# baser_test_sequencer_flat

baser_test_sequencer_flat/power_grid.png
Bar = 50 um. Pins as bars on the die edge. Tap cells in grey.
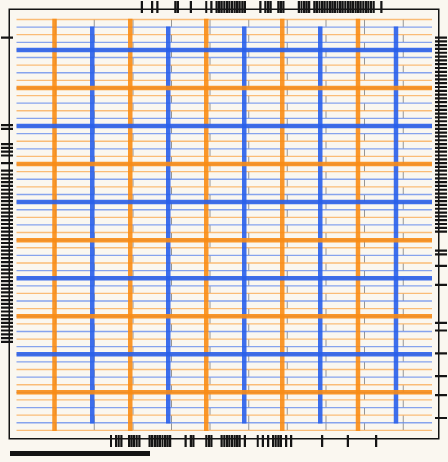

<file path="src/rtl/baser_test_sequencer_pkg.sv">
// ============================================================================
// Module : baser_seq_pkg
// Brief  : Shared types and constant tables for the BASE-R link-test sequencer.
// Rev    : 1.0  initial release
// ============================================================================
`default_nettype none

package baser_seq_pkg;

  typedef enum logic [2:0] {
    IDLE  = 3'd0,
    GEN   = 3'd1,
    MII   = 3'd2,
    DRAIN = 3'd3,
    CHECK = 3'd4,
    DONE  = 3'd5
  } state_t;

  localparam int GEN_STEPS = 3;
  localparam int MII_WORDS = 7;

  localparam logic [3:0] GEN_SEL [GEN_STEPS] = '{4'b0001, 4'b0010, 4'b0000};

  // Each entry is {txc, txd}; the last word is the idle pattern held through drain.
  localparam logic [71:0] MII_SCRIPT [MII_WORDS] = '{
    72'h00_FFFFFFFFFFFFFFFF,
    72'h00_AAAAAAAAAAAAAAAA,
    72'hFF_07070707070707FD,
    72'h01_AAAAAAAAAAAAAAFB,
    72'h00_AAAAAAAAAAAAAAAA,
    72'hFC_0707070707FDAAAA,
    72'hFF_0707070707070707
  };

  function automatic int max3(input int a, input int b, input int c);
    int m;
    m = (a > b) ? a : b;
    return (m > c) ? m : c;
  endfunction

endpackage

`default_nettype wire

</file>
<file path="src/rtl/baser_test_sequencer_if.sv">
// ============================================================================
// Module : baser_test_sequencer_if
// Brief  : Generator drive / checker counter bundle between sequencer and PCS.
// Rev    : 1.0  initial release
// ============================================================================
`default_nettype none

interface baser_test_sequencer_if #(
  parameter int DATA_WIDTH    = 64,
  parameter int CONTROL_WIDTH = 8,
  parameter int SEL_WIDTH     = 4,
  parameter int CNT_WIDTH     = 32
);
  logic                     enable;
  logic [1:0]               valid;
  logic [SEL_WIDTH-1:0]     data_sel;
  logic [DATA_WIDTH-1:0]    txd;
  logic [CONTROL_WIDTH-1:0] txc;
  logic [CNT_WIDTH-1:0]     block_count;
  logic [CNT_WIDTH-1:0]     inv_block_count;

  modport master (
    output enable, valid, data_sel, txd, txc,
    input  block_count, inv_block_count
  );

  modport slave (
    input  enable, valid, data_sel, txd, txc,
    output block_count, inv_block_count
  );
endinterface

`default_nettype wire

</file>
<file path="src/rtl/baser_test_sequencer_dwell_cnt.sv">
// ============================================================================
// Module : baser_seq_dwell_cnt
// Brief  : Loadable down-counter; o_tc flags terminal count (0) while enabled.
// Rev    : 1.0  initial release
// ============================================================================
`default_nettype none

module baser_seq_dwell_cnt #(
  parameter int WIDTH = 8
) (
  input  logic             clk,
  input  logic             i_rst_n,
  input  logic             i_load,
  input  logic [WIDTH-1:0] i_load_val,
  input  logic             i_en,
  output logic             o_tc
);

  logic [WIDTH-1:0] cnt_q, cnt_d;

  // Terminal flag ignores i_load so the parent can reload on the same cycle.
  assign o_tc = i_en && (cnt_q == '0);

  always_comb begin
    cnt_d = cnt_q;
    if (i_load) begin
      cnt_d = i_load_val;
    end else if (i_en && (cnt_q != '0)) begin
      cnt_d = cnt_q - 1'b1;
    end
  end

  always_ff @(posedge clk) begin
    if (!i_rst_n) begin
      cnt_q <= '0;
    end else begin
      cnt_q <= cnt_d;
    end
  end

endmodule

`default_nettype wire

</file>
<file path="src/rtl/baser_test_sequencer.sv">
// ============================================================================
// Module : baser_test_sequencer
// Brief  : Walks the BASE-R generator through pattern and MII stages, then
//          scores checker counter deltas. Optional stall timeout is enabled
//          with the macro BASER_SEQ_TIMEOUT_EN.
// Rev    : 1.0  initial release
// ============================================================================
`default_nettype none

module baser_test_sequencer
  import baser_seq_pkg::*;
#(
  parameter int DATA_WIDTH     = 64,
  parameter int CONTROL_WIDTH  = 8,
  parameter int SEL_WIDTH      = 4,
  parameter int CNT_WIDTH      = 32,
  parameter int GEN_CYCLES     = 10,
  parameter int MII_CYCLES     = 30,
  parameter int DRAIN_CYCLES   = 16,
  parameter int TIMEOUT_CYCLES = 64
) (
  input  logic                  clk,
  input  logic                  i_rst_n,
  input  logic                  i_start,
  input  logic                  i_abort,
  input  logic [CNT_WIDTH-1:0]  i_err_thresh,
  baser_test_sequencer_if.master gen_bus,
  output logic                  o_busy,
  output logic                  o_done,
  output logic                  o_pass,
  output logic [CNT_WIDTH-1:0]  o_err_blocks,
  output logic [2:0]            o_phase,
  output logic                  o_timeout
);

  localparam int MAX_DWELL = max3(GEN_CYCLES, MII_CYCLES, DRAIN_CYCLES);
  localparam int DWELL_W   = $clog2(MAX_DWELL) + 1;

  state_t                   state_q, state_d;
  logic [2:0]               step_q, step_d;
  logic                     dwell_load, dwell_tc, running, run_start;
  logic [DWELL_W-1:0]       dwell_val;
  logic [CNT_WIDTH-1:0]     base_blk_q, base_blk_d, base_inv_q, base_inv_d;
  logic [CNT_WIDTH-1:0]     d_inv, d_blk;
  logic [71:0]              mii_word;

  logic                     enable_q, enable_d;
  logic [1:0]               valid_q, valid_d;
  logic [SEL_WIDTH-1:0]     data_sel_q, data_sel_d;
  logic [DATA_WIDTH-1:0]    txd_q, txd_d;
  logic [CONTROL_WIDTH-1:0] txc_q, txc_d;
  logic                     busy_q, busy_d, done_q, done_d, pass_q, pass_d;
  logic [CNT_WIDTH-1:0]     err_blocks_q, err_blocks_d;

  assign running = (state_q == GEN) || (state_q == MII) || (state_q == DRAIN);
  assign d_inv   = gen_bus.inv_block_count - base_inv_q;
  assign d_blk   = gen_bus.block_count - base_blk_q;

  baser_seq_dwell_cnt #(.WIDTH(DWELL_W)) u_dwell (
    .clk        (clk),
    .i_rst_n    (i_rst_n),
    .i_load     (dwell_load),
    .i_load_val (dwell_val),
    .i_en       (running),
    .o_tc       (dwell_tc)
  );

`ifdef BASER_SEQ_TIMEOUT_EN
  localparam int STALL_W = $clog2(TIMEOUT_CYCLES) + 1;

  logic [CNT_WIDTH-1:0] prev_blk_q;
  logic                 timeout_q, timeout_d, blk_moved, stall_tc, stall_jump;

  assign blk_moved = (gen_bus.block_count != prev_blk_q);

  // Stall window restarts whenever the checker block count moves.
  baser_seq_dwell_cnt #(.WIDTH(STALL_W)) u_stall (
    .clk        (clk),
    .i_rst_n    (i_rst_n),
    .i_load     (!running || blk_moved),
    .i_load_val (STALL_W'(TIMEOUT_CYCLES - 1)),
    .i_en       (running && !blk_moved),
    .o_tc       (stall_tc)
  );

  always_ff @(posedge clk) begin
    if (!i_rst_n) begin
      prev_blk_q <= '0;
      timeout_q  <= 1'b0;
    end else begin
      prev_blk_q <= gen_bus.block_count;
      timeout_q  <= timeout_d;
    end
  end

  assign o_timeout = timeout_q;
`else
  if (TIMEOUT_CYCLES < 1) begin : g_timeout_unused
  end
  assign o_timeout = 1'b0;
`endif

  always_ff @(posedge clk) begin
    if (!i_rst_n) begin
      state_q <= IDLE;
      step_q  <= '0;
    end else begin
      state_q <= state_d;
      step_q  <= step_d;
    end
  end

  always_comb begin
    state_d    = state_q;
    step_d     = step_q;
    dwell_load = 1'b0;
    dwell_val  = '0;
    run_start  = 1'b0;
    case (state_q)
      IDLE, DONE: begin
        if (i_start) begin
          state_d    = GEN;
          step_d     = '0;
          dwell_load = 1'b1;
          dwell_val  = DWELL_W'(GEN_CYCLES - 1);
          run_start  = 1'b1;
        end
      end
      GEN: begin
        if (dwell_tc) begin
          dwell_load = 1'b1;
          if (step_q == 3'(GEN_STEPS - 1)) begin
            state_d   = MII;
            step_d    = '0;
            dwell_val = DWELL_W'(MII_CYCLES - 1);
          end else begin
            step_d    = step_q + 3'd1;
            dwell_val = DWELL_W'(GEN_CYCLES - 1);
          end
        end
      end
      MII: begin
        if (dwell_tc) begin
          dwell_load = 1'b1;
          if (step_q == 3'(MII_WORDS - 1)) begin
            state_d   = DRAIN;
            dwell_val = DWELL_W'(DRAIN_CYCLES - 1);
          end else begin
            step_d    = step_q + 3'd1;
            dwell_val = DWELL_W'(MII_CYCLES - 1);
          end
        end
      end
      DRAIN: begin
        if (dwell_tc) begin
          state_d = CHECK;
        end
      end
      CHECK:   state_d = DONE;
      default: state_d = IDLE;
    endcase
`ifdef BASER_SEQ_TIMEOUT_EN
    stall_jump = 1'b0;
    if (running && stall_tc) begin
      stall_jump = 1'b1;
      state_d    = CHECK;
    end
`endif
    // Abort outranks everything, including a simultaneous start.
    if (i_abort) begin
      state_d    = IDLE;
      step_d     = '0;
      dwell_load = 1'b1;
      dwell_val  = '0;
      run_start  = 1'b0;
    end
  end

  always_comb begin
    mii_word     = '0;
    enable_d     = 1'b0;
    valid_d      = 2'b00;
    data_sel_d   = '0;
    busy_d       = 1'b0;
    done_d       = 1'b0;
    pass_d       = pass_q;
    err_blocks_d = err_blocks_q;
    base_blk_d   = base_blk_q;
    base_inv_d   = base_inv_q;
    case (state_d)
      GEN: begin
        enable_d   = 1'b1;
        valid_d    = 2'b11;
        data_sel_d = SEL_WIDTH'(GEN_SEL[step_d[1:0]]);
        busy_d     = 1'b1;
      end
      MII: begin
        valid_d  = 2'b11;
        mii_word = MII_SCRIPT[step_d];
        busy_d   = 1'b1;
      end
      DRAIN, CHECK: begin
        valid_d  = 2'b11;
        mii_word = MII_SCRIPT[MII_WORDS-1];
        busy_d   = 1'b1;
      end
      DONE:    done_d = 1'b1;
      default: ;
    endcase
    txd_d = DATA_WIDTH'(mii_word[63:0]);
    txc_d = CONTROL_WIDTH'(mii_word[71:64]);
`ifdef BASER_SEQ_TIMEOUT_EN
    timeout_d = timeout_q;
    if (run_start)  timeout_d = 1'b0;
    if (stall_jump) timeout_d = 1'b1;
`endif
    if (run_start) begin
      base_blk_d = gen_bus.block_count;
      base_inv_d = gen_bus.inv_block_count;
      pass_d     = 1'b0;
    end
    if (state_q == CHECK) begin
      err_blocks_d = d_inv;
`ifdef BASER_SEQ_TIMEOUT_EN
      pass_d = (d_inv <= i_err_thresh) && (d_blk != '0) && !timeout_q;
`else
      pass_d = (d_inv <= i_err_thresh) && (d_blk != '0);
`endif
    end
    if (i_abort) begin
      pass_d       = 1'b0;
      err_blocks_d = '0;
      base_blk_d   = '0;
      base_inv_d   = '0;
`ifdef BASER_SEQ_TIMEOUT_EN
      timeout_d    = 1'b0;
`endif
    end
  end

  always_ff @(posedge clk) begin
    if (!i_rst_n) begin
      enable_q     <= 1'b0;
      valid_q      <= 2'b00;
      data_sel_q   <= '0;
      txd_q        <= '0;
      txc_q        <= '0;
      busy_q       <= 1'b0;
      done_q       <= 1'b0;
      pass_q       <= 1'b0;
      err_blocks_q <= '0;
      base_blk_q   <= '0;
      base_inv_q   <= '0;
    end else begin
      enable_q     <= enable_d;
      valid_q      <= valid_d;
      data_sel_q   <= data_sel_d;
      txd_q        <= txd_d;
      txc_q        <= txc_d;
      busy_q       <= busy_d;
      done_q       <= done_d;
      pass_q       <= pass_d;
      err_blocks_q <= err_blocks_d;
      base_blk_q   <= base_blk_d;
      base_inv_q   <= base_inv_d;
    end
  end

  assign gen_bus.enable   = enable_q;
  assign gen_bus.valid    = valid_q;
  assign gen_bus.data_sel = data_sel_q;
  assign gen_bus.txd      = txd_q;
  assign gen_bus.txc      = txc_q;
  assign o_busy           = busy_q;
  assign o_done           = done_q;
  assign o_pass           = pass_q;
  assign o_err_blocks     = err_blocks_q;
  assign o_phase          = state_q;

endmodule

`default_nettype wire

</file>
<file path="src/flat_wrapper.sv">
// flat-port wrapper written by rule: the top's interface ports become plain ports
module baser_test_sequencer_flat import baser_seq_pkg::*;
#(
  parameter int DATA_WIDTH     = 64,
  parameter int CONTROL_WIDTH  = 8,
  parameter int SEL_WIDTH      = 4,
  parameter int CNT_WIDTH      = 32,
  parameter int GEN_CYCLES     = 10,
  parameter int MII_CYCLES     = 30,
  parameter int DRAIN_CYCLES   = 16,
  parameter int TIMEOUT_CYCLES = 64
)
  (clk, i_rst_n, i_start, i_abort, i_err_thresh, o_busy, o_done, o_pass, o_err_blocks, o_phase, o_timeout, gen_bus_enable, gen_bus_valid, gen_bus_data_sel, gen_bus_txd, gen_bus_txc, gen_bus_block_count, gen_bus_inv_block_count);
  baser_test_sequencer_if #(.DATA_WIDTH(DATA_WIDTH), .CONTROL_WIDTH(CONTROL_WIDTH), .SEL_WIDTH(SEL_WIDTH), .CNT_WIDTH(CNT_WIDTH)) gen_bus_i ();
  input  logic clk;
  input  logic i_rst_n;
  input  logic i_start;
  input  logic i_abort;
  input  logic [CNT_WIDTH-1:0] i_err_thresh;
  output logic o_busy;
  output logic o_done;
  output logic o_pass;
  output logic [CNT_WIDTH-1:0] o_err_blocks;
  output logic [2:0] o_phase;
  output logic o_timeout;
  output wire logic [$bits(gen_bus_i.enable)-1:0] gen_bus_enable;
  output wire logic [$bits(gen_bus_i.valid)-1:0] gen_bus_valid;
  output wire logic [$bits(gen_bus_i.data_sel)-1:0] gen_bus_data_sel;
  output wire logic [$bits(gen_bus_i.txd)-1:0] gen_bus_txd;
  output wire logic [$bits(gen_bus_i.txc)-1:0] gen_bus_txc;
  input wire logic [$bits(gen_bus_i.block_count)-1:0] gen_bus_block_count;
  input wire logic [$bits(gen_bus_i.inv_block_count)-1:0] gen_bus_inv_block_count;
  assign gen_bus_enable = gen_bus_i.enable;
  assign gen_bus_valid = gen_bus_i.valid;
  assign gen_bus_data_sel = gen_bus_i.data_sel;
  assign gen_bus_txd = gen_bus_i.txd;
  assign gen_bus_txc = gen_bus_i.txc;
  assign gen_bus_i.block_count = gen_bus_block_count;
  assign gen_bus_i.inv_block_count = gen_bus_inv_block_count;
  baser_test_sequencer #(.DATA_WIDTH(DATA_WIDTH), .CONTROL_WIDTH(CONTROL_WIDTH), .SEL_WIDTH(SEL_WIDTH), .CNT_WIDTH(CNT_WIDTH), .GEN_CYCLES(GEN_CYCLES), .MII_CYCLES(MII_CYCLES), .DRAIN_CYCLES(DRAIN_CYCLES), .TIMEOUT_CYCLES(TIMEOUT_CYCLES)) u_core (.clk(clk), .i_rst_n(i_rst_n), .i_start(i_start), .i_abort(i_abort), .i_err_thresh(i_err_thresh), .gen_bus(gen_bus_i), .o_busy(o_busy), .o_done(o_done), .o_pass(o_pass), .o_err_blocks(o_err_blocks), .o_phase(o_phase), .o_timeout(o_timeout));
endmodule
</file>
<file path="config.mk">
export PLATFORM = sky130hd
export DESIGN_NAME = baser_test_sequencer_flat
export DESIGN_NICKNAME = d
export VERILOG_FILES = /design/src/rtl/baser_test_sequencer_pkg.sv /design/src/rtl/baser_test_sequencer_if.sv /design/src/rtl/baser_test_sequencer_dwell_cnt.sv /design/src/rtl/baser_test_sequencer.sv /design/src/flat_wrapper.sv
export SDC_FILE = /design/constraint.sdc
export NUM_CORES = 1
export LEC_CHECK = 0
export CORE_MARGIN = 2
export CORE_UTILIZATION = 45
export DETAILED_ROUTE_END_ITERATION = 8
export PLACE_DENSITY_LB_ADDON = 0.3
export SETUP_SLACK_MARGIN = 0.2
export SYNTH_ARGS = -nofsm -noshare
export SYNTH_HDL_FRONTEND = slang
export SYNTH_HIERARCHICAL = 1
export SYNTH_SLANG_ARGS = --single-unit
</file>
<file path="constraint.sdc">
create_clock -name clk -period 4 [get_ports clk]
set_input_delay 0.4 -clock clk [delete_from_list [all_inputs] [get_ports clk]]
set_output_delay 0.4 -clock clk [all_outputs]
set_load 0.03 [all_outputs]
</file>
# sampler_multi_flat

<file path="src/rtl/sampler_multi_if.sv">
// Bundle of the sampler's channel, trigger, readout-handshake and debug signals.
// Optional timestamp field exists only when SAMPLER_TIMESTAMP_EN is defined.
interface sampler_multi_if #(
    parameter int N_CH   = 16,
    parameter int WINDOW = 64
);
    localparam int CW = $clog2(N_CH + 1);

    logic [N_CH-1:0]             ch_in;
    logic                        trig_tresh;
    logic [1:0]                  trig_mode;
    logic [CW-1:0]               coinc_thresh;
    logic                        event_saved;
    logic                        event_ready;
    logic [N_CH-1:0][WINDOW-1:0] evento;
    logic [15:0]                 event_id;
    logic [15:0]                 missed_cnt;
    logic [1:0]                  fsm_state;
`ifdef SAMPLER_TIMESTAMP_EN
    logic [31:0]                 timestamp;
`endif

    // Handshake: event_ready rises with a frozen evento and stays high until
    // event_saved is seen high; the next event is only possible after
    // event_saved has been seen low again (4-phase ready/saved).
    modport master (
        output ch_in, trig_tresh, trig_mode, coinc_thresh, event_saved,
        input  event_ready, evento, event_id, missed_cnt, fsm_state
`ifdef SAMPLER_TIMESTAMP_EN
        , input timestamp
`endif
    );

    modport slave (
        input  ch_in, trig_tresh, trig_mode, coinc_thresh, event_saved,
        output event_ready, evento, event_id, missed_cnt, fsm_state
`ifdef SAMPLER_TIMESTAMP_EN
        , output timestamp
`endif
    );
endinterface

</file>
<file path="src/rtl/sampler_multi.sv">
// Multi-channel event sampler: per-channel WINDOW-deep history frozen on external or
// coincidence trigger with pre/post split. SAMPLER_TIMESTAMP_EN adds a capture timestamp.
module sampler_multi #(
    parameter int N_CH      = 16,
    parameter int WINDOW    = 64,
    parameter int POST_TRIG = 32
) (
    input logic           clk,
    input logic           aresetn,
    sampler_multi_if.slave bus
);
    localparam int CW = $clog2(N_CH + 1);
    localparam int FW = $clog2(WINDOW + 1);
    localparam int PW = (POST_TRIG > 0) ? $clog2(POST_TRIG + 1) : 1;
    localparam logic [FW-1:0] FILL_FULL = FW'(WINDOW);
    localparam logic [PW-1:0] POST_LOAD = PW'(POST_TRIG);

    typedef enum logic [1:0] {
        S_IDLE    = 2'd0,
        S_POST    = 2'd1,
        S_READY   = 2'd2,
        S_RELEASE = 2'd3
    } state_t;

    logic [N_CH-1:0]             ch_s1_q, ch_s2_q, ch_pipe_q;
    logic [N_CH-1:0][WINDOW-1:0] shift_q, shift_d;
    logic                        ext_s1_q, ext_s2_q, ext_prev_q;
    logic                        sav_s1_q, sav_s2_q;
    logic                        coinc_prev_q;
    logic [FW-1:0]               fill_q;
    state_t                      state_q, state_d;
    logic [PW-1:0]               post_q, post_d;
    logic                        ready_q, ready_d;
    logic [N_CH-1:0][WINDOW-1:0] evento_q, evento_d;
    logic [15:0]                 id_q, id_d;
    logic [15:0]                 missed_q, missed_d;

    logic [CW-1:0] pop;
    logic          coinc_now, ext_rise, self_rise, trig_any, trig_ok;
    logic          capture, missed_inc;

    always_comb begin
        pop = '0;
        for (int i = 0; i < N_CH; i++) begin
            pop = pop + CW'(ch_pipe_q[i]);
        end
    end

    assign coinc_now = (bus.coinc_thresh != '0) && (pop >= bus.coinc_thresh);
    assign ext_rise  = ext_s2_q & ~ext_prev_q;
    assign self_rise = coinc_now & ~coinc_prev_q;

    // Mode 2 ORs the sources so a coincident external+self trigger counts once.
    always_comb begin
        case (bus.trig_mode)
            2'd0:    trig_any = ext_rise;
            2'd1:    trig_any = self_rise;
            2'd2:    trig_any = ext_rise | self_rise;
            default: trig_any = 1'b0;
        endcase
    end

    // Triggers are meaningless until the history has been completely filled.
    assign trig_ok = trig_any && (fill_q == FILL_FULL);
    assign capture = (state_q == S_POST) && (post_q == '0);

    always_comb begin
        for (int c = 0; c < N_CH; c++) begin
            shift_d[c] = {ch_pipe_q[c], shift_q[c][WINDOW-1:1]};
        end
    end

    always_comb begin
        state_d    = state_q;
        post_d     = post_q;
        ready_d    = ready_q;
        evento_d   = evento_q;
        id_d       = id_q;
        missed_inc = 1'b0;
        case (state_q)
            S_IDLE: begin
                if (trig_ok) begin
                    state_d = S_POST;
                    post_d  = POST_LOAD;
                end
            end
            S_POST: begin
                missed_inc = trig_ok;
                if (capture) begin
                    state_d  = S_READY;
                    ready_d  = 1'b1;
                    evento_d = shift_q;
                end else begin
                    post_d = post_q - 1'b1;
                end
            end
            S_READY: begin
                missed_inc = trig_ok;
                if (sav_s2_q) begin
                    state_d = S_RELEASE;
                    ready_d = 1'b0;
                end
            end
            S_RELEASE: begin
                missed_inc = trig_ok;
                if (!sav_s2_q) begin
                    state_d = S_IDLE;
                    id_d    = id_q + 16'd1;
                end
            end
            default: state_d = S_IDLE;
        endcase
        missed_d = (missed_inc && (missed_q != 16'hFFFF)) ? missed_q + 16'd1 : missed_q;
    end

    always_ff @(posedge clk or negedge aresetn) begin
        if (!aresetn) begin
            ch_s1_q      <= '0;
            ch_s2_q      <= '0;
            ch_pipe_q    <= '0;
            shift_q      <= '0;
            ext_s1_q     <= 1'b0;
            ext_s2_q     <= 1'b0;
            ext_prev_q   <= 1'b0;
            sav_s1_q     <= 1'b0;
            sav_s2_q     <= 1'b0;
            coinc_prev_q <= 1'b0;
            fill_q       <= '0;
            state_q      <= S_IDLE;
            post_q       <= '0;
            ready_q      <= 1'b0;
            evento_q     <= '0;
            id_q         <= '0;
            missed_q     <= '0;
        end else begin
            ch_s1_q      <= bus.ch_in;
            ch_s2_q      <= ch_s1_q;
            ch_pipe_q    <= ch_s2_q;
            shift_q      <= shift_d;
            ext_s1_q     <= bus.trig_tresh;
            ext_s2_q     <= ext_s1_q;
            ext_prev_q   <= ext_s2_q;
            sav_s1_q     <= bus.event_saved;
            sav_s2_q     <= sav_s1_q;
            coinc_prev_q <= coinc_now;
            if (fill_q != FILL_FULL) fill_q <= fill_q + 1'b1;
            state_q      <= state_d;
            post_q       <= post_d;
            ready_q      <= ready_d;
            evento_q     <= evento_d;
            id_q         <= id_d;
            missed_q     <= missed_d;
        end
    end

`ifdef SAMPLER_TIMESTAMP_EN
    logic [31:0] ts_cnt_q, ts_q;

    always_ff @(posedge clk or negedge aresetn) begin
        if (!aresetn) begin
            ts_cnt_q <= '0;
            ts_q     <= '0;
        end else begin
            ts_cnt_q <= ts_cnt_q + 32'd1;
            if (capture) ts_q <= ts_cnt_q;
        end
    end

    assign bus.timestamp = ts_q;
`endif

    assign bus.event_ready = ready_q;
    assign bus.evento      = evento_q;
    assign bus.event_id    = id_q;
    assign bus.missed_cnt  = missed_q;
    assign bus.fsm_state   = state_q;
endmodule

</file>
<file path="src/flat_wrapper.sv">
// flat-port wrapper written by rule: the top's interface ports become plain ports
module sampler_multi_flat 
#(
    parameter int N_CH      = 16,
    parameter int WINDOW    = 64,
    parameter int POST_TRIG = 32
)
  (clk, aresetn, bus_ch_in, bus_trig_tresh, bus_trig_mode, bus_coinc_thresh, bus_event_saved, bus_event_ready, bus_evento, bus_event_id, bus_missed_cnt, bus_fsm_state);
  sampler_multi_if #(.N_CH(N_CH), .WINDOW(WINDOW)) bus_i ();
  input logic clk;
  input logic aresetn;
  input wire logic [$bits(bus_i.ch_in)-1:0] bus_ch_in;
  input wire logic [$bits(bus_i.trig_tresh)-1:0] bus_trig_tresh;
  input wire logic [$bits(bus_i.trig_mode)-1:0] bus_trig_mode;
  input wire logic [$bits(bus_i.coinc_thresh)-1:0] bus_coinc_thresh;
  input wire logic [$bits(bus_i.event_saved)-1:0] bus_event_saved;
  output wire logic [$bits(bus_i.event_ready)-1:0] bus_event_ready;
  output wire logic [$bits(bus_i.evento)-1:0] bus_evento;
  output wire logic [$bits(bus_i.event_id)-1:0] bus_event_id;
  output wire logic [$bits(bus_i.missed_cnt)-1:0] bus_missed_cnt;
  output wire logic [$bits(bus_i.fsm_state)-1:0] bus_fsm_state;
  assign bus_i.ch_in = bus_ch_in;
  assign bus_i.trig_tresh = bus_trig_tresh;
  assign bus_i.trig_mode = bus_trig_mode;
  assign bus_i.coinc_thresh = bus_coinc_thresh;
  assign bus_i.event_saved = bus_event_saved;
  assign bus_event_ready = bus_i.event_ready;
  assign bus_evento = bus_i.evento;
  assign bus_event_id = bus_i.event_id;
  assign bus_missed_cnt = bus_i.missed_cnt;
  assign bus_fsm_state = bus_i.fsm_state;
  sampler_multi #(.N_CH(N_CH), .WINDOW(WINDOW), .POST_TRIG(POST_TRIG)) u_core (.clk(clk), .aresetn(aresetn), .bus(bus_i));
endmodule
</file>
<file path="config.mk">
export PLATFORM = sky130hd
export DESIGN_NAME = sampler_multi_flat
export DESIGN_NICKNAME = d
export VERILOG_FILES = /design/src/rtl/sampler_multi_if.sv /design/src/rtl/sampler_multi.sv /design/src/flat_wrapper.sv
export SDC_FILE = /design/constraint.sdc
export NUM_CORES = 2
export LEC_CHECK = 0
export CORE_AREA = 2 2 429 431
export CTS_CLUSTER_SIZE = 16
export DETAILED_ROUTE_END_ITERATION = 10
export DIE_AREA = 0 0 431 433
export SLEW_MARGIN = 40
export SYNTH_ARGS = -nofsm -noshare
export SYNTH_HDL_FRONTEND = slang
export SYNTH_SLANG_ARGS = --single-unit
export TNS_END_PERCENT = 10
</file>
<file path="constraint.sdc">
create_clock -name clk -period 9.05 [get_ports clk]
set_clock_uncertainty 0.05 [all_clocks]
set_input_delay 2.2625 -clock clk [delete_from_list [all_inputs] [get_ports clk]]
set_output_delay 2.2625 -clock clk [all_outputs]
set_load 0.05 [all_outputs]
</file>
# read_mem

### config.mk
export PLATFORM = sky130hd
export DESIGN_NAME = read_mem
export DESIGN_NICKNAME = d
export VERILOG_FILES = /design/src/rtl/read_mem_pkg.sv /design/src/rtl/read_mem.sv
export SDC_FILE = /design/constraint.sdc
export NUM_CORES = 1
export LEC_CHECK = 0
export ABC_AREA = 1
export CAP_MARGIN = 20
export CORE_ASPECT_RATIO = 2
export CORE_MARGIN = 2
export CORE_UTILIZATION = 47
export CTS_CLUSTER_SIZE = 40
export DETAILED_ROUTE_END_ITERATION = 10
export GPL_ROUTABILITY_DRIVEN = 0
export PLACE_DENSITY_LB_ADDON = 0.2
export SLEW_MARGIN = 10
export SYNTH_ARGS = -nofsm -noshare
export SYNTH_HDL_FRONTEND = slang
export SYNTH_SLANG_ARGS = --single-unit
### constraint.sdc
create_clock -name clk -period 1.7 [get_ports clk]
set_input_delay 0.34 -clock clk [delete_from_list [all_inputs] [get_ports clk]]
set_output_delay 0.34 -clock clk [all_outputs]
set_load 0.005 [all_outputs]
### src/rtl/read_mem_pkg.sv
// Shared constants and state encoding for the capture-buffer readout engine.
package read_mem_pkg;

    localparam int unsigned DATA_WIDTH  = 8;
    localparam int unsigned ADDR_WIDTH  = 4;
    localparam int unsigned MEMORY_SIZE = 2 ** ADDR_WIDTH;
    localparam int unsigned CNT_WIDTH   = ADDR_WIDTH + 1;

    typedef logic [2:0] state_t;

    localparam state_t ST_IDLE = 3'd0;
    localparam state_t ST_HDR  = 3'd1;
    localparam state_t ST_ADDR = 3'd2;
    localparam state_t ST_CAPT = 3'd3;
    localparam state_t ST_SEND = 3'd4;
    localparam state_t ST_DONE = 3'd5;

endpackage

### src/rtl/read_mem.sv
// Streams the circular capture buffer out oldest-first on a valid/ready port.
// Define READ_MEM_HEADER_EN to prepend a beat carrying the sample count.
module read_mem #(
    parameter int unsigned DATA_WIDTH  = read_mem_pkg::DATA_WIDTH,
    parameter int unsigned ADDR_WIDTH  = read_mem_pkg::ADDR_WIDTH,
    parameter int unsigned MEMORY_SIZE = 2 ** ADDR_WIDTH
) (
    input  logic                  clk,
    input  logic                  reset,
    input  logic                  start,
    input  logic                  primed,
    input  logic [ADDR_WIDTH-1:0] waddr,
    output logic [ADDR_WIDTH-1:0] raddr,
    input  logic [DATA_WIDTH-1:0] rdata,
    output logic [DATA_WIDTH-1:0] tdata,
    output logic                  tvalid,
    input  logic                  tready,
    output logic                  tlast,
    output logic                  busy,
    output logic                  done
);
    import read_mem_pkg::*;

    localparam int unsigned CNT_W = ADDR_WIDTH + 1;

    state_t           state_q, state_d;
    logic [CNT_W-1:0] rem_q;
    logic [CNT_W-1:0] start_cnt;
    logic             hs;
`ifdef READ_MEM_HEADER_EN
    logic             hdr_q;
`endif

    // A primed buffer is full and its oldest sample sits at the write pointer.
    assign start_cnt = primed ? CNT_W'(MEMORY_SIZE) : {1'b0, waddr};
    assign hs        = tvalid & tready;

    always_comb begin
        state_d = state_q;
        unique case (state_q)
            ST_IDLE: begin
                if (start) begin
`ifdef READ_MEM_HEADER_EN
                    state_d = ST_HDR;
`else
                    state_d = (start_cnt != '0) ? ST_ADDR : ST_DONE;
`endif
                end
            end
            ST_HDR:  state_d = ST_SEND;
            ST_ADDR: state_d = ST_CAPT;
            ST_CAPT: state_d = ST_SEND;
            ST_SEND: begin
                if (hs) begin
`ifdef READ_MEM_HEADER_EN
                    if (hdr_q) state_d = (rem_q != '0) ? ST_ADDR : ST_DONE;
                    else       state_d = (rem_q == CNT_W'(1)) ? ST_DONE : ST_ADDR;
`else
                    state_d = (rem_q == CNT_W'(1)) ? ST_DONE : ST_ADDR;
`endif
                end
            end
            ST_DONE: state_d = ST_IDLE;
            default: state_d = ST_IDLE;
        endcase
    end

    always_ff @(posedge clk) begin
        if (reset) begin
            state_q <= ST_IDLE;
            raddr   <= '0;
            tdata   <= '0;
            tvalid  <= 1'b0;
            tlast   <= 1'b0;
            busy    <= 1'b0;
            done    <= 1'b0;
            rem_q   <= '0;
`ifdef READ_MEM_HEADER_EN
            hdr_q   <= 1'b0;
`endif
        end else begin
            state_q <= state_d;
            done    <= (state_q == ST_DONE);
            case (state_q)
                ST_IDLE: begin
                    if (start) begin
                        raddr <= primed ? waddr : '0;
                        rem_q <= start_cnt;
                        busy  <= 1'b1;
                    end
                end
`ifdef READ_MEM_HEADER_EN
                ST_HDR: begin
                    tdata  <= DATA_WIDTH'(rem_q);
                    tvalid <= 1'b1;
                    tlast  <= (rem_q == '0);
                    hdr_q  <= 1'b1;
                end
`endif
                ST_CAPT: begin
                    tdata  <= rdata;
                    tvalid <= 1'b1;
                    tlast  <= (rem_q == CNT_W'(1));
                end
                ST_SEND: begin
                    if (hs) begin
                        tvalid <= 1'b0;
`ifdef READ_MEM_HEADER_EN
                        hdr_q  <= 1'b0;
                        if (!hdr_q) begin
                            rem_q <= rem_q - CNT_W'(1);
                            raddr <= raddr + ADDR_WIDTH'(1);
                        end
`else
                        rem_q  <= rem_q - CNT_W'(1);
                        raddr  <= raddr + ADDR_WIDTH'(1);
`endif
                    end
                end
                ST_DONE: busy <= 1'b0;
                default: ;
            endcase
        end
    end

endmodule

# fetch_queue

### config.mk
export PLATFORM = sky130hd
export DESIGN_NAME = fetch_queue
export DESIGN_NICKNAME = d
export VERILOG_FILES = /design/src/rtl/fetch_queue.sv
export SDC_FILE = /design/constraint.sdc
export NUM_CORES = 1
export LEC_CHECK = 0
export CAP_MARGIN = 20
export CORE_ASPECT_RATIO = 0.8
export CORE_MARGIN = 8
export CORE_UTILIZATION = 48
export CTS_CLUSTER_DIAMETER = 200
export DETAILED_ROUTE_END_ITERATION = 6
export PLACE_DENSITY_LB_ADDON = 0.2
export SLEW_MARGIN = 5
export SYNTH_ARGS = -nofsm -noshare
export SYNTH_HDL_FRONTEND = slang
export SYNTH_SLANG_ARGS = --single-unit
### constraint.sdc
create_clock -name clk -period 1.95 [get_ports clk]
set_input_delay 0.39 -clock clk [delete_from_list [all_inputs] [get_ports clk]]
set_output_delay 0.39 -clock clk [all_outputs]
set_load 0.005 [all_outputs]
### src/rtl/fetch_queue.sv
// Instruction prefetch queue: owns the fetch PC, reads one instruction per cycle
// from a combinational instruction memory and buffers {pc, instr} pairs for decode.
module fetch_queue #(
   parameter int WIDTH = 12,
   parameter int DEPTH = 4,
   parameter int PTR_W = $clog2(DEPTH)
) (
   input  logic             clk,
   input  logic             reset,
   output logic [WIDTH-1:0] imem_addr,
   input  logic [WIDTH-1:0] imem_instr,
   input  logic             redirect,
   input  logic [WIDTH-1:0] redirect_pc,
   input  logic             id_stall,
   output logic             out_valid,
   output logic [WIDTH-1:0] out_pc,
   output logic [WIDTH-1:0] out_instr,
   output logic [PTR_W:0]   count
);

   localparam logic [PTR_W:0] FULL_CNT = (PTR_W+1)'(DEPTH);

   logic [WIDTH-1:0] fetch_pc_q, fetch_pc_d;
   logic [PTR_W-1:0] rd_ptr_q, rd_ptr_d;
   logic [PTR_W-1:0] wr_ptr_q, wr_ptr_d;
   logic [PTR_W:0]   count_q, count_d;
   logic [WIDTH-1:0] mem_pc    [DEPTH];
   logic [WIDTH-1:0] mem_instr [DEPTH];
   logic             pop, push;

   // A full queue may still push when the head leaves in the same cycle.
   assign pop  = (count_q != '0) & ~id_stall & ~redirect;
   assign push = ~redirect & ((count_q < FULL_CNT) | pop);

   always_comb begin
      fetch_pc_d = fetch_pc_q;
      rd_ptr_d   = rd_ptr_q;
      wr_ptr_d   = wr_ptr_q;
      count_d    = count_q;
      if (redirect) begin
         fetch_pc_d = redirect_pc;
         rd_ptr_d   = '0;
         wr_ptr_d   = '0;
         count_d    = '0;
      end else begin
         if (push) begin
            wr_ptr_d   = wr_ptr_q + PTR_W'(1);
            fetch_pc_d = fetch_pc_q + WIDTH'(1);
         end
         if (pop) begin
            rd_ptr_d = rd_ptr_q + PTR_W'(1);
         end
         case ({push, pop})
            2'b10:   count_d = count_q + (PTR_W+1)'(1);
            2'b01:   count_d = count_q - (PTR_W+1)'(1);
            default: count_d = count_q;
         endcase
      end
   end

   always_ff @(posedge clk or negedge reset) begin
      if (!reset) begin
         fetch_pc_q <= '0;
         rd_ptr_q   <= '0;
         wr_ptr_q   <= '0;
         count_q    <= '0;
      end else begin
         fetch_pc_q <= fetch_pc_d;
         rd_ptr_q   <= rd_ptr_d;
         wr_ptr_q   <= wr_ptr_d;
         count_q    <= count_d;
      end
   end

   // Storage carries no reset; validity is tracked entirely by count_q.
   always_ff @(posedge clk) begin
      if (push) begin
         mem_pc[wr_ptr_q]    <= fetch_pc_q;
         mem_instr[wr_ptr_q] <= imem_instr;
      end
   end

   assign imem_addr = fetch_pc_q;
   assign out_valid = (count_q != '0);
   assign out_pc    = mem_pc[rd_ptr_q];
   assign out_instr = mem_instr[rd_ptr_q];
   assign count     = count_q;

endmodule

sampler_multi_flat/power_grid.png
Bar = 100 um. Pins as bars on the die edge. Tap cells in grey.
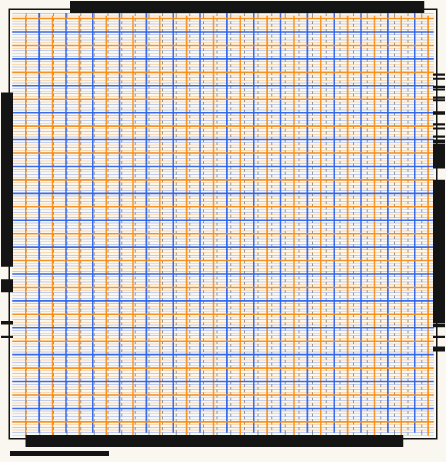
legend:
  blue:
    net: VDD
  orange:
    net: VSS
met5 straps: 31
signal pins: 1086
rows: 157

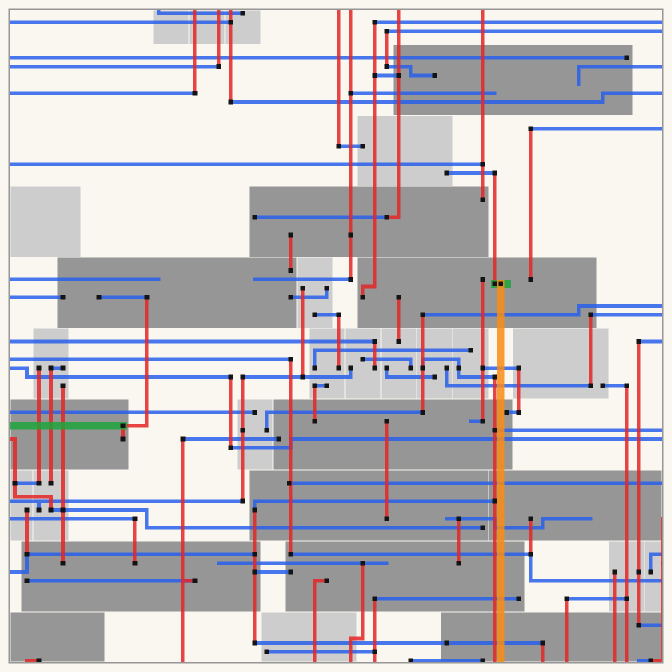
sampler_multi_flat/detail.png
Window x 311 to 336, y 96 to 121 um. Cells in grey, sequential cells in the stronger grey; small squares are vias.
legend:
  green:
    layer: metal 3
  blue:
    layer: metal 1
  red:
    layer: metal 2
  orange:
    layer: metal 4
netlist names of flops here include: u_core.shift_d (6), u_core.bus.evento (4)
sequential cells in the window: 10
cells with their middle in the window: 24
most frequent: nand2_1 (11), dfrtp_1 (10), clkdlybuf4s50_1 (3)

==> run summary, sampler_multi_flat <==
Status -> finished, final reports clean
Most frequent cells in the layout -> nand2_1, dfrtp_1, clkdlybuf4s50_1
Fraction of area in multi-input gates -> 14.65%
Worst Path Required -> 9.72 ns
Cells along the critical path -> ha_1, inv_1, fa_1, fa_1, fa_1, fa_1, fa_1, fa_1, nor2b_1, o21a_1, ha_1, a211o_1, a311oi_1, o41a_4, nor3_1, nand4_1, mux2_1
Final hold vios -> 0
Row count -> 157
Power share of the clock group -> 29.0%
Post-synth EDFFs -> 0
Fmax -> 0.1695 GHz
Post-synth top area cell -> dfrtp_1
Crit path to -> u_core.bus.missed_cnt[12]$_DFFE_PN0P_
Detailed placement HPWL -> 131500 um
Net count, final -> 6857
DR vias/cell -> 4.545
Layout Utilization -> 49.00%
CTS sink cnt -> 2150
Dominant kind of cell -> registers
Startpoint types -> flip-flop
Routability cong. -> 0.8743
Distinct lib cells used -> 47
Layout cells sized above 1 -> 6.017%
Wirelength per Cell -> 20.27 um
Avg Inst Size Synth -> 12.00 um2
CTS tree -> built
Reg2reg end -> u_core.bus.missed_cnt[12]$_DFFE_PN0P_
IO Pins -> 1086
Core ar. -> 182100 um2
Most numerous logic cell after layout -> nand2_1
Post-detailed-route count of antenna-violating nets -> 0
Htree depth -> 4
Clk latency late pin -> 0.85 ns
Total congestion overflow -> 0
CP arrival -> 6.57 ns
Drt pass-1 iters -> 5
WL final -> 190100 um
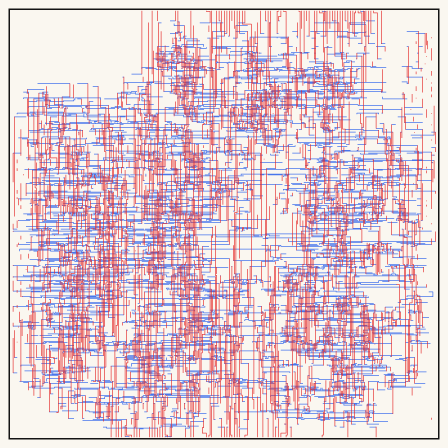
baser_test_sequencer_flat/wires.png
Two of the layers only.
legend:
  red:
    layer: metal 2
    wire_length: 14700 um
  blue:
    layer: metal 1
    wire_length: 13200 um

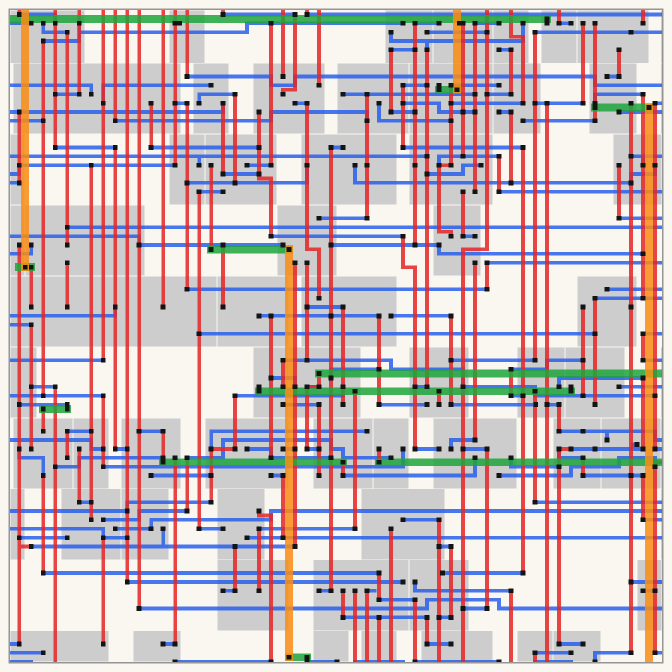
baser_test_sequencer_flat/detail.png
Window x 102 to 127, y 26 to 51 um. Cells in grey, sequential cells in the stronger grey; small squares are vias.
legend:
  orange:
    layer: metal 4
  green:
    layer: metal 3
  blue:
    layer: metal 1
  red:
    layer: metal 2
cells with their middle in the window: 48
most frequent: nand2_1 (7), nand4_1 (5), a21oi_1 (4)
sequential cells in the window: 0

## Picture notes: baser_test_sequencer_flat/power_grid.png
legend:
  blue:
    net: VDD
  orange:
    net: VSS
signal pins: 218
rows: 54

==> run summary, baser_test_sequencer_flat <==
Logic area -> 6535 um2
Flop share of the area -> 18.91%
Overall routing resource usage -> 25.25%
Status -> finished, final reports clean
GR Layer Usage met1 -> 31.68%
Reg2reg end -> u_core/o_pass$_SDFFE_PP0P_
Final Instance Area -> 13670 um2
Cts hold-fix bufs -> 0
Non-Filler Instances -> 1903
FFs w/ async S/R, synth -> 0%
Critical Path Source -> gen_bus_inv_block_count[8]
Placed insts -> 1844
Hold Crit Class -> in2reg
Met2 Wirelength -> 14680 um
Post-layout period usage -> 96.65%
Global-route met2 utilization -> 44.63%
Avg Inst Size Synth -> 7.328 um2
Fill count -> 1913
Detailed placement HPWL -> 22000 um
Comb power frac -> 30.0%
Wirelength per Cell -> 15.78 um
Dominant kind of cell -> logic gates
Startpoint types -> input port
Crit path depth -> 21
Max Slew Vio Count -> 0
DR iter-0 viols -> 480
Die height -> 153.0 um
Comb group -> 1.27 mW
IO Pins -> 218
Power share of the clock group -> 38.6%
Worst reg2reg setup slack -> 0.16 ns
Switch Pwr -> 1.314 mW
Placed instance area -> 12570 um2
Pre-CTS setup slack -> -0.6233 ns
Critical R2R Launch -> u_core/base_inv_q[0]$_SDFFE_PP0P_
Critical Setup Path Class -> in2reg
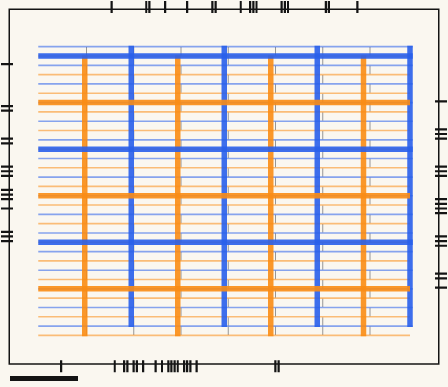
fetch_queue/power_grid.png
Bar = 20 um. Pins as bars on the die edge. Tap cells in grey.
legend:
  blue:
    net: VDD
  orange:
    net: VSS
signal pins: 68
met4 straps: 8
met1 rails: 32
rows: 31

==> run summary, fetch_queue <==
Status -> complete, but fails checks
Failing checks -> setup timing
Area fraction in compound gates -> 3.072%
Worst reg2reg setup slack -> 0.33 ns
Switch Pwr -> 1.785 mW
Wirelength per Cell -> 20.55 um
Final tally of setup violations -> 24
Signal inverters -> 7
Main area contributors -> edfxtp_1, mux4_2, dfrtp_1, xnor2_1, ha_1
Final worst slack -> -0.1598 ns
Core ar. -> 9154 um2
Routing usage on met3 -> 5.482%
Avg Inst Size Synth -> 18.47 um2
Drt pass-1 iters -> 5
Post-synth top cells -> edfxtp_1, mux4_2, dfrtp_1
Overall routing resource usage -> 16.29%
Worst Clk Skew -> 0.009159 ns
Die X -> 125.0 um
Max-cap violations -> 0
Slowest CP cell -> mux4_2
Met3 Wirelength -> 477 um
CTS tree -> built
Via Count -> 2625
Initial antenna violation count -> 0
CTS root buf -> clkbuf_16
CTS clk-pin slew, worst paths -> 0.05 ns
CTS Buffer Depth -> 2
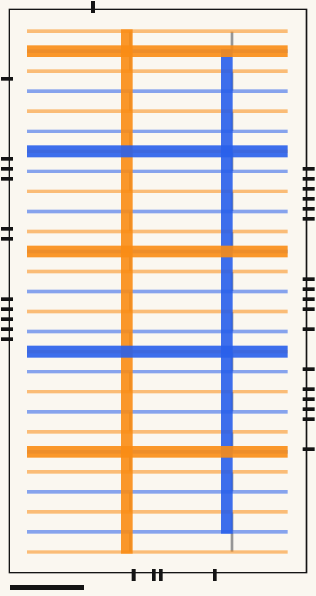
read_mem/power_grid.png
Bar = 10 um. Pins as bars on the die edge. Tap cells in grey.
legend:
  blue:
    net: VDD
  orange:
    net: VSS
met4 straps: 2
met5 straps: 5

==> run summary, read_mem <==
CTS Buffer Depth -> 2
Dominant kind of cell -> logic gates
Via Count -> 1222
Worst Hold End -> busy$_SDFFE_PP0P_
Placed instance area -> 1584 um2
Tmin final -> 1.540 ns
Die X -> 40.16 um
P_seq -> 851 uW
Critical R2R Launch -> rem_q[1]$_SDFFE_PP0P_
Detailed placement HPWL -> 2171 um
WP buf/inv -> 1
Mi-comb count -> 128
CTS root buf -> clkbuf_8
Top Consumer -> combinational logic
Adder share -> 3.055%
Area fraction in compound gates -> 17.21%
Total congestion overflow -> 0
PD cells -> 1463 nW/um2
Net count, final -> 230
Htree depth -> 1
Clk latency late pin -> 0.26 ns
Most numerous logic cell after layout -> clkdlybuf4s50_1
Post-synth top area cell -> dfxtp_1
Met2 Wirelength -> 1456 um
Flop count -> 24
Flop share of the area -> 29.56%
Buffers, non-clock -> 36
Die height -> 76.31 um
Logic area -> 651.9 um2
Post-Syn Nets -> 193
Status -> finished, final reports clean
Number of port buffers -> 32
Switch Pwr -> 970.0 uW
Clk tree area frac -> 2.540%
Critical Setup Path Class -> reg2out
Layout Utilization -> 64.89%
Reg2reg end -> state_q[2]$_SDFFE_PP0P_
GR Layer Usage met1 -> 24.77%

==> layout pictures side by side <==
Congestion heat map.
Plate I
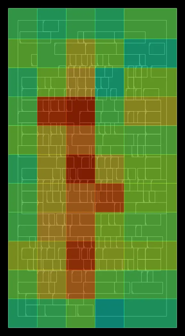
Plate II
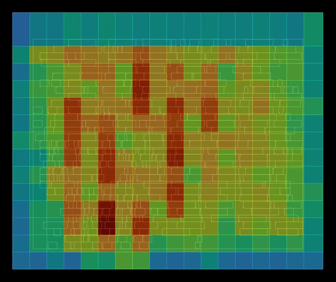
Plate III
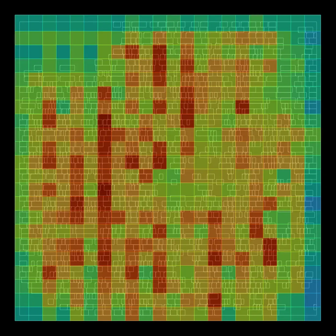
Plate IV
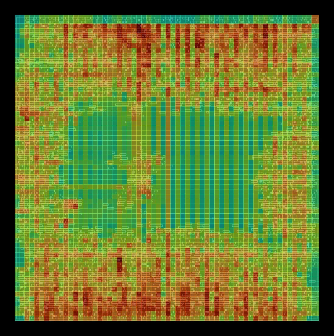
- highest track usage: Plate III
- least wire per cell: Plate I
Plate III: baser_test_sequencer_flat
Plate II: fetch_queue
Plate IV: sampler_multi_flat
Plate I: read_mem


# w5300_bus_arbiter

### src/rtl/w5300_bus_arbiter.sv
// Round-robin owner arbiter for the shared W5300 host-bus command port; optional grant timeout via `W5300_ARB_TIMEOUT_EN.
// Latency: grant one cycle after an eligible req is sampled at an op boundary; addr/wr_data/op_state/rd_data muxing is combinational.
// Backpressure: non-owners wait with req held; ownership only changes when op_state=1, with one idle cycle between owners.
module w5300_bus_arbiter #(
    parameter int NUM_REQ = 4,
    parameter int TIMEOUT = 1024
) (
    input  logic                    clk,
    input  logic                    rst,
    input  logic [NUM_REQ-1:0]      req,
    input  logic [NUM_REQ*11-1:0]   req_addr,
    input  logic [NUM_REQ*16-1:0]   req_wr_data,
    output logic [NUM_REQ-1:0]      grant,
    output logic [NUM_REQ-1:0]      req_op_state,
    output logic [15:0]             req_rd_data,
    output logic [NUM_REQ-1:0]      timeout_err,
    output logic [10:0]             addr,
    output logic [15:0]             wr_data,
    input  logic [15:0]             rd_data,
    input  logic                    op_state
);
    localparam int IW = $clog2(NUM_REQ);
    // W5300 op encoding: RD = 0, WR = 1
    localparam logic        OP_RD    = 1'b0;
    localparam logic [10:0] IDLE_CMD = {OP_RD, 10'h3FE};

    typedef enum logic {S_IDLE, S_OWNED} state_t;

    state_t             state_q, state_d;
    logic [NUM_REQ-1:0] grant_q, grant_d;
    logic [IW-1:0]      last_q, last_d;   // doubles as the owner index while in S_OWNED
    logic [NUM_REQ-1:0] elig;
    logic               win_vld;
    logic [IW-1:0]      win_idx;
    logic               owner_req;

`ifdef W5300_ARB_TIMEOUT_EN
    localparam int CW = $clog2(TIMEOUT + 1);
    logic [CW-1:0]      cnt_q, cnt_d;
    logic [NUM_REQ-1:0] mask_q, mask_d;
    logic [NUM_REQ-1:0] terr_q, terr_d;

    assign elig        = req & ~mask_q;
    assign timeout_err = terr_q;
`else
    logic unused_timeout_cfg;
    assign unused_timeout_cfg = (TIMEOUT == 0);
    assign elig        = req;
    assign timeout_err = '0;
`endif

    assign owner_req    = req[last_q];
    assign grant        = grant_q;
    assign req_op_state = grant_q & {NUM_REQ{op_state}};
    assign req_rd_data  = rd_data;

    // Search from last+1 upward with wraparound; first eligible wins.
    always_comb begin
        win_vld = 1'b0;
        win_idx = '0;
        for (int k = 1; k <= NUM_REQ; k++) begin
            if (!win_vld && elig[(int'(last_q) + k) % NUM_REQ]) begin
                win_vld = 1'b1;
                win_idx = IW'((int'(last_q) + k) % NUM_REQ);
            end
        end
    end

    always_comb begin
        state_d = state_q;
        grant_d = grant_q;
        last_d  = last_q;
`ifdef W5300_ARB_TIMEOUT_EN
        cnt_d   = cnt_q;
        mask_d  = mask_q & req;
        terr_d  = terr_q;
`endif
        case (state_q)
            S_IDLE: begin
                if (op_state && win_vld) begin
                    state_d          = S_OWNED;
                    grant_d          = '0;
                    grant_d[win_idx] = 1'b1;
                    last_d           = win_idx;
`ifdef W5300_ARB_TIMEOUT_EN
                    cnt_d            = '0;
`endif
                end
            end
            S_OWNED: begin
`ifdef W5300_ARB_TIMEOUT_EN
                if (cnt_q != CW'(TIMEOUT)) begin
                    cnt_d = cnt_q + 1'b1;
                end
`endif
                if (op_state && !owner_req) begin
                    state_d = S_IDLE;
                    grant_d = '0;
                end
`ifdef W5300_ARB_TIMEOUT_EN
                else if (op_state && cnt_q == CW'(TIMEOUT)) begin
                    state_d        = S_IDLE;
                    grant_d        = '0;
                    terr_d[last_q] = 1'b1;
                    mask_d[last_q] = 1'b1;
                end
`endif
            end
            default: begin
                state_d = S_IDLE;
                grant_d = '0;
            end
        endcase
    end

    always_comb begin
        addr    = IDLE_CMD;
        wr_data = 16'h0000;
        if (state_q == S_OWNED) begin
            addr    = req_addr[11*last_q +: 11];
            wr_data = req_wr_data[16*last_q +: 16];
        end
    end

    always_ff @(posedge clk) begin
        if (rst) begin
            state_q <= S_IDLE;
            grant_q <= '0;
            last_q  <= IW'(NUM_REQ - 1);
`ifdef W5300_ARB_TIMEOUT_EN
            cnt_q   <= '0;
            mask_q  <= '0;
            terr_q  <= '0;
`endif
        end else begin
            state_q <= state_d;
            grant_q <= grant_d;
            last_q  <= last_d;
`ifdef W5300_ARB_TIMEOUT_EN
            cnt_q   <= cnt_d;
            mask_q  <= mask_d;
            terr_q  <= terr_d;
`endif
        end
    end

endmodule

### config.mk
export PLATFORM = sky130hd
export DESIGN_NAME = w5300_bus_arbiter
export DESIGN_NICKNAME = d
export VERILOG_FILES = /design/src/rtl/w5300_bus_arbiter.sv
export SDC_FILE = /design/constraint.sdc
export NUM_CORES = 1
export LEC_CHECK = 0
export ABC_CLOCK_PERIOD_IN_PS = 2150
export CAP_MARGIN = 20
export CORE_UTILIZATION = 26
export CTS_CLUSTER_DIAMETER = 30
export CTS_CLUSTER_SIZE = 14
export DETAILED_ROUTE_END_ITERATION = 12
export GPL_TIMING_DRIVEN = 0
export PLACE_DENSITY = 0.8
export SETUP_SLACK_MARGIN = 0.4
export SLEW_MARGIN = 0
export SYNTH_ARGS = -nofsm -noshare
export SYNTH_HDL_FRONTEND = slang
export SYNTH_SLANG_ARGS = --single-unit
export TNS_END_PERCENT = 30
### constraint.sdc
create_clock -name clk -period 2.15 [get_ports clk]
set_input_delay 0.43 -clock clk [delete_from_list [all_inputs] [get_ports clk]]
set_output_delay 0.43 -clock clk [all_outputs]
set_load 0.005 [all_outputs]
# stack_ctrl_flat

$ cat config.mk
export PLATFORM = sky130hd
export DESIGN_NAME = stack_ctrl_flat
export DESIGN_NICKNAME = d
export VERILOG_FILES = /design/src/rtl/stack_ctrl_pkg.sv /design/src/rtl/stack_ctrl_if.sv /design/src/rtl/stack_ctrl.sv /design/src/flat_wrapper.sv
export SDC_FILE = /design/constraint.sdc
export NUM_CORES = 1
export LEC_CHECK = 0
export CORE_ASPECT_RATIO = 2
export CORE_MARGIN = 3
export CORE_UTILIZATION = 49
export DETAILED_ROUTE_END_ITERATION = 8
export PLACE_DENSITY = 0.84
export SETUP_SLACK_MARGIN = 0.15
export SLEW_MARGIN = 20
export SYNTH_ARGS = -nofsm -noshare
export SYNTH_HDL_FRONTEND = slang
export SYNTH_SLANG_ARGS = --single-unit
$ cat constraint.sdc
create_clock -name clk -period 5.75 [get_ports clk]
set_input_delay 1.725 -clock clk [delete_from_list [all_inputs] [get_ports clk]]
set_output_delay 1.725 -clock clk [all_outputs]
set_load 0.01 [all_outputs]
$ cat src/rtl/stack_ctrl_pkg.sv
// stack_ctrl_pkg: shared definitions for the operand-stack controller.
//   - default entry width / RAM address width
//   - 2-bit FSM state encoding, also exported on the debug state port
package stack_ctrl_pkg;

  localparam int DATA_W_DEF = 8;
  localparam int ADDR_W_DEF = 5;

  typedef enum logic [1:0] {
    ST_IDLE     = 2'd0,
    ST_PUSH_WR  = 2'd1,
    ST_POP_RD   = 2'd2,
    ST_POP_DONE = 2'd3
  } stack_state_e;

endpackage

$ cat src/rtl/stack_ctrl_if.sv
// stack_ctrl_if: request/response bundle between the main controller
// (master) and the stack controller (slave).
//   push_req  : push request, held until accepted
//   push_data : value to push, sampled on accept
//   pop_req   : pop request, held until accepted
//   ready     : high only while the stack controller is idle
//   pop_data  : last popped value, held until the next pop completes
//   pop_valid : one-cycle pulse when pop_data is new
// Handshake: a request is accepted in the cycle where req & ready are both
// high at the rising clock edge; push wins when both requests are high, and
// the losing pop stays asserted until it is accepted at a later idle cycle.
interface stack_ctrl_if #(
  parameter int DATA_W = 8
) ();
  logic              push_req;
  logic [DATA_W-1:0] push_data;
  logic              pop_req;
  logic              ready;
  logic [DATA_W-1:0] pop_data;
  logic              pop_valid;

  modport master (
    output push_req, push_data, pop_req,
    input  ready, pop_data, pop_valid
  );

  modport slave (
    input  push_req, push_data, pop_req,
    output ready, pop_data, pop_valid
  );
endinterface

$ cat src/rtl/stack_ctrl.sv
// stack_ctrl: operand-stack sequencer. Owns the stack pointer (count) and
// drives an external single-port synchronous RAM (read data valid one cycle
// after the address).
// Ports:
//   clk, reset     : clock, asynchronous active-high reset
//   ctl            : push/pop request bundle (slave side)
//   clear_i        : synchronous stack flush, aborts any in-flight operation
//   clr_err_i      : clears sticky error flags
//   count_o        : number of entries, 0..2^ADDR_W
//   full_o/empty_o : count == 2^ADDR_W / count == 0
//   ovf_err_o      : sticky, push attempted while full
//   unf_err_o      : sticky, pop attempted while empty
//   mem_*          : RAM address / write data / write enable / read data
//   state_o        : current FSM state (debug)
module stack_ctrl
  import stack_ctrl_pkg::*;
#(
  parameter int DATA_W = DATA_W_DEF,
  parameter int ADDR_W = ADDR_W_DEF
) (
  input  logic              clk,
  input  logic              reset,
  stack_ctrl_if.slave       ctl,
  input  logic              clear_i,
  input  logic              clr_err_i,
  output logic [ADDR_W:0]   count_o,
  output logic              full_o,
  output logic              empty_o,
  output logic              ovf_err_o,
  output logic              unf_err_o,
  output logic [ADDR_W-1:0] mem_addr_o,
  output logic [DATA_W-1:0] mem_wdata_o,
  output logic              mem_we_o,
  input  logic [DATA_W-1:0] mem_rdata_i,
  output stack_state_e      state_o
);

  localparam logic [ADDR_W:0] DEPTH = (ADDR_W + 1)'(1) << ADDR_W;

  stack_state_e      state_q;
  logic [ADDR_W:0]   count_q;
  logic              ready_q;
  logic [DATA_W-1:0] pop_data_q;
  logic              pop_valid_q;
  logic              ovf_q, ovf_d;
  logic              unf_q, unf_d;
  logic [ADDR_W-1:0] mem_addr_q;
  logic [DATA_W-1:0] mem_wdata_q;
  logic              mem_we_q;

  logic              full, empty;
  logic              push_acc, pop_acc;
  logic [ADDR_W:0]   count_dec;

  assign full      = (count_q == DEPTH);
  assign empty     = (count_q == '0);
  assign count_dec = count_q - 1'b1;

  // Push has priority; a pop is only accepted when no push is pending.
  assign push_acc = ctl.push_req & ready_q;
  assign pop_acc  = ctl.pop_req & ready_q & ~ctl.push_req;

  // A flag raised in the same cycle as clr_err_i stays set. A clear pulse
  // blocks acceptance, so it also blocks raising an error.
  always_comb begin
    ovf_d = (ovf_q & ~clr_err_i) | (push_acc & full  & ~clear_i);
    unf_d = (unf_q & ~clr_err_i) | (pop_acc  & empty & ~clear_i);
  end

  always_ff @(posedge clk or posedge reset) begin
    if (reset) begin
      state_q     <= ST_IDLE;
      count_q     <= '0;
      ready_q     <= 1'b1;
      pop_data_q  <= '0;
      pop_valid_q <= 1'b0;
      ovf_q       <= 1'b0;
      unf_q       <= 1'b0;
      mem_addr_q  <= '0;
      mem_wdata_q <= '0;
      mem_we_q    <= 1'b0;
    end else begin
      ovf_q       <= ovf_d;
      unf_q       <= unf_d;
      pop_valid_q <= 1'b0;
      if (clear_i) begin
        state_q     <= ST_IDLE;
        count_q     <= '0;
        ready_q     <= 1'b1;
        mem_addr_q  <= '0;
        mem_wdata_q <= '0;
        mem_we_q    <= 1'b0;
      end else begin
        case (state_q)
          ST_IDLE: begin
            if (push_acc && !full) begin
              mem_addr_q  <= count_q[ADDR_W-1:0];
              mem_wdata_q <= ctl.push_data;
              mem_we_q    <= 1'b1;
              ready_q     <= 1'b0;
              state_q     <= ST_PUSH_WR;
            end else if (pop_acc && !empty) begin
              // Pointer drops immediately; the read uses the new value.
              count_q    <= count_dec;
              mem_addr_q <= count_dec[ADDR_W-1:0];
              ready_q    <= 1'b0;
              state_q    <= ST_POP_RD;
            end
          end
          ST_PUSH_WR: begin
            count_q     <= count_q + 1'b1;
            mem_addr_q  <= '0;
            mem_wdata_q <= '0;
            mem_we_q    <= 1'b0;
            ready_q     <= 1'b1;
            state_q     <= ST_IDLE;
          end
          ST_POP_RD: begin
            // RAM latches the address at this edge; data arrives next cycle.
            mem_addr_q <= '0;
            state_q    <= ST_POP_DONE;
          end
          ST_POP_DONE: begin
            pop_data_q  <= mem_rdata_i;
            pop_valid_q <= 1'b1;
            ready_q     <= 1'b1;
            state_q     <= ST_IDLE;
          end
          default: begin
            state_q <= ST_IDLE;
            ready_q <= 1'b1;
          end
        endcase
      end
    end
  end

  assign ctl.ready     = ready_q;
  assign ctl.pop_data  = pop_data_q;
  assign ctl.pop_valid = pop_valid_q;
  assign count_o       = count_q;
  assign full_o        = full;
  assign empty_o       = empty;
  assign ovf_err_o     = ovf_q;
  assign unf_err_o     = unf_q;
  assign mem_addr_o    = mem_addr_q;
  assign mem_wdata_o   = mem_wdata_q;
  assign mem_we_o      = mem_we_q;
  assign state_o       = state_q;

endmodule

$ cat src/flat_wrapper.sv
// flat-port wrapper written by rule: the top's interface ports become plain ports
module stack_ctrl_flat import stack_ctrl_pkg::*;
#(
  parameter int DATA_W = DATA_W_DEF,
  parameter int ADDR_W = ADDR_W_DEF
)
  (clk, reset, clear_i, clr_err_i, count_o, full_o, empty_o, ovf_err_o, unf_err_o, mem_addr_o, mem_wdata_o, mem_we_o, mem_rdata_i, state_o, ctl_push_req, ctl_push_data, ctl_pop_req, ctl_ready, ctl_pop_data, ctl_pop_valid);
  stack_ctrl_if #(.DATA_W(DATA_W)) ctl_i ();
  input  logic clk;
  input  logic reset;
  input  logic clear_i;
  input  logic clr_err_i;
  output logic [ADDR_W:0] count_o;
  output logic full_o;
  output logic empty_o;
  output logic ovf_err_o;
  output logic unf_err_o;
  output logic [ADDR_W-1:0] mem_addr_o;
  output logic [DATA_W-1:0] mem_wdata_o;
  output logic mem_we_o;
  input  logic [DATA_W-1:0] mem_rdata_i;
  output stack_state_e state_o;
  input wire logic [$bits(ctl_i.push_req)-1:0] ctl_push_req;
  input wire logic [$bits(ctl_i.push_data)-1:0] ctl_push_data;
  input wire logic [$bits(ctl_i.pop_req)-1:0] ctl_pop_req;
  output wire logic [$bits(ctl_i.ready)-1:0] ctl_ready;
  output wire logic [$bits(ctl_i.pop_data)-1:0] ctl_pop_data;
  output wire logic [$bits(ctl_i.pop_valid)-1:0] ctl_pop_valid;
  assign ctl_i.push_req = ctl_push_req;
  assign ctl_i.push_data = ctl_push_data;
  assign ctl_i.pop_req = ctl_pop_req;
  assign ctl_ready = ctl_i.ready;
  assign ctl_pop_data = ctl_i.pop_data;
  assign ctl_pop_valid = ctl_i.pop_valid;
  stack_ctrl #(.DATA_W(DATA_W), .ADDR_W(ADDR_W)) u_core (.clk(clk), .reset(reset), .ctl(ctl_i), .clear_i(clear_i), .clr_err_i(clr_err_i), .count_o(count_o), .full_o(full_o), .empty_o(empty_o), .ovf_err_o(ovf_err_o), .unf_err_o(unf_err_o), .mem_addr_o(mem_addr_o), .mem_wdata_o(mem_wdata_o), .mem_we_o(mem_we_o), .mem_rdata_i(mem_rdata_i), .state_o(state_o));
endmodule
# fp16_add_sequencer

**config.mk**
```make
export PLATFORM = sky130hd
export DESIGN_NAME = fp16_add_sequencer
export DESIGN_NICKNAME = d
export VERILOG_FILES = /design/src/rtl/fp16_add_sequencer.sv
export SDC_FILE = /design/constraint.sdc
export NUM_CORES = 1
export LEC_CHECK = 0
export ABC_AREA = 1
export CORE_AREA = 2 2 140 142
export CTS_CLUSTER_DIAMETER = 120
export DETAILED_ROUTE_END_ITERATION = 7
export DIE_AREA = 0 0 142 144
export PLACE_DENSITY = 0.52
export SLEW_MARGIN = 20
export SYNTH_ARGS = -nofsm -noshare
export SYNTH_HDL_FRONTEND = slang
export SYNTH_SLANG_ARGS = --single-unit
```
**constraint.sdc**
```tcl
create_clock -name clk -period 4.3 [get_ports clk]
set_input_delay 1.29 -clock clk [delete_from_list [all_inputs] [get_ports clk]]
set_output_delay 1.29 -clock clk [all_outputs]
set_load 0.02 [all_outputs]
```
**src/rtl/fp16_add_sequencer.sv**
```systemverilog
// fp16_add_sequencer
//   Multi-cycle half-precision adder built around one shared mantissa
//   add/subtract datapath. One operand pair is accepted per transaction;
//   the sequencer steps through alignment, add and normalise, then holds
//   the packed result until the consumer takes it. Subnormal inputs are
//   flushed to zero. Results are truncated toward zero unless the
//   FPADD_RNE_EN macro is defined, in which case guard/round/sticky bits
//   are carried and a ROUND state applies round-to-nearest-even.
//
// Ports
//   clk        rising-edge clock
//   rst_n      asynchronous active-low reset
//   in_valid   operand pair valid
//   in_ready   sequencer can accept (IDLE only)
//   a, b       operands {sign, exp, frac}
//   out_valid  result valid (DONE only)
//   out_ready  consumer accepts result
//   result     packed sum
//   ovf        result saturated to infinity
//   uflow      result flushed to zero by underflow
module fp16_add_sequencer #(
    parameter int EXP_W = 5,
    parameter int MAN_W = 10
) (
    input  logic                   clk,
    input  logic                   rst_n,
    input  logic                   in_valid,
    output logic                   in_ready,
    input  logic [EXP_W+MAN_W:0]   a,
    input  logic [EXP_W+MAN_W:0]   b,
    output logic                   out_valid,
    input  logic                   out_ready,
    output logic [EXP_W+MAN_W:0]   result,
    output logic                   ovf,
    output logic                   uflow
);
`ifdef FPADD_RNE_EN
    localparam int GRS = 3;
`else
    localparam int GRS = 0;
`endif
    localparam int W = 1 + EXP_W + MAN_W;
    localparam int M = MAN_W + 1 + GRS;
    localparam logic [4:0]       DMAX   = 5'(MAN_W + 2);
    localparam logic [EXP_W-1:0] E_ONES = '1;
    localparam logic [EXP_W-1:0] E_ONE  = EXP_W'(1);
    localparam logic [MAN_W-1:0] F_ZERO = '0;
    localparam logic [W-1:0]     QNAN   = {1'b0, E_ONES, 1'b1, {(MAN_W-1){1'b0}}};

    typedef enum logic [2:0] {S_IDLE, S_ALIGN, S_ADD, S_NORM, S_ROUND, S_DONE} state_t;
    state_t state, state_d;

    logic             sign_q, sub_q, carry_q, ovf_q, uflow_q;
    logic [EXP_W-1:0] exp_q;
    logic [M-1:0]     ma, mb;
    logic [4:0]       cnt;
    logic [W-1:0]     result_q;

    // Operand decode and swap
    logic             sa, sb, a_zero, b_zero, a_inf, b_inf, a_big, special, s_big;
    logic [EXP_W-1:0] ea, eb, e_big, e_sml, diff;
    logic [MAN_W-1:0] fa, fb, f_big, f_sml;
    logic [4:0]       dp;
    logic [W-1:0]     special_res;

    assign {sa, ea, fa} = a;
    assign {sb, eb, fb} = b;

    // NOTE: every signal written in an always_comb gets a default first, so no path can infer a latch.
    always_comb begin
        a_zero  = (ea == '0);
        b_zero  = (eb == '0);
        a_inf   = (ea == E_ONES);
        b_inf   = (eb == E_ONES);
        special = a_zero | b_zero | a_inf | b_inf;
        a_big   = ({ea, fa} >= {eb, fb});
        s_big   = a_big ? sa : sb;
        e_big   = a_big ? ea : eb;
        f_big   = a_big ? fa : fb;
        e_sml   = a_big ? eb : ea;
        f_sml   = a_big ? fb : fa;
        diff    = e_big - e_sml;
        dp      = (diff > EXP_W'(MAN_W + 2)) ? DMAX : 5'(diff);

        special_res = '0;
        if (a_inf && b_inf && (sa != sb)) special_res = QNAN;
        else if (a_inf)                   special_res = {sa, E_ONES, F_ZERO};
        else if (b_inf)                   special_res = {sb, E_ONES, F_ZERO};
        else if (a_zero && b_zero)        special_res = {sa & sb, {(W-1){1'b0}}};
        else if (a_zero)                  special_res = b;
        else                              special_res = a;
    end

    // One alignment step; with rounding enabled the LSB is sticky.
    logic [M-1:0] mb_sh;
    always_comb begin
        mb_sh = mb >> 1;
`ifdef FPADD_RNE_EN
        mb_sh[0] = mb[1] | mb[0];
`endif
    end

    // One normalisation step.
    logic [M-1:0]     nm;
    logic [EXP_W-1:0] ne;
    logic             n_fin, n_ovf, n_unf, n_zero;
    always_comb begin
        nm     = ma;
        ne     = exp_q;
        n_fin  = 1'b0;
        n_ovf  = 1'b0;
        n_unf  = 1'b0;
        n_zero = 1'b0;
        if (carry_q) begin
            nm    = {1'b1, ma[M-1:1]};
`ifdef FPADD_RNE_EN
            nm[0] = ma[1] | ma[0];
`endif
            ne    = exp_q + E_ONE;
            n_fin = 1'b1;
            n_ovf = (exp_q == E_ONES - E_ONE);
        end else if (ma == '0) begin
            n_fin  = 1'b1;
            n_zero = 1'b1;
        end else if (!ma[M-1]) begin
            if (exp_q == E_ONE) begin
                n_fin = 1'b1;
                n_unf = 1'b1;
            end else begin
                nm = ma << 1;
                ne = exp_q - E_ONE;
            end
        end else begin
            n_fin = 1'b1;
        end
    end

`ifdef FPADD_RNE_EN
    // Round-to-nearest-even on the guard/round/sticky tail.
    logic           rnd_up;
    logic [MAN_W+1:0] rsum;
    always_comb begin
        rnd_up = ma[2] & (ma[1] | ma[0] | ma[3]);
        rsum   = {1'b0, ma[M-1:3]} + {{(MAN_W+1){1'b0}}, rnd_up};
    end
`endif

    // Next-state and handshake outputs
    always_comb begin
        state_d   = state;
        in_ready  = (state == S_IDLE);
        out_valid = (state == S_DONE);
        case (state)
            S_IDLE:  if (in_valid) state_d = special ? S_DONE : ((dp != '0) ? S_ALIGN : S_ADD);
            S_ALIGN: if (cnt == 5'd1) state_d = S_ADD;
            S_ADD:   state_d = S_NORM;
`ifdef FPADD_RNE_EN
            S_NORM:  if (n_fin) state_d = S_ROUND;
            S_ROUND: state_d = S_DONE;
`else
            S_NORM:  if (n_fin) state_d = S_DONE;
`endif
            S_DONE:  if (out_ready) state_d = S_IDLE;
            default: state_d = S_IDLE;
        endcase
    end

    // NOTE: sequential state uses non-blocking assignments so every register samples pre-edge values.
    always_ff @(posedge clk or negedge rst_n) begin
        if (!rst_n) state <= S_IDLE;
        else        state <= state_d;
    end

    always_ff @(posedge clk or negedge rst_n) begin
        if (!rst_n) begin
            sign_q   <= 1'b0;
            sub_q    <= 1'b0;
            carry_q  <= 1'b0;
            exp_q    <= '0;
            ma       <= '0;
            mb       <= '0;
            cnt      <= '0;
            result_q <= '0;
            ovf_q    <= 1'b0;
            uflow_q  <= 1'b0;
        end else begin
            case (state)
                S_IDLE: if (in_valid) begin
                    ovf_q   <= 1'b0;
                    uflow_q <= 1'b0;
                    carry_q <= 1'b0;
                    if (special) begin
                        result_q <= special_res;
                    end else begin
                        sign_q <= s_big;
                        sub_q  <= sa ^ sb;
                        exp_q  <= e_big;
                        cnt    <= dp;
                        ma     <= M'({1'b1, f_big}) << GRS;
                        // A shift past every datapath bit leaves nothing of B.
                        mb     <= (dp == DMAX) ? '0 : (M'({1'b1, f_sml}) << GRS);
                    end
                end
                S_ALIGN: begin
                    mb  <= mb_sh;
                    cnt <= cnt - 5'd1;
                end
                S_ADD: begin
                    // The swap guarantees ma >= mb, so subtraction never goes negative.
                    if (sub_q) begin
                        ma      <= ma - mb;
                        carry_q <= 1'b0;
                    end else begin
                        {carry_q, ma} <= {1'b0, ma} + {1'b0, mb};
                    end
                end
                S_NORM: begin
                    ma    <= nm;
                    exp_q <= ne;
                    if (n_ovf) begin
                        result_q <= {sign_q, E_ONES, F_ZERO};
                        ovf_q    <= 1'b1;
                    end else if (n_unf) begin
                        result_q <= {sign_q, {(W-1){1'b0}}};
                        uflow_q  <= 1'b1;
                    end else if (n_zero) begin
                        result_q <= '0;
`ifndef FPADD_RNE_EN
                    end else if (n_fin) begin
                        result_q <= {sign_q, ne, nm[M-2:0]};
`endif
                    end
                end
`ifdef FPADD_RNE_EN
                S_ROUND: begin
                    // Zero, underflow and overflow results were already fixed in NORM.
                    if (ma[M-1] && !ovf_q) begin
                        if (rsum[MAN_W+1]) begin
                            if (exp_q == E_ONES - E_ONE) begin
                                result_q <= {sign_q, E_ONES, F_ZERO};
                                ovf_q    <= 1'b1;
                            end else begin
                                result_q <= {sign_q, exp_q + E_ONE, rsum[MAN_W:1]};
                            end
                        end else begin
                            result_q <= {sign_q, exp_q, rsum[MAN_W-1:0]};
                        end
                    end
                end
`endif
                default: ;
            endcase
        end
    end

    assign result = result_q;
    assign ovf    = ovf_q;
    assign uflow  = uflow_q;

endmodule

```
# addr_seq_ctrl

[src/rtl/addr_seq_ctrl.sv]
// Memory address sequencer: arbitrates fetch/data/burst requests, loads the
// address register from the winning bus and steps it through burst beats.
module addr_seq_ctrl #(
  parameter int unsigned WORD_INC  = 4,
  parameter int unsigned MAX_BURST = 16
) (
  input  logic        clk,
  input  logic        reset,
  input  logic        fetch_req,
  input  logic        data_req,
  input  logic        burst_req,
  input  logic [4:0]  burst_len,
  input  logic        is_write,
  input  logic [31:0] pc_bus,
  input  logic [31:0] alu_bus,
  input  logic        mem_ready,
  output logic [31:0] addr,
  output logic        mem_req,
  output logic        mem_we,
  output logic [1:0]  src_sel,
  output logic        ld_reg,
  output logic        busy,
  output logic        done
);

  localparam int unsigned CW = $clog2(MAX_BURST + 1);

  localparam logic [0:0] IDLE   = 1'b0;
  localparam logic [0:0] ACCESS = 1'b1;

  localparam logic [1:0] SEL_NONE = 2'b00;
  localparam logic [1:0] SEL_ALU  = 2'b01;
  localparam logic [1:0] SEL_PC   = 2'b10;
  localparam logic [1:0] SEL_INC  = 2'b11;

  logic [0:0]    state_q, state_d;
  logic [31:0]   addr_q, addr_d;
  logic [CW-1:0] count_q, count_d;
  logic          we_q, we_d;
  logic          done_q, done_d;
  logic [1:0]    sel;
  logic          ld;
  logic [CW-1:0] blen;

  always_comb begin
    if (burst_len == '0) begin
      blen = CW'(1);
    end else if (32'(burst_len) > MAX_BURST) begin
      blen = CW'(MAX_BURST);
    end else begin
      blen = CW'(burst_len);
    end
  end

  always_comb begin
    state_d = state_q;
    addr_d  = addr_q;
    count_d = count_q;
    we_d    = we_q;
    done_d  = 1'b0;
    sel     = SEL_NONE;
    ld      = 1'b0;
    case (state_q)
      IDLE: begin
        if (burst_req) begin
          sel     = SEL_ALU;
          ld      = 1'b1;
          addr_d  = {alu_bus[31:2], 2'b00};
          count_d = blen;
          we_d    = is_write;
          state_d = ACCESS;
        end else if (data_req) begin
          sel     = SEL_ALU;
          ld      = 1'b1;
          addr_d  = alu_bus;
          count_d = CW'(1);
          we_d    = is_write;
          state_d = ACCESS;
        end else if (fetch_req) begin
          sel     = SEL_PC;
          ld      = 1'b1;
          addr_d  = pc_bus;
          count_d = CW'(1);
          we_d    = 1'b0;
          state_d = ACCESS;
        end
      end
      default: begin
        if (mem_ready) begin
          if (count_q > CW'(1)) begin
            // next beat's address is loaded on the same edge, so no idle gap
            sel     = SEL_INC;
            ld      = 1'b1;
            addr_d  = addr_q + 32'(WORD_INC);
            count_d = count_q - CW'(1);
          end else begin
            count_d = '0;
            we_d    = 1'b0;
            done_d  = 1'b1;
            state_d = IDLE;
          end
        end
      end
    endcase
  end

  always_ff @(posedge clk or posedge reset) begin
    if (reset) begin
      state_q <= IDLE;
      addr_q  <= '0;
      count_q <= '0;
      we_q    <= 1'b0;
      done_q  <= 1'b0;
    end else begin
      state_q <= state_d;
      addr_q  <= addr_d;
      count_q <= count_d;
      we_q    <= we_d;
      done_q  <= done_d;
    end
  end

  // Gate the combinational load controls so reset silences them at once.
  assign src_sel = reset ? SEL_NONE : sel;
  assign ld_reg  = reset ? 1'b0 : ld;
  assign addr    = addr_q;
  assign mem_req = (state_q == ACCESS);
  assign busy    = (state_q == ACCESS);
  assign mem_we  = we_q;
  assign done    = done_q;

endmodule

[config.mk]
export PLATFORM = sky130hd
export DESIGN_NAME = addr_seq_ctrl
export DESIGN_NICKNAME = d
export VERILOG_FILES = /design/src/rtl/addr_seq_ctrl.sv
export SDC_FILE = /design/constraint.sdc
export NUM_CORES = 1
export LEC_CHECK = 0
export ABC_AREA = 1
export CORE_MARGIN = 8
export CORE_UTILIZATION = 41
export CTS_CLUSTER_DIAMETER = 50
export DETAILED_ROUTE_END_ITERATION = 16
export GPL_TIMING_DRIVEN = 0
export PLACE_DENSITY = 0.75
export SLEW_MARGIN = 40
export SYNTH_ARGS = -nofsm -noshare
export SYNTH_HDL_FRONTEND = slang
export SYNTH_SLANG_ARGS = --single-unit
[constraint.sdc]
create_clock -name clk -period 4.8 [get_ports clk]
set_input_delay 0.96 -clock clk [delete_from_list [all_inputs] [get_ports clk]]
set_output_delay 0.96 -clock clk [all_outputs]
set_load 0.02 [all_outputs]
stack_ctrl_flat/detail.png
Window x 24 to 49, y 10 to 35 um. Cells in grey, sequential cells in the stronger grey; small squares are vias.
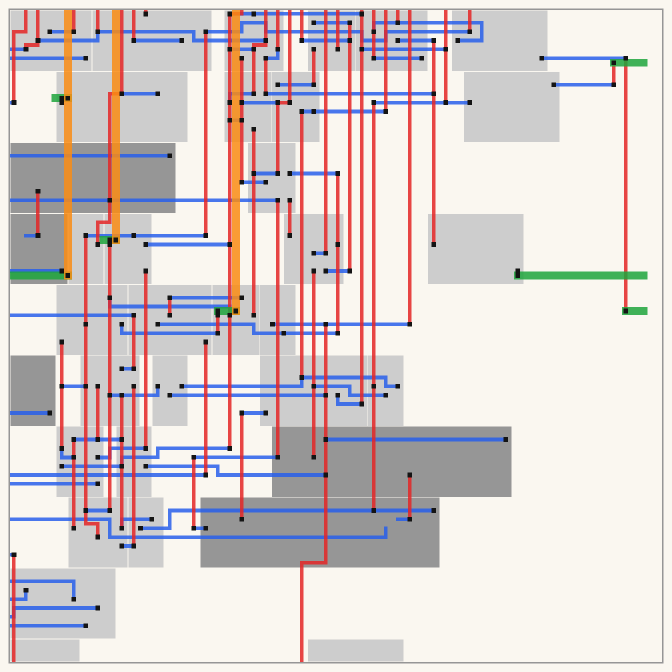
legend:
  red:
    layer: metal 2
  orange:
    layer: metal 4
  green:
    layer: metal 3
  blue:
    layer: metal 1
sequential cells in the window: 3
cells with their middle in the window: 31
netlist names of flops here include: u_core.count_o (2), u_core.mem_addr_o (1)

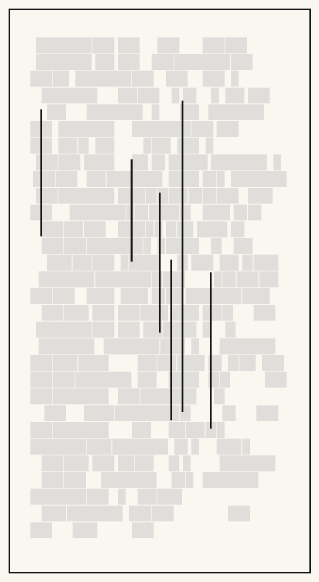
stack_ctrl_flat/layer_met4.png
wire length on this layer: 161 um
share of all routed wire: 3.4%
main direction: vertical

==> run summary, stack_ctrl_flat <==
Layout Utilization -> 71.67%
Fraction of cell area in non-clock buffers -> 23.36%
Hold path depth -> 1
Setup crit end kind -> output pin
Top Consumer -> combinational logic
Placed insts -> 258
Critical Setup Path Class -> reg2out
Total cells reported by yosys after synthesis -> 161
Worst Path Required -> 4.03 ns
Status -> finished, final reports clean
CTS tree -> built
Comb group -> 649 uW
Startpoint types -> flip-flop
Setup bufs post-CTS -> 0
Worst reg2reg setup slack -> 3.53 ns
Die ar. -> 4454 um2
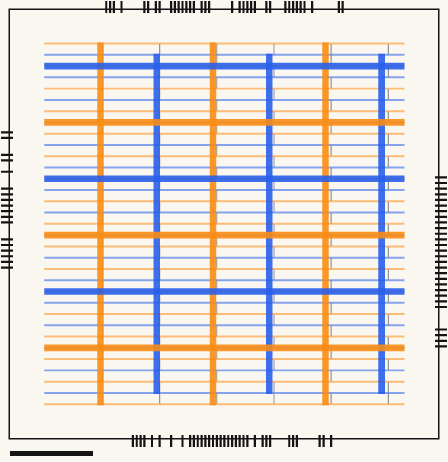
addr_seq_ctrl/power_grid.png
Bar = 20 um. Pins as bars on the die edge. Tap cells in grey.
legend:
  blue:
    net: VDD
  orange:
    net: VSS
met4 straps: 6
met5 straps: 6
rows: 32
met1 rails: 33
tap cells: 102

==> run summary, addr_seq_ctrl <==
Status -> finished, final reports clean
Worst Hold End -> mem_we$_DFFE_PP0P_
Dominant cell by count in the synthesized netlist -> nor2_1
Final setup TNS -> 0 ns
FF/Latch Area -> 1001 um2
Comb power frac -> 53.7%
Post-synth EDFFs -> 0
CTS Buf Count -> 5
Post-CTS sizing -> 0
GR Layer Usage met1 -> 26.55%
Hold wc startpoint -> mem_we$_DFFE_PP0P_
Most frequent cells in the layout -> nor2_1, nand2_1, clkdlybuf4s50_1
Slowest CP cell -> clkdlybuf4s50_1
Critical Setup Path Class -> in2out
Placed instance area -> 4395 um2
Switch Pwr -> 920.1 uW
Clk tree area frac -> 2.795%
DRC Markers -> 0
FF-to-FF path depth -> 9
CTS tree -> built
Busiest grt layer -> met2
Post-Syn Nets -> 601
Dominant flop cell -> dfrtp_1
Cells along the critical path -> clkdlybuf4s50_1, nor2_4, nand2_4, o21ai_4, inv_4, nand2_4, buf_6, buf_6, nor2_1, clkdlybuf4s50_1
Post-synth top cells -> nor2_1, nand2_1, inv_1
Die height -> 103.3 um
CTS clk-pin slew, worst paths -> 0.08 ns
Flop share of the area -> 22.14%
Slowest cell delay on critical path -> 0.53 ns
Dominant kind of cell -> logic gates
Floorplan core density -> 41.29%
Detailed placement HPWL -> 8494 um
Post-detailed-route count of antenna-violating nets -> 0
XOR/XNOR Area Share -> 0.8410%
Critical Path Source -> data_req
Logic area -> 1847 um2
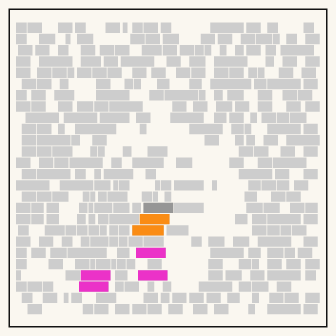
w5300_bus_arbiter/flops_by_reg.png
legend:
  orange:
    name_in_the_netlist: last_q
    placed_flops: 2
  magenta:
    name_in_the_netlist: grant
    placed_flops: 4
not coloured: 1

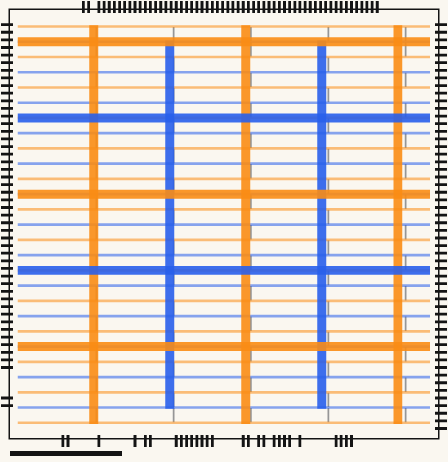
w5300_bus_arbiter/power_grid.png
Bar = 20 um. Pins as bars on the die edge. Tap cells in grey.
legend:
  blue:
    net: VDD
  orange:
    net: VSS
rows: 26
signal pins: 186
met1 rails: 27
met4 straps: 5
met5 straps: 5

==> run summary, w5300_bus_arbiter <==
Area growth from synthesis to layout -> 145.7%
Mi-comb count -> 101
Drt pass-1 iters -> 4
Fill count -> 418
Comb power frac -> 70.7%
Flops after synth -> 7
Synthesis warning total -> 0
Layout cells sized above 1 -> 39.01%
IO Pins -> 186
CP arrival -> 1.74 ns
Seq pwr share -> 13.0%
CTS Buf Count -> 3
Max reg flops -> 4
Syn Std Cell Area -> 1439 um2
Worst Clk Skew -> 0.002539 ns
Clock group -> 184 uW
Flop share of the area -> 4.000%
Final tally of setup violations -> 1
Failing checks -> setup timing
Status -> complete, but fails checks
Final worst slack -> -0.02485 ns
Max layer used -> met4
Critical Setup Path Class -> reg2out
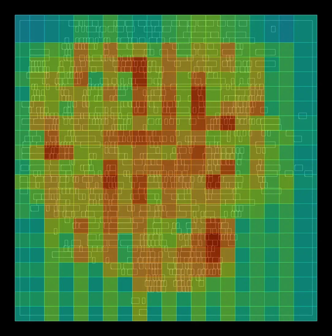
fp16_add_sequencer/congestion.png
Wirelength per Cell: 17.22 um
overall routing resource usage: 18.92%
global-route met2 utilization: 29.60%

==> run summary, fp16_add_sequencer <==
Status -> finished, final reports clean
Max layer used -> met4
Hold WS -> 0.4824 ns
CTS clk-pin slew, worst paths -> 0.07 ns
Synthesis warning total -> 0
Max Slew Vio Count -> 0
Tap cells -> 238
FF-to-FF path depth -> 11
Worst reg2reg setup slack -> 1.68 ns
Comb power frac -> 66.1%
CTS Buffer Depth -> 2
Dominant cell by count in the synthesized netlist -> nand2_1
Final worst slack -> 0.3543 ns
Most numerous logic cell after layout -> nand2_1
Cells after Synth -> 815
RSZ-0062 raised after global routing -> false
Buffers, non-clock -> 78
Post-CTS sizing -> 0
Die X -> 142 um
Antenna cells -> 0
Signal inverters -> 121
Most frequent cells in the layout -> nand2_1, inv_1, o21ai_0
CTS sink cnt -> 56
Fraction of cell area in non-clock buffers -> 10.80%
Worst Hold End -> cnt[4]$_DFFE_PN0P_
Max reg flops -> 16
Post-Syn Nets -> 897
Setup bufs post-CTS -> 0
Clk latency late pin -> 0.31 ns
Busiest grt layer -> met2
Dominant kind of cell -> logic gates
Met1 WL -> 9493 um
Flop count -> 56
Slew Limit Headroom -> 52.50%
Syn Std Cell Area -> 5569 um2
First-pass GRT wire length -> 29870 um
Peak supply drop -> 259.2 uV
Power share of the clock group -> 10.6%
DR iter-0 viols -> 467
Core ar. -> 19080 um2
Total cells reported by yosys after synthesis -> 815
Worst Path Required -> 4.54 ns
Fraction of area in multi-input gates -> 54.27%
Critical Setup Path Class -> in2reg
Drt pass-1 iters -> 5
Sw Ratio -> 52.66%
Placed instance area -> 6481 um2
Hold Crit Class -> reg2reg
Clk_buf instances -> 6
Non-Filler Instances -> 1115
FF/Latch Area -> 1401 um2
Row count -> 51
Distinct lib cells used -> 55
Initial antenna violation count -> 0
CTS tree -> built
Hold wc startpoint -> cnt[4]$_DFFE_PN0P_
Adder share -> 10.60%
Met2 Wirelength -> 8422 um
Yosys stat area -> 5569 um2
Number of global-route vias before repair -> 5333
Via Count -> 5773
Mi-comb count -> 614
Pint -> 2.167 mW

# tx_arbiter

tx_arbiter/congestion.png
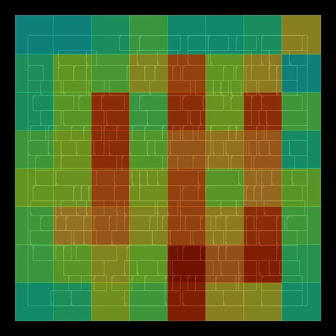

## src/rtl/tx_arbiter_pkg.sv

```systemverilog
// Shared definitions for the TX arbiter: command width, reply-owner encoding,
// FSM state and grant encodings.
package tx_arbiter_pkg;

  // Default width of a TX command word.
  localparam int TX_CMD_BITS = 16;

  // Reply-owner encoding stored in the owner FIFO.
  localparam logic OWNER_PF = 1'b0;
  localparam logic OWNER_SC = 1'b1;

  typedef enum logic [1:0] {
    ST_IDLE    = 2'd0,
    ST_BUSY_PF = 2'd1,
    ST_BUSY_SC = 2'd2
  } state_t;

  typedef enum logic [1:0] {
    GNT_NONE = 2'd0,
    GNT_PF   = 2'd1,
    GNT_SC   = 2'd2
  } grant_t;

endpackage

```

## src/rtl/tx_arbiter_owner_fifo.sv

```systemverilog
// tx_owner_fifo: 1-bit wide reply-owner FIFO. Wrap-around read/write pointers
// plus an occupancy count. Pop on empty is dropped; push while full is accepted
// only when a pop happens in the same cycle.
module tx_owner_fifo #(
  parameter int DEPTH = 2
) (
  input  logic clk,
  input  logic reset,
  input  logic push,
  input  logic din,
  input  logic pop,
  output logic full,
  output logic empty,
  output logic head
);

  localparam int PW = (DEPTH > 1) ? $clog2(DEPTH) : 1;
  localparam int CW = $clog2(DEPTH + 1);

  logic [DEPTH-1:0] mem;
  logic [PW-1:0]    rd_ptr;
  logic [PW-1:0]    wr_ptr;
  logic [CW-1:0]    count;
  logic             do_pop;
  logic             do_push;

  function automatic logic [PW-1:0] ptr_next(input logic [PW-1:0] p);
    if (p == PW'(DEPTH - 1)) return '0;
    else                     return p + 1'b1;
  endfunction

  assign full    = (count == CW'(DEPTH));
  assign empty   = (count == '0);
  assign head    = mem[rd_ptr];
  assign do_pop  = pop && !empty;
  assign do_push = push && (!full || do_pop);

  // Storage, pointers and occupancy.
  always_ff @(posedge clk) begin
    if (reset) begin
      mem    <= '0;
      rd_ptr <= '0;
      wr_ptr <= '0;
      count  <= '0;
    end else begin
      if (do_push) begin
        mem[wr_ptr] <= din;
        wr_ptr      <= ptr_next(wr_ptr);
      end
      if (do_pop) rd_ptr <= ptr_next(rd_ptr);
      if (do_push && !do_pop)      count <= count + 1'b1;
      else if (do_pop && !do_push) count <= count - 1'b1;
    end
  end

endmodule

```

## src/rtl/tx_arbiter.sv

```systemverilog
// tx_arbiter: shares the TX command/payload channel between prefetch and the
// scheduler and records which requester owns each outstanding RX reply.
// Optional macro TX_ARB_FAIRNESS_EN: after the scheduler wins over a waiting
// prefetch, the next unreserved grant goes to prefetch.
module tx_arbiter
  import tx_arbiter_pkg::*;
#(
  parameter int NSHIFT      = 2,
  parameter int CMD_BITS    = TX_CMD_BITS,
  parameter int REPLY_DEPTH = 2
) (
  input  logic                clk,
  input  logic                reset,
  input  logic                pf_cmd_valid,
  input  logic [CMD_BITS-1:0] pf_cmd,
  output logic                pf_started,
  output logic                pf_rx_sel,
  input  logic                sc_cmd_valid,
  input  logic [CMD_BITS-1:0] sc_cmd,
  input  logic                sc_reserve,
  input  logic                sc_reply_wanted,
  input  logic                sc_block_reply,
  input  logic [NSHIFT-1:0]   sc_data,
  output logic                sc_data_next,
  output logic                sc_started,
  output logic                sc_tx_done,
  output logic                sc_rx_sel,
  output logic                tx_command_valid,
  output logic [CMD_BITS-1:0] tx_command,
  output logic [NSHIFT-1:0]   tx_data,
  input  logic                tx_command_started,
  input  logic                tx_data_next,
  input  logic                tx_done,
  input  logic                rx_done,
  output logic                busy,
  output logic                err_rx
);

  state_t state_q, state_d;
  grant_t gnt_sel;
  logic   fifo_full, fifo_empty, fifo_head;
  logic   push, push_bit;
  logic   sc_needs_reply;
  logic   pf_ok, sc_ok;

`ifdef TX_ARB_FAIRNESS_EN
  logic   fair_q;
`endif

  assign sc_needs_reply = sc_reply_wanted && !sc_block_reply;
  // Every prefetch command expects a reply, so it always needs a free owner slot.
  assign pf_ok = pf_cmd_valid && !sc_reserve && !fifo_full;
  assign sc_ok = sc_cmd_valid && (!sc_needs_reply || !fifo_full);

  // Pick the requester offered to TX while idle.
  always_comb begin
    gnt_sel = GNT_NONE;
`ifdef TX_ARB_FAIRNESS_EN
    if (fair_q && pf_ok) gnt_sel = GNT_PF;
    else
`endif
    if (sc_cmd_valid) gnt_sel = sc_ok ? GNT_SC : GNT_NONE;
    else if (pf_ok)   gnt_sel = GNT_PF;
  end

  // FSM state register.
  always_ff @(posedge clk) begin
    if (reset) state_q <= ST_IDLE;
    else       state_q <= state_d;
  end

  // Next-state, TX channel muxing and handshake pulses.
  always_comb begin
    state_d          = state_q;
    tx_command_valid = 1'b0;
    tx_command       = '0;
    tx_data          = '0;
    pf_started       = 1'b0;
    sc_started       = 1'b0;
    sc_data_next     = 1'b0;
    sc_tx_done       = 1'b0;
    push             = 1'b0;
    push_bit         = OWNER_PF;
    unique case (state_q)
      ST_IDLE: begin
        if (gnt_sel != GNT_NONE) begin
          tx_command_valid = 1'b1;
          tx_command       = (gnt_sel == GNT_SC) ? sc_cmd : pf_cmd;
          if (tx_command_started) begin
            if (gnt_sel == GNT_SC) begin
              sc_started = 1'b1;
              state_d    = ST_BUSY_SC;
              push       = sc_needs_reply;
              push_bit   = OWNER_SC;
            end else begin
              pf_started = 1'b1;
              state_d    = ST_BUSY_PF;
              push       = 1'b1;
              push_bit   = OWNER_PF;
            end
          end
        end
      end
      ST_BUSY_PF: begin
        if (tx_done) state_d = ST_IDLE;
      end
      ST_BUSY_SC: begin
        tx_data      = sc_data;
        sc_data_next = tx_data_next;
        if (tx_done) begin
          sc_tx_done = 1'b1;
          state_d    = ST_IDLE;
        end
      end
      default: state_d = ST_IDLE;
    endcase
  end

  // Sticky flag: a reply arrived that nobody was waiting for.
  always_ff @(posedge clk) begin
    if (reset)                    err_rx <= 1'b0;
    else if (rx_done && fifo_empty) err_rx <= 1'b1;
  end

`ifdef TX_ARB_FAIRNESS_EN
  // Owe prefetch one grant after the scheduler wins while prefetch waits.
  always_ff @(posedge clk) begin
    if (reset)                                                    fair_q <= 1'b0;
    else if (pf_started)                                          fair_q <= 1'b0;
    else if (sc_started && pf_cmd_valid)                          fair_q <= 1'b1;
  end
`endif

  tx_owner_fifo #(
    .DEPTH (REPLY_DEPTH)
  ) u_owner_fifo (
    .clk   (clk),
    .reset (reset),
    .push  (push),
    .din   (push_bit),
    .pop   (rx_done),
    .full  (fifo_full),
    .empty (fifo_empty),
    .head  (fifo_head)
  );

  assign pf_rx_sel = !fifo_empty && (fifo_head == OWNER_PF);
  assign sc_rx_sel = !fifo_empty && (fifo_head == OWNER_SC);
  assign busy      = (state_q != ST_IDLE);

endmodule

```

## config.mk

```make
export PLATFORM = sky130hd
export DESIGN_NAME = tx_arbiter
export DESIGN_NICKNAME = d
export VERILOG_FILES = /design/src/rtl/tx_arbiter_pkg.sv /design/src/rtl/tx_arbiter_owner_fifo.sv /design/src/rtl/tx_arbiter.sv
export SDC_FILE = /design/constraint.sdc
export NUM_CORES = 1
export LEC_CHECK = 0
export CAP_MARGIN = 5
export CORE_MARGIN = 2
export CORE_UTILIZATION = 31
export CTS_CLUSTER_SIZE = 20
export DETAILED_ROUTE_END_ITERATION = 10
export GPL_ROUTABILITY_DRIVEN = 0
export PLACE_DENSITY = 0.78
export REMOVE_ABC_BUFFERS = 1
export SYNTH_ARGS = -nofsm -noshare
export SYNTH_HDL_FRONTEND = slang
export SYNTH_SLANG_ARGS = --single-unit
```

## constraint.sdc

```tcl
create_clock -name clk -period 2.4 [get_ports clk]
set_input_delay 0.48 -clock clk [delete_from_list [all_inputs] [get_ports clk]]
set_output_delay 0.48 -clock clk [all_outputs]
set_load 0.1 [all_outputs]
```

# key_mode_ctrl

**config.mk**
```make
export PLATFORM = sky130hd
export DESIGN_NAME = key_mode_ctrl
export DESIGN_NICKNAME = d
export VERILOG_FILES = /design/src/rtl/key_mode_pkg.sv /design/src/rtl/key_debounce.sv /design/src/rtl/key_mode_ctrl.sv
export SDC_FILE = /design/constraint.sdc
export NUM_CORES = 1
export LEC_CHECK = 0
export CAP_MARGIN = 20
export CORE_MARGIN = 1.5
export CORE_UTILIZATION = 40
export DETAILED_ROUTE_END_ITERATION = 16
export GPL_TIMING_DRIVEN = 0
export SLEW_MARGIN = 20
export SYNTH_ARGS = -nofsm -noshare
export SYNTH_HDL_FRONTEND = slang
export SYNTH_SLANG_ARGS = --single-unit
```
**constraint.sdc**
```tcl
create_clock -name iCLK -period 2.6 [get_ports iCLK]
set_clock_uncertainty 0.15 [all_clocks]
set_input_delay 0.65 -clock iCLK [delete_from_list [all_inputs] [get_ports iCLK]]
set_output_delay 0.65 -clock iCLK [all_outputs]
set_load 0.02 [all_outputs]
```
**src/rtl/key_mode_pkg.sv**
```systemverilog
// key_mode_pkg
//   Shared types and constants for the front-panel key/mode controller.
//   - rpt_state_e : auto-repeat FSM state
//   - KEY_*       : fixed key function indices
//   - cnt_width() : counter width able to hold 0..n-1 (never less than 1)
package key_mode_pkg;

    typedef enum logic [1:0] {
        IDLE   = 2'd0,
        HOLD   = 2'd1,
        REPEAT = 2'd2
    } rpt_state_e;

    localparam int KEY_NEXT   = 0;
    localparam int KEY_PREV   = 1;
    localparam int KEY_FREEZE = 2;
    localparam int KEY_CLEAR  = 3;

    function automatic int unsigned cnt_width(input int unsigned n);
        return (n > 1) ? $clog2(n) : 1;
    endfunction

endpackage

```
**src/rtl/key_debounce.sv**
```systemverilog
// key_debounce
//   One push-button: 2-flop synchroniser followed by a stability counter.
//   The accepted level only changes after the synchronised input has
//   differed from it for DEBOUNCE_CYCLES consecutive cycles.
// Ports:
//   iCLK      in   system clock
//   iRST      in   synchronous reset, active high
//   key_i     in   raw button level, asynchronous to iCLK
//   stable_o  out  debounced level
//   rise_o    out  one-cycle pulse on each debounced rising edge (registered)
module key_debounce
    import key_mode_pkg::*;
#(
    parameter int unsigned DEBOUNCE_CYCLES = 500000
) (
    input  logic iCLK,
    input  logic iRST,
    input  logic key_i,
    output logic stable_o,
    output logic rise_o
);

    localparam int unsigned CNT_W = cnt_width(DEBOUNCE_CYCLES);
    localparam logic [CNT_W-1:0] CNT_LAST = CNT_W'(DEBOUNCE_CYCLES - 1);

    logic             sync1_q;
    logic             sync2_q;
    logic             stable_q;
    logic             stable_dly_q;
    logic             rise_q;
    logic [CNT_W-1:0] cnt_q;

    always_ff @(posedge iCLK) begin
        if (iRST) begin
            sync1_q      <= 1'b0;
            sync2_q      <= 1'b0;
            stable_q     <= 1'b0;
            stable_dly_q <= 1'b0;
            rise_q       <= 1'b0;
            cnt_q        <= '0;
        end else begin
            sync1_q <= key_i;
            sync2_q <= sync1_q;

            // Any return to the accepted level restarts the qualification window.
            if (sync2_q == stable_q) begin
                cnt_q <= '0;
            end else if (cnt_q == CNT_LAST) begin
                stable_q <= sync2_q;
                cnt_q    <= '0;
            end else begin
                cnt_q <= cnt_q + 1'b1;
            end

            stable_dly_q <= stable_q;
            rise_q       <= stable_q & ~stable_dly_q;
        end
    end

    assign stable_o = stable_q;
    assign rise_o   = rise_q;

endmodule

```
**src/rtl/key_mode_ctrl.sv**
```systemverilog
// key_mode_ctrl
//   Front-panel controller for the image pipeline. Debounces the keys,
//   arbitrates press events, stages mode/freeze changes (with hold-to-repeat
//   on next/prev) and commits the staged values only at frame start.
//   Keys 0..3 have fixed functions; NUM_KEYS must be at least 4.
// Ports:
//   iCLK         in   system clock
//   iRST         in   synchronous reset, active high
//   iKey         in   raw buttons, active high, asynchronous
//   iFrameStart  in   one-cycle frame start pulse (commit point)
//   oNewPress    out  one-cycle pulse per debounced rising edge
//   oMode        out  committed mode
//   oFreeze      out  committed freeze flag
//   oPending     out  staged values differ from committed values
//
// Auto-repeat FSM:
//   state  | meaning
//   IDLE   | no direction key being held
//   HOLD   | direction key held, waiting HOLD_CYCLES before repeating
//   REPEAT | stepping once every REPEAT_CYCLES while the key stays held
module key_mode_ctrl
    import key_mode_pkg::*;
#(
    parameter int unsigned NUM_KEYS        = 4,
    parameter int unsigned MODE_W          = 3,
    parameter int unsigned NUM_MODES       = 8,
    parameter int unsigned DEBOUNCE_CYCLES = 500000,
    parameter int unsigned HOLD_CYCLES     = 25000000,
    parameter int unsigned REPEAT_CYCLES   = 10000000
) (
    input  logic                iCLK,
    input  logic                iRST,
    input  logic [NUM_KEYS-1:0] iKey,
    input  logic                iFrameStart,
    output logic [NUM_KEYS-1:0] oNewPress,
    output logic [MODE_W-1:0]   oMode,
    output logic                oFreeze,
    output logic                oPending
);

    localparam int unsigned TMR_MAX = (HOLD_CYCLES > REPEAT_CYCLES) ? HOLD_CYCLES : REPEAT_CYCLES;
    localparam int unsigned CNT_W   = cnt_width(TMR_MAX);
    localparam logic [CNT_W-1:0]  HOLD_LAST   = CNT_W'(HOLD_CYCLES - 1);
    localparam logic [CNT_W-1:0]  REPEAT_LAST = CNT_W'(REPEAT_CYCLES - 1);
    localparam logic [MODE_W-1:0] MODE_LAST   = MODE_W'(NUM_MODES - 1);

    logic [NUM_KEYS-1:0] stable_w;
    logic [NUM_KEYS-1:0] press_w;

    for (genvar k = 0; k < int'(NUM_KEYS); k++) begin : g_key
        key_debounce #(
            .DEBOUNCE_CYCLES (DEBOUNCE_CYCLES)
        ) u_debounce (
            .iCLK     (iCLK),
            .iRST     (iRST),
            .key_i    (iKey[k]),
            .stable_o (stable_w[k]),
            .rise_o   (press_w[k])
        );
    end

    // Only the direction keys' levels matter to the FSM.
    logic unused_stable;
    assign unused_stable = ^stable_w[NUM_KEYS-1:KEY_FREEZE];

    assign oNewPress = press_w;

    // Fixed priority: clear > freeze > prev > next.
    logic win_clr, win_frz, win_prev, win_next;
    assign win_clr  = press_w[KEY_CLEAR];
    assign win_frz  = press_w[KEY_FREEZE] & ~press_w[KEY_CLEAR];
    assign win_prev = press_w[KEY_PREV] & ~press_w[KEY_FREEZE] & ~press_w[KEY_CLEAR];
    assign win_next = press_w[KEY_NEXT] & ~press_w[KEY_PREV] & ~press_w[KEY_FREEZE]
                    & ~press_w[KEY_CLEAR];

    rpt_state_e        state_q, state_d;
    logic [CNT_W-1:0]  cnt_q, cnt_d;
    logic              dir_q, dir_d;          // 1 = prev, 0 = next
    logic [MODE_W-1:0] mode_stg_q, mode_stg_d;
    logic              frz_stg_q, frz_stg_d;
    logic [MODE_W-1:0] mode_q, mode_d;
    logic              frz_q, frz_d;
    logic              pend_q, pend_d;

    logic held_w;
    logic rpt_step;
    logic step_up;
    logic step_dn;

    assign held_w = dir_q ? stable_w[KEY_PREV] : stable_w[KEY_NEXT];

    always_comb begin
        state_d  = state_q;
        cnt_d    = cnt_q;
        dir_d    = dir_q;
        rpt_step = 1'b0;

        case (state_q)
            IDLE: begin
                if (win_next | win_prev) begin
                    state_d = HOLD;
                    dir_d   = win_prev;
                    cnt_d   = '0;
                end
            end
            HOLD, REPEAT: begin
                if (win_clr | win_frz) begin
                    state_d = IDLE;
                    cnt_d   = '0;
                end else if (win_next | win_prev) begin
                    // A fresh direction press restarts the hold delay.
                    state_d = HOLD;
                    dir_d   = win_prev;
                    cnt_d   = '0;
                end else if (!held_w) begin
                    state_d = IDLE;
                    cnt_d   = '0;
                end else if ((state_q == HOLD) && (cnt_q == HOLD_LAST)) begin
                    state_d  = REPEAT;
                    cnt_d    = '0;
                    rpt_step = 1'b1;
                end else if ((state_q == REPEAT) && (cnt_q == REPEAT_LAST)) begin
                    cnt_d    = '0;
                    rpt_step = 1'b1;
                end else begin
                    cnt_d = cnt_q + 1'b1;
                end
            end
            default: begin
                state_d = IDLE;
                cnt_d   = '0;
            end
        endcase

        // Press steps and repeat steps never coincide: a press preempts the timer.
        step_up = win_next | (rpt_step & ~dir_q);
        step_dn = win_prev | (rpt_step & dir_q);

        mode_stg_d = mode_stg_q;
        frz_stg_d  = frz_stg_q;
        if (win_clr) begin
            mode_stg_d = '0;
            frz_stg_d  = 1'b0;
        end else if (win_frz) begin
            frz_stg_d = ~frz_stg_q;
        end else if (step_up) begin
            mode_stg_d = (mode_stg_q == MODE_LAST) ? '0 : mode_stg_q + 1'b1;
        end else if (step_dn) begin
            mode_stg_d = (mode_stg_q == '0) ? MODE_LAST : mode_stg_q - 1'b1;
        end

        // Commit takes the staged value from before this cycle's action.
        mode_d = iFrameStart ? mode_stg_q : mode_q;
        frz_d  = iFrameStart ? frz_stg_q  : frz_q;
        pend_d = (mode_stg_q != mode_q) | (frz_stg_q != frz_q);
    end

    always_ff @(posedge iCLK) begin
        if (iRST) begin
            state_q    <= IDLE;
            cnt_q      <= '0;
            dir_q      <= 1'b0;
            mode_stg_q <= '0;
            frz_stg_q  <= 1'b0;
            mode_q     <= '0;
            frz_q      <= 1'b0;
            pend_q     <= 1'b0;
        end else begin
            state_q    <= state_d;
            cnt_q      <= cnt_d;
            dir_q      <= dir_d;
            mode_stg_q <= mode_stg_d;
            frz_stg_q  <= frz_stg_d;
            mode_q     <= mode_d;
            frz_q      <= frz_d;
            pend_q     <= pend_d;
        end
    end

    assign oMode    = mode_q;
    assign oFreeze  = frz_q;
    assign oPending = pend_q;

endmodule

```
# irt_dep_table

--- src/rtl/irt_dep_table.sv ---
// In-flight register dependency table: circular FIFO of issued-but-unretired
// instructions, checked combinationally for RAW/WAR/WAW hazards against the incoming one.
module irt_dep_table #(
  parameter int IW     = 16,
  parameter int BS     = 16,
  parameter int RW     = 4,
  parameter int RD_LSB = 8,
  parameter int RS_LSB = 4,
  parameter int RT_LSB = 0
) (
  input  logic                  clk,
  input  logic                  rst,
  input  logic                  flush,
  input  logic                  in_valid,
  input  logic [IW-1:0]         instr_in,
  output logic                  in_ready,
  output logic [$clog2(BS)-1:0] in_tag,
  input  logic                  retire,
  output logic                  hazard_raw,
  output logic                  hazard_war,
  output logic                  hazard_waw,
  output logic [$clog2(BS):0]   count,
  output logic                  full,
  output logic                  empty
);

  localparam int             PW       = $clog2(BS);
  localparam logic [RW-1:0]  NONE     = '1;
  localparam logic [PW:0]    CNT_FULL = (PW+1)'(BS);

  logic [BS-1:0][RW-1:0] srd_q, srd_d;
  logic [BS-1:0][RW-1:0] srs_q, srs_d;
  logic [BS-1:0][RW-1:0] srt_q, srt_d;
  logic [BS-1:0]         vld_q, vld_d;
  logic [PW-1:0]         wr_ptr_q, wr_ptr_d;
  logic [PW-1:0]         rd_ptr_q, rd_ptr_d;
  logic [PW:0]           cnt_q, cnt_d;

  logic [RW-1:0] f_rd, f_rs, f_rt;
  logic          raw_c, war_c, waw_c;
  logic          do_ins, do_ret;
  logic          unused_instr;

  assign f_rd = instr_in[RD_LSB +: RW];
  assign f_rs = instr_in[RS_LSB +: RW];
  assign f_rt = instr_in[RT_LSB +: RW];
  // Bits outside the three register fields (opcode etc.) are not needed here.
  assign unused_instr = ^instr_in;

  // An incoming NONE field never matches; a slot field can only equal a
  // non-NONE incoming field if it is itself non-NONE, so one test suffices.
  always_comb begin
    raw_c = 1'b0;
    war_c = 1'b0;
    waw_c = 1'b0;
    for (int i = 0; i < BS; i++) begin
      if (vld_q[i]) begin
        if (f_rs != NONE && f_rs == srd_q[i]) raw_c = 1'b1;
        if (f_rt != NONE && f_rt == srd_q[i]) raw_c = 1'b1;
        if (f_rd != NONE && (f_rd == srs_q[i] || f_rd == srt_q[i])) war_c = 1'b1;
        if (f_rd != NONE && f_rd == srd_q[i]) waw_c = 1'b1;
      end
    end
  end

  assign hazard_raw = raw_c;
  assign hazard_war = war_c;
  assign hazard_waw = waw_c;
  assign full       = (cnt_q == CNT_FULL);
  assign empty      = (cnt_q == '0);
  assign count      = cnt_q;
  assign in_tag     = wr_ptr_q;
  assign in_ready   = !full && !(raw_c || war_c || waw_c);
  assign do_ins     = in_valid && in_ready;
  assign do_ret     = retire && !empty;

  always_comb begin
    srd_d    = srd_q;
    srs_d    = srs_q;
    srt_d    = srt_q;
    vld_d    = vld_q;
    wr_ptr_d = wr_ptr_q;
    rd_ptr_d = rd_ptr_q;
    cnt_d    = cnt_q;
    if (flush) begin
      srd_d    = '1;
      srs_d    = '1;
      srt_d    = '1;
      vld_d    = '0;
      wr_ptr_d = '0;
      rd_ptr_d = '0;
      cnt_d    = '0;
    end else begin
      // Insert into a full table is impossible (in_ready low), so the
      // retire and insert slots never coincide.
      if (do_ret) begin
        srd_d[rd_ptr_q] = NONE;
        srs_d[rd_ptr_q] = NONE;
        srt_d[rd_ptr_q] = NONE;
        vld_d[rd_ptr_q] = 1'b0;
        rd_ptr_d        = rd_ptr_q + 1'b1;
      end
      if (do_ins) begin
        srd_d[wr_ptr_q] = f_rd;
        srs_d[wr_ptr_q] = f_rs;
        srt_d[wr_ptr_q] = f_rt;
        vld_d[wr_ptr_q] = 1'b1;
        wr_ptr_d        = wr_ptr_q + 1'b1;
      end
      case ({do_ins, do_ret})
        2'b10:   cnt_d = cnt_q + 1'b1;
        2'b01:   cnt_d = cnt_q - 1'b1;
        default: cnt_d = cnt_q;
      endcase
    end
  end

  always_ff @(posedge clk or posedge rst) begin
    if (rst) begin
      srd_q    <= '1;
      srs_q    <= '1;
      srt_q    <= '1;
      vld_q    <= '0;
      wr_ptr_q <= '0;
      rd_ptr_q <= '0;
      cnt_q    <= '0;
    end else begin
      srd_q    <= srd_d;
      srs_q    <= srs_d;
      srt_q    <= srt_d;
      vld_q    <= vld_d;
      wr_ptr_q <= wr_ptr_d;
      rd_ptr_q <= rd_ptr_d;
      cnt_q    <= cnt_d;
    end
  end

endmodule

--- config.mk ---
export PLATFORM = sky130hd
export DESIGN_NAME = irt_dep_table
export DESIGN_NICKNAME = d
export VERILOG_FILES = /design/src/rtl/irt_dep_table.sv
export SDC_FILE = /design/constraint.sdc
export NUM_CORES = 1
export LEC_CHECK = 0
export ABC_CLOCK_PERIOD_IN_PS = 20400
export CORE_UTILIZATION = 30
export DETAILED_ROUTE_END_ITERATION = 8
export GPL_TIMING_DRIVEN = 0
export PLACE_DENSITY = 0.47
export SYNTH_ARGS = -nofsm -noshare
export SYNTH_HDL_FRONTEND = slang
export SYNTH_SLANG_ARGS = --single-unit
export TNS_END_PERCENT = 1
--- constraint.sdc ---
create_clock -name clk -period 20.4 [get_ports clk]
set_input_delay 4.08 -clock clk [delete_from_list [all_inputs] [get_ports clk]]
set_output_delay 4.08 -clock clk [all_outputs]
set_load 0.01 [all_outputs]

## Gallery

PDN straps and rails.
panel A
Bar = 50 um. Pins as bars on the die edge. Tap cells in grey.
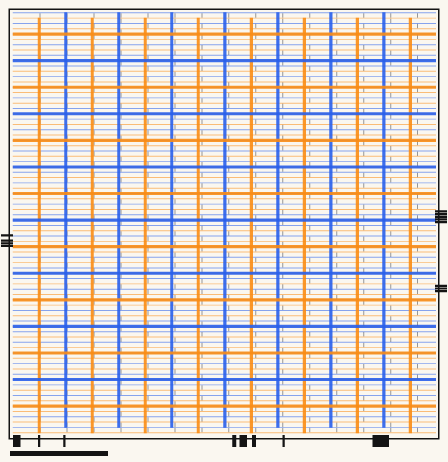
panel B
Bar = 20 um. Pins as bars on the die edge. Tap cells in grey.
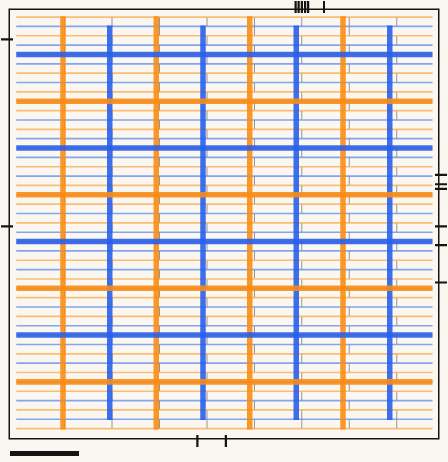
panel C
Bar = 20 um. Pins as bars on the die edge. Tap cells in grey.
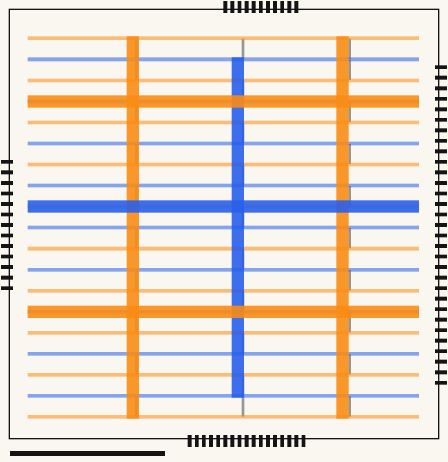
- largest die: panel A
- fewest pins: panel B
Panel B comes from key_mode_ctrl.
Panel A comes from irt_dep_table.
Panel C comes from tx_arbiter.

Key to panel C:
legend:
  orange:
    net: VSS
  blue:
    net: VDD
met5 straps: 3
signal pins: 72
tap cells: 30
rows: 18
met1 rails: 19

key_mode_ctrl/wires.png
Two of the layers only.
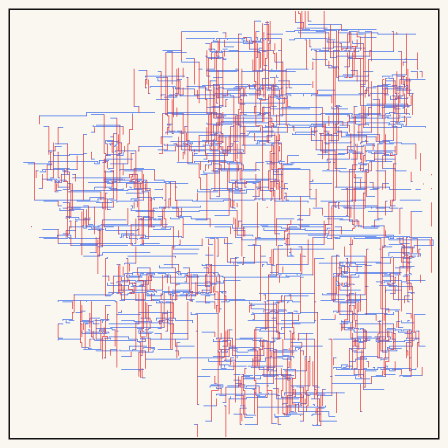
legend:
  red:
    layer: metal 2
    wire_length: 5090 um
  blue:
    layer: metal 1
    wire_length: 5510 um

==> run summary, key_mode_ctrl <==
Status -> finished, final reports clean
Layout cells sized above 1 -> 9.673%
Crit path depth -> 2
Area leader share -> 45.12%
Overall routing resource usage -> 15.02%
Setup bufs post-CTS -> 0
Clock group -> 2.44 mW
P_seq -> 2.07 mW
Total congestion overflow -> 0
Cts hold-fix bufs -> 0
Power share of the clock group -> 52.5%
Drt pass-1 iters -> 4
Worst Tran Pin Value -> 0.5229 ns
Tool warnings -> 30
Slowest cell delay on critical path -> 0.58 ns
WL final -> 11120 um
Synthesis warning total -> 0
Mi-comb count -> 490
Post-synth EDFFs -> 0
Seq share, synth -> 45.12%
Post-synth top cells -> nor2_1, dfxtp_1, xor2_1
Htree depth -> 4
Critical Setup Path Class -> reg2out
CP top delay family -> buffers and inverters
FF-to-FF path depth -> 6
CTS root buf -> clkbuf_16
Max layer used -> met4
Wirelength per Cell -> 12.53 um
Area fraction in compound gates -> 3.796%
Yosys stat area -> 5901 um2
Met1 WL -> 5513 um
Net count, final -> 710
Simple Share, Synth -> 29.26%
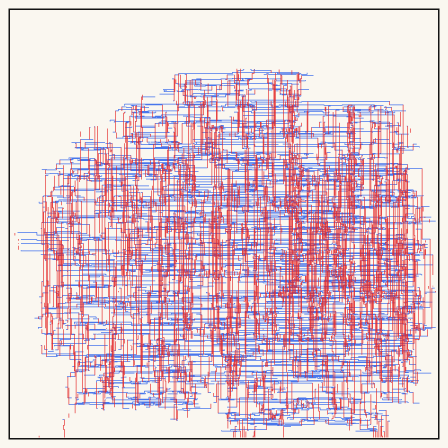
irt_dep_table/wires.png
Two of the layers only.
legend:
  blue:
    layer: metal 1
    wire_length: 22.6 mm
  red:
    layer: metal 2
    wire_length: 21.6 mm

==> run summary, irt_dep_table <==
Critical R2R Launch -> srt_q[3]$_DFF_PP1_
Largest non-sequential cell family by area -> XOR/XNOR gates
Placed instance area -> 15170 um2
Most numerous logic cell after layout -> nor2_1
WL final -> 47230 um
Distinct lib cells used -> 42
Non-Filler Instances -> 2064
Hold wc startpoint -> srt_q[14]$_DFF_PP1_
Seq share, synth -> 40.83%
Clk_buf instances -> 45
Worst Hold End -> srt_q[14]$_DFF_PP1_
Synthesis warning total -> 0
Fraction of area in multi-input gates -> 47.53%
CTS Buf Count -> 29
Signal inverters -> 10
Flops after synth -> 221
Max layer used -> met4
Final Instance Area -> 16140 um2
Core ar. -> 46560 um2
Leak pwr -> 6.873 nW
Met3 Wirelength -> 1918 um
Wirelength per Cell -> 22.88 um
Area leader share -> 35.70%
Fraction of cell area in non-clock buffers -> 5.753%
First-pass GRT wire length -> 70220 um
Top Consumer -> the clock network
Fill count -> 4725
Tool warnings -> 36
Most frequent cells in the layout -> nor2_1, mux2i_1, dfstp_2
Syn Std Cell Area -> 14130 um2
Biggest regs -> srd_q x64, srs_q x64, srt_q x64
Die X -> 219.0 um
Status -> finished, final reports clean
Max-cap violations -> 0
Number of global-route vias before repair -> 10090
Initial antenna violation count -> 0
Area growth from synthesis to layout -> 14.19%
CTS root buf -> clkbuf_16
GR Layer Usage met1 -> 28.94%
Tmin final -> 11.84 ns
Fmax -> 0.08447 GHz
Final setup TNS -> 0 ns
Tap cells -> 607
CTS clk-pin slew, worst paths -> 0.06 ns
Cells along the critical path -> clkdlybuf4s50_1, buf_2, buf_2, nand3_1, nand2_1, a211oi_1, nor4_1, nand4_1, or2_2, nor4_1, clkdlybuf4s50_1
Main area contributors -> dfstp_2, mux2i_1, xor2_1, xnor2_1, nor2_1
Mi-comb count -> 1045
Worst Tran Pin Value -> 1.300 ns
RSZ-0062 raised after global routing -> false
DRC Markers -> 0
FF/Latch Area -> 5771 um2
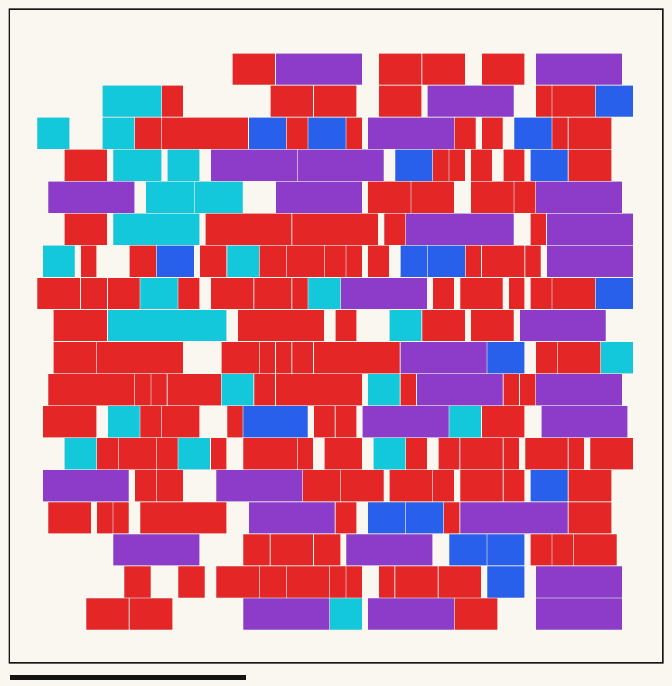
tx_arbiter/sizes.png
Bar = 20 um.
legend:
  cyan:
    size: _3 and _4 cells
    cells: 23
  red:
    size: _0 and _1 cells
    cells: 135
  purple:
    size: _6 and larger
    cells: 29
  blue:
    size: _2 cells
    cells: 18

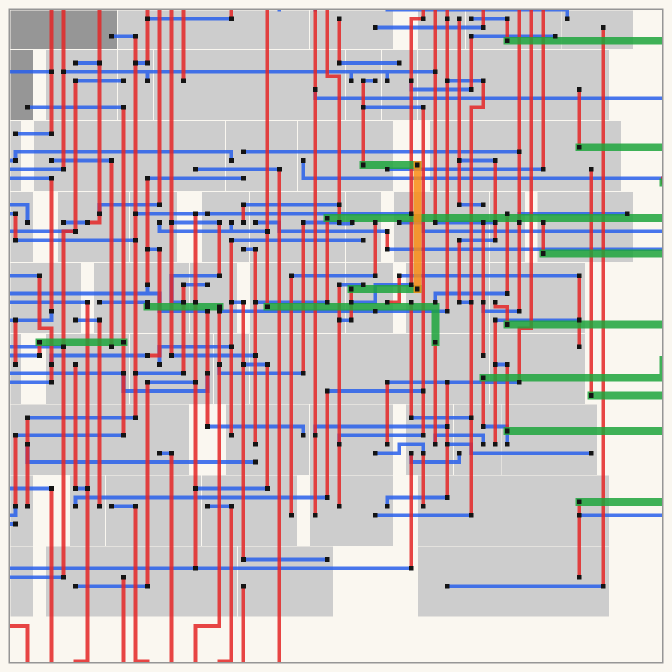
tx_arbiter/detail.png
Window x 29 to 54, y 1 to 26 um. Cells in grey, sequential cells in the stronger grey; small squares are vias.
legend:
  red:
    layer: metal 2
  blue:
    layer: metal 1
  orange:
    layer: metal 4
  green:
    layer: metal 3
netlist names of flops here include: state_q (1)
sequential cells in the window: 1
most frequent: clkdlybuf4s50_1 (14), buf_12 (9)
cells with their middle in the window: 51

## Picture notes: tx_arbiter/congestion.png
global-route met2 utilization: 38.44%
Wirelength per Cell: 16.03 um
overall routing resource usage: 20.94%
routing usage on met3: 4.684%

==> run summary, tx_arbiter <==
Post-synth EDFFs -> 0
Switch Pwr -> 1.138 mW
Die ar. -> 3063 um2
Slowest CP cell -> clkdlybuf4s50_1
Crit path to -> tx_command[5]
Core ar. -> 2477 um2
Dominant cell by count in the synthesized netlist -> a21oi_1
Hold WS -> 0.5017 ns
Final hold vios -> 0
Status -> finished, final reports clean
Signal inverters -> 5
Setup bufs post-CTS -> 0
Placed insts -> 226
Worst-path fanout max -> 9
CTS Buf Count -> 3
Largest non-sequential cell family by area -> simple AND/OR/NAND/NOR gates
Final setup TNS -> 0 ns
Area leader share -> 22.05%
Layout cells sized above 1 -> 34.15%
DRC Markers -> 0
Most frequent cells in the layout -> clkdlybuf4s50_1, buf_12, nand2_1
Row count -> 18
Final worst slack -> 0.04803 ns
Tmin final -> 2.352 ns
Tap cells -> 30


## Gallery

Close-up of the layout.
shot_01.png
Window x 15 to 40, y 7 to 32 um. Cells in grey, sequential cells in the stronger grey; small squares are vias.
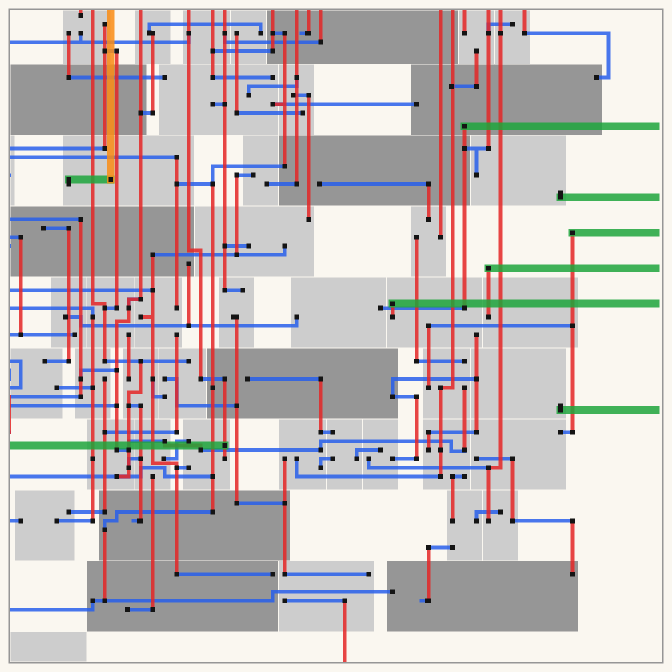
shot_02.png
Window x 152 to 177, y 42 to 67 um. Cells in grey, sequential cells in the stronger grey; small squares are vias.
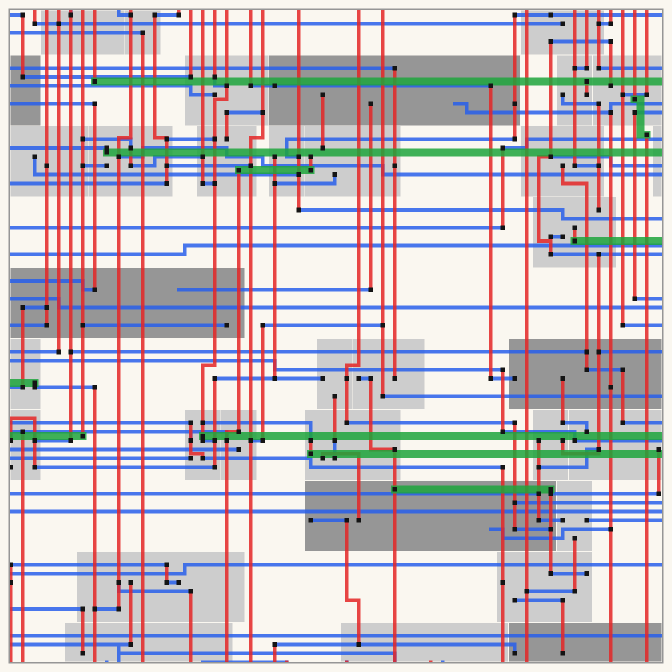
shot_03.png
Window x 94 to 119, y 24 to 49 um. Cells in grey, sequential cells in the stronger grey; small squares are vias.
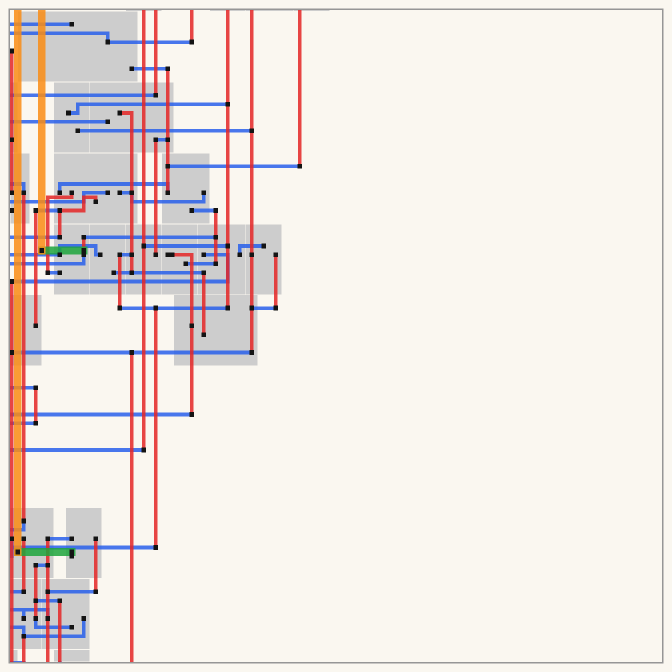
shot_04.png
Window x 65 to 90, y 13 to 38 um. Cells in grey, sequential cells in the stronger grey; small squares are vias.
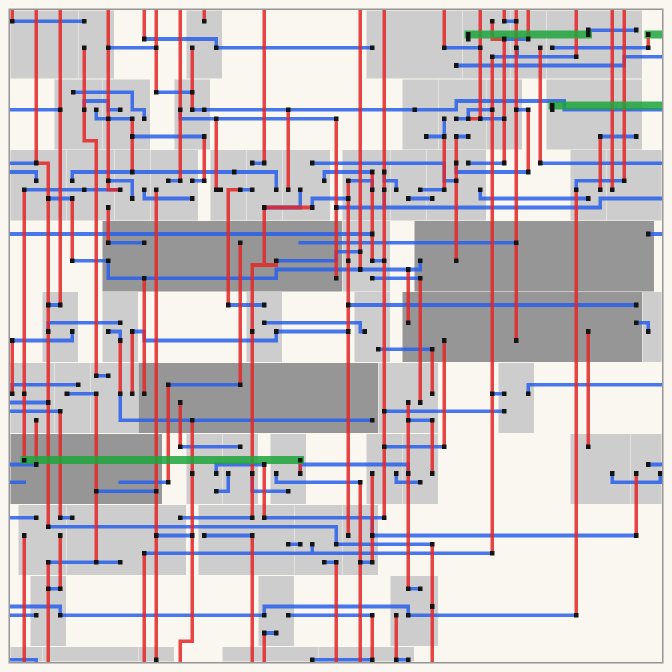
shot_05.png
Window x 81 to 106, y 19 to 44 um. Cells in grey, sequential cells in the stronger grey; small squares are vias.
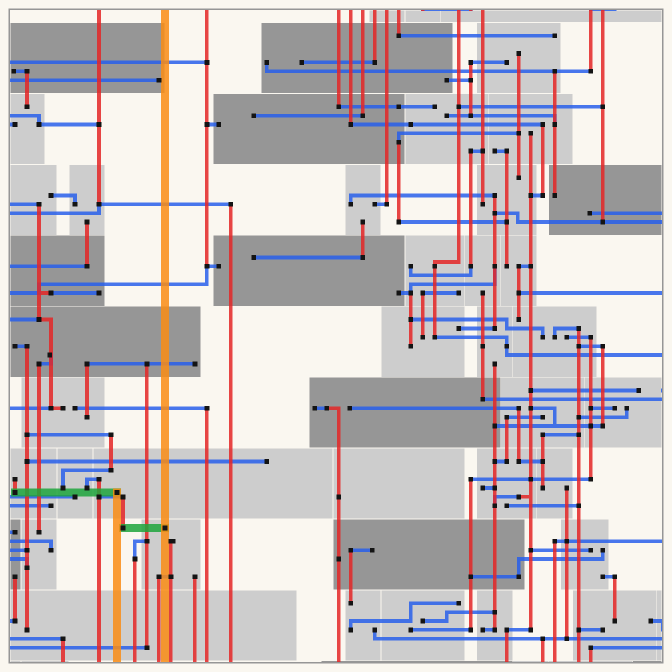
shot_06.png
Window x 45 to 70, y 7 to 32 um. Cells in grey, sequential cells in the stronger grey; small squares are vias.
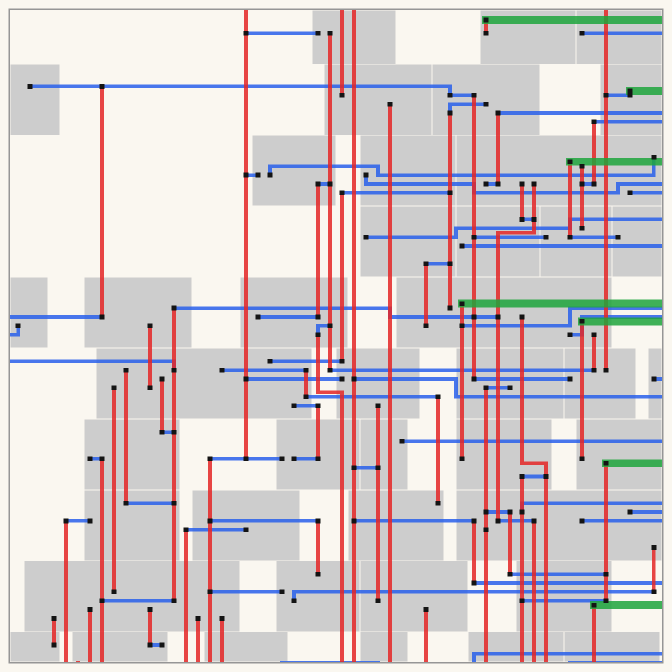
- shot_01.png = read_mem
- shot_02.png = irt_dep_table
- shot_04.png = addr_seq_ctrl
- shot_05.png = key_mode_ctrl
- shot_03.png = fp16_add_sequencer
- shot_06.png = w5300_bus_arbiter

Key to shot_04.png:
legend:
  blue:
    layer: metal 1
  green:
    layer: metal 3
  red:
    layer: metal 2
most frequent: nand2_1 (13), nor2_1 (9), o21ai_0 (9)
cells with their middle in the window: 55
sequential cells in the window: 5
netlist names of flops here include: addr (5)


==> layout pictures side by side <==
Signal wires on met4.
(a)
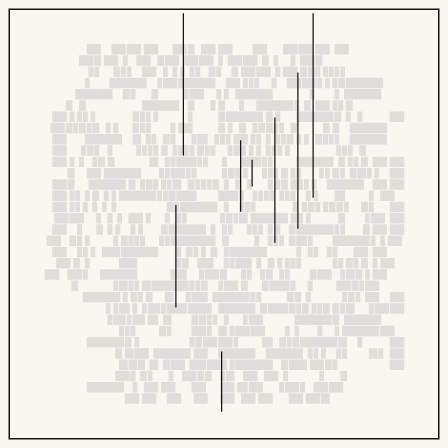
(b)
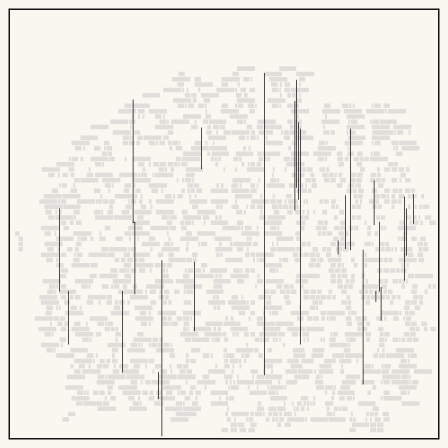
(c)
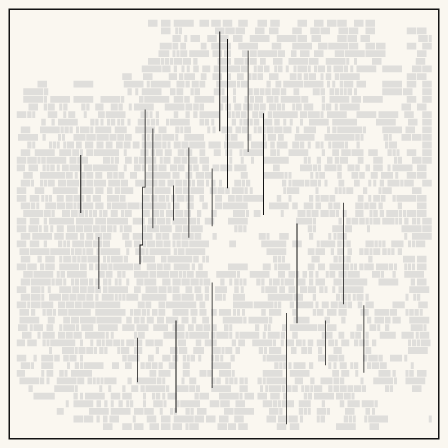
(d)
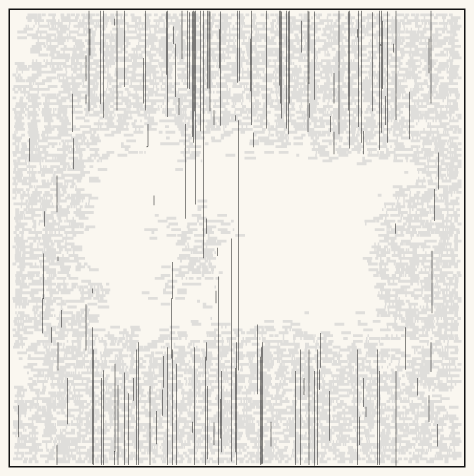
(e)
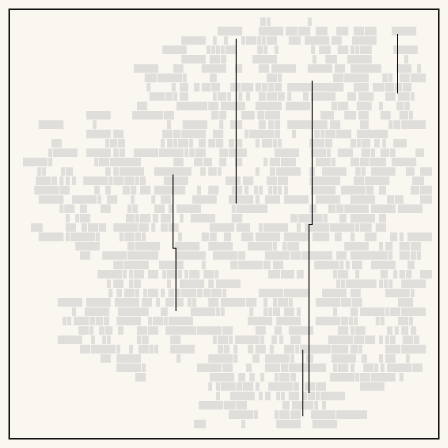
key_mode_ctrl -> (e)
baser_test_sequencer_flat -> (c)
irt_dep_table -> (b)
sampler_multi_flat -> (d)
addr_seq_ctrl -> (a)

Power and IR drop assume default switching activity.
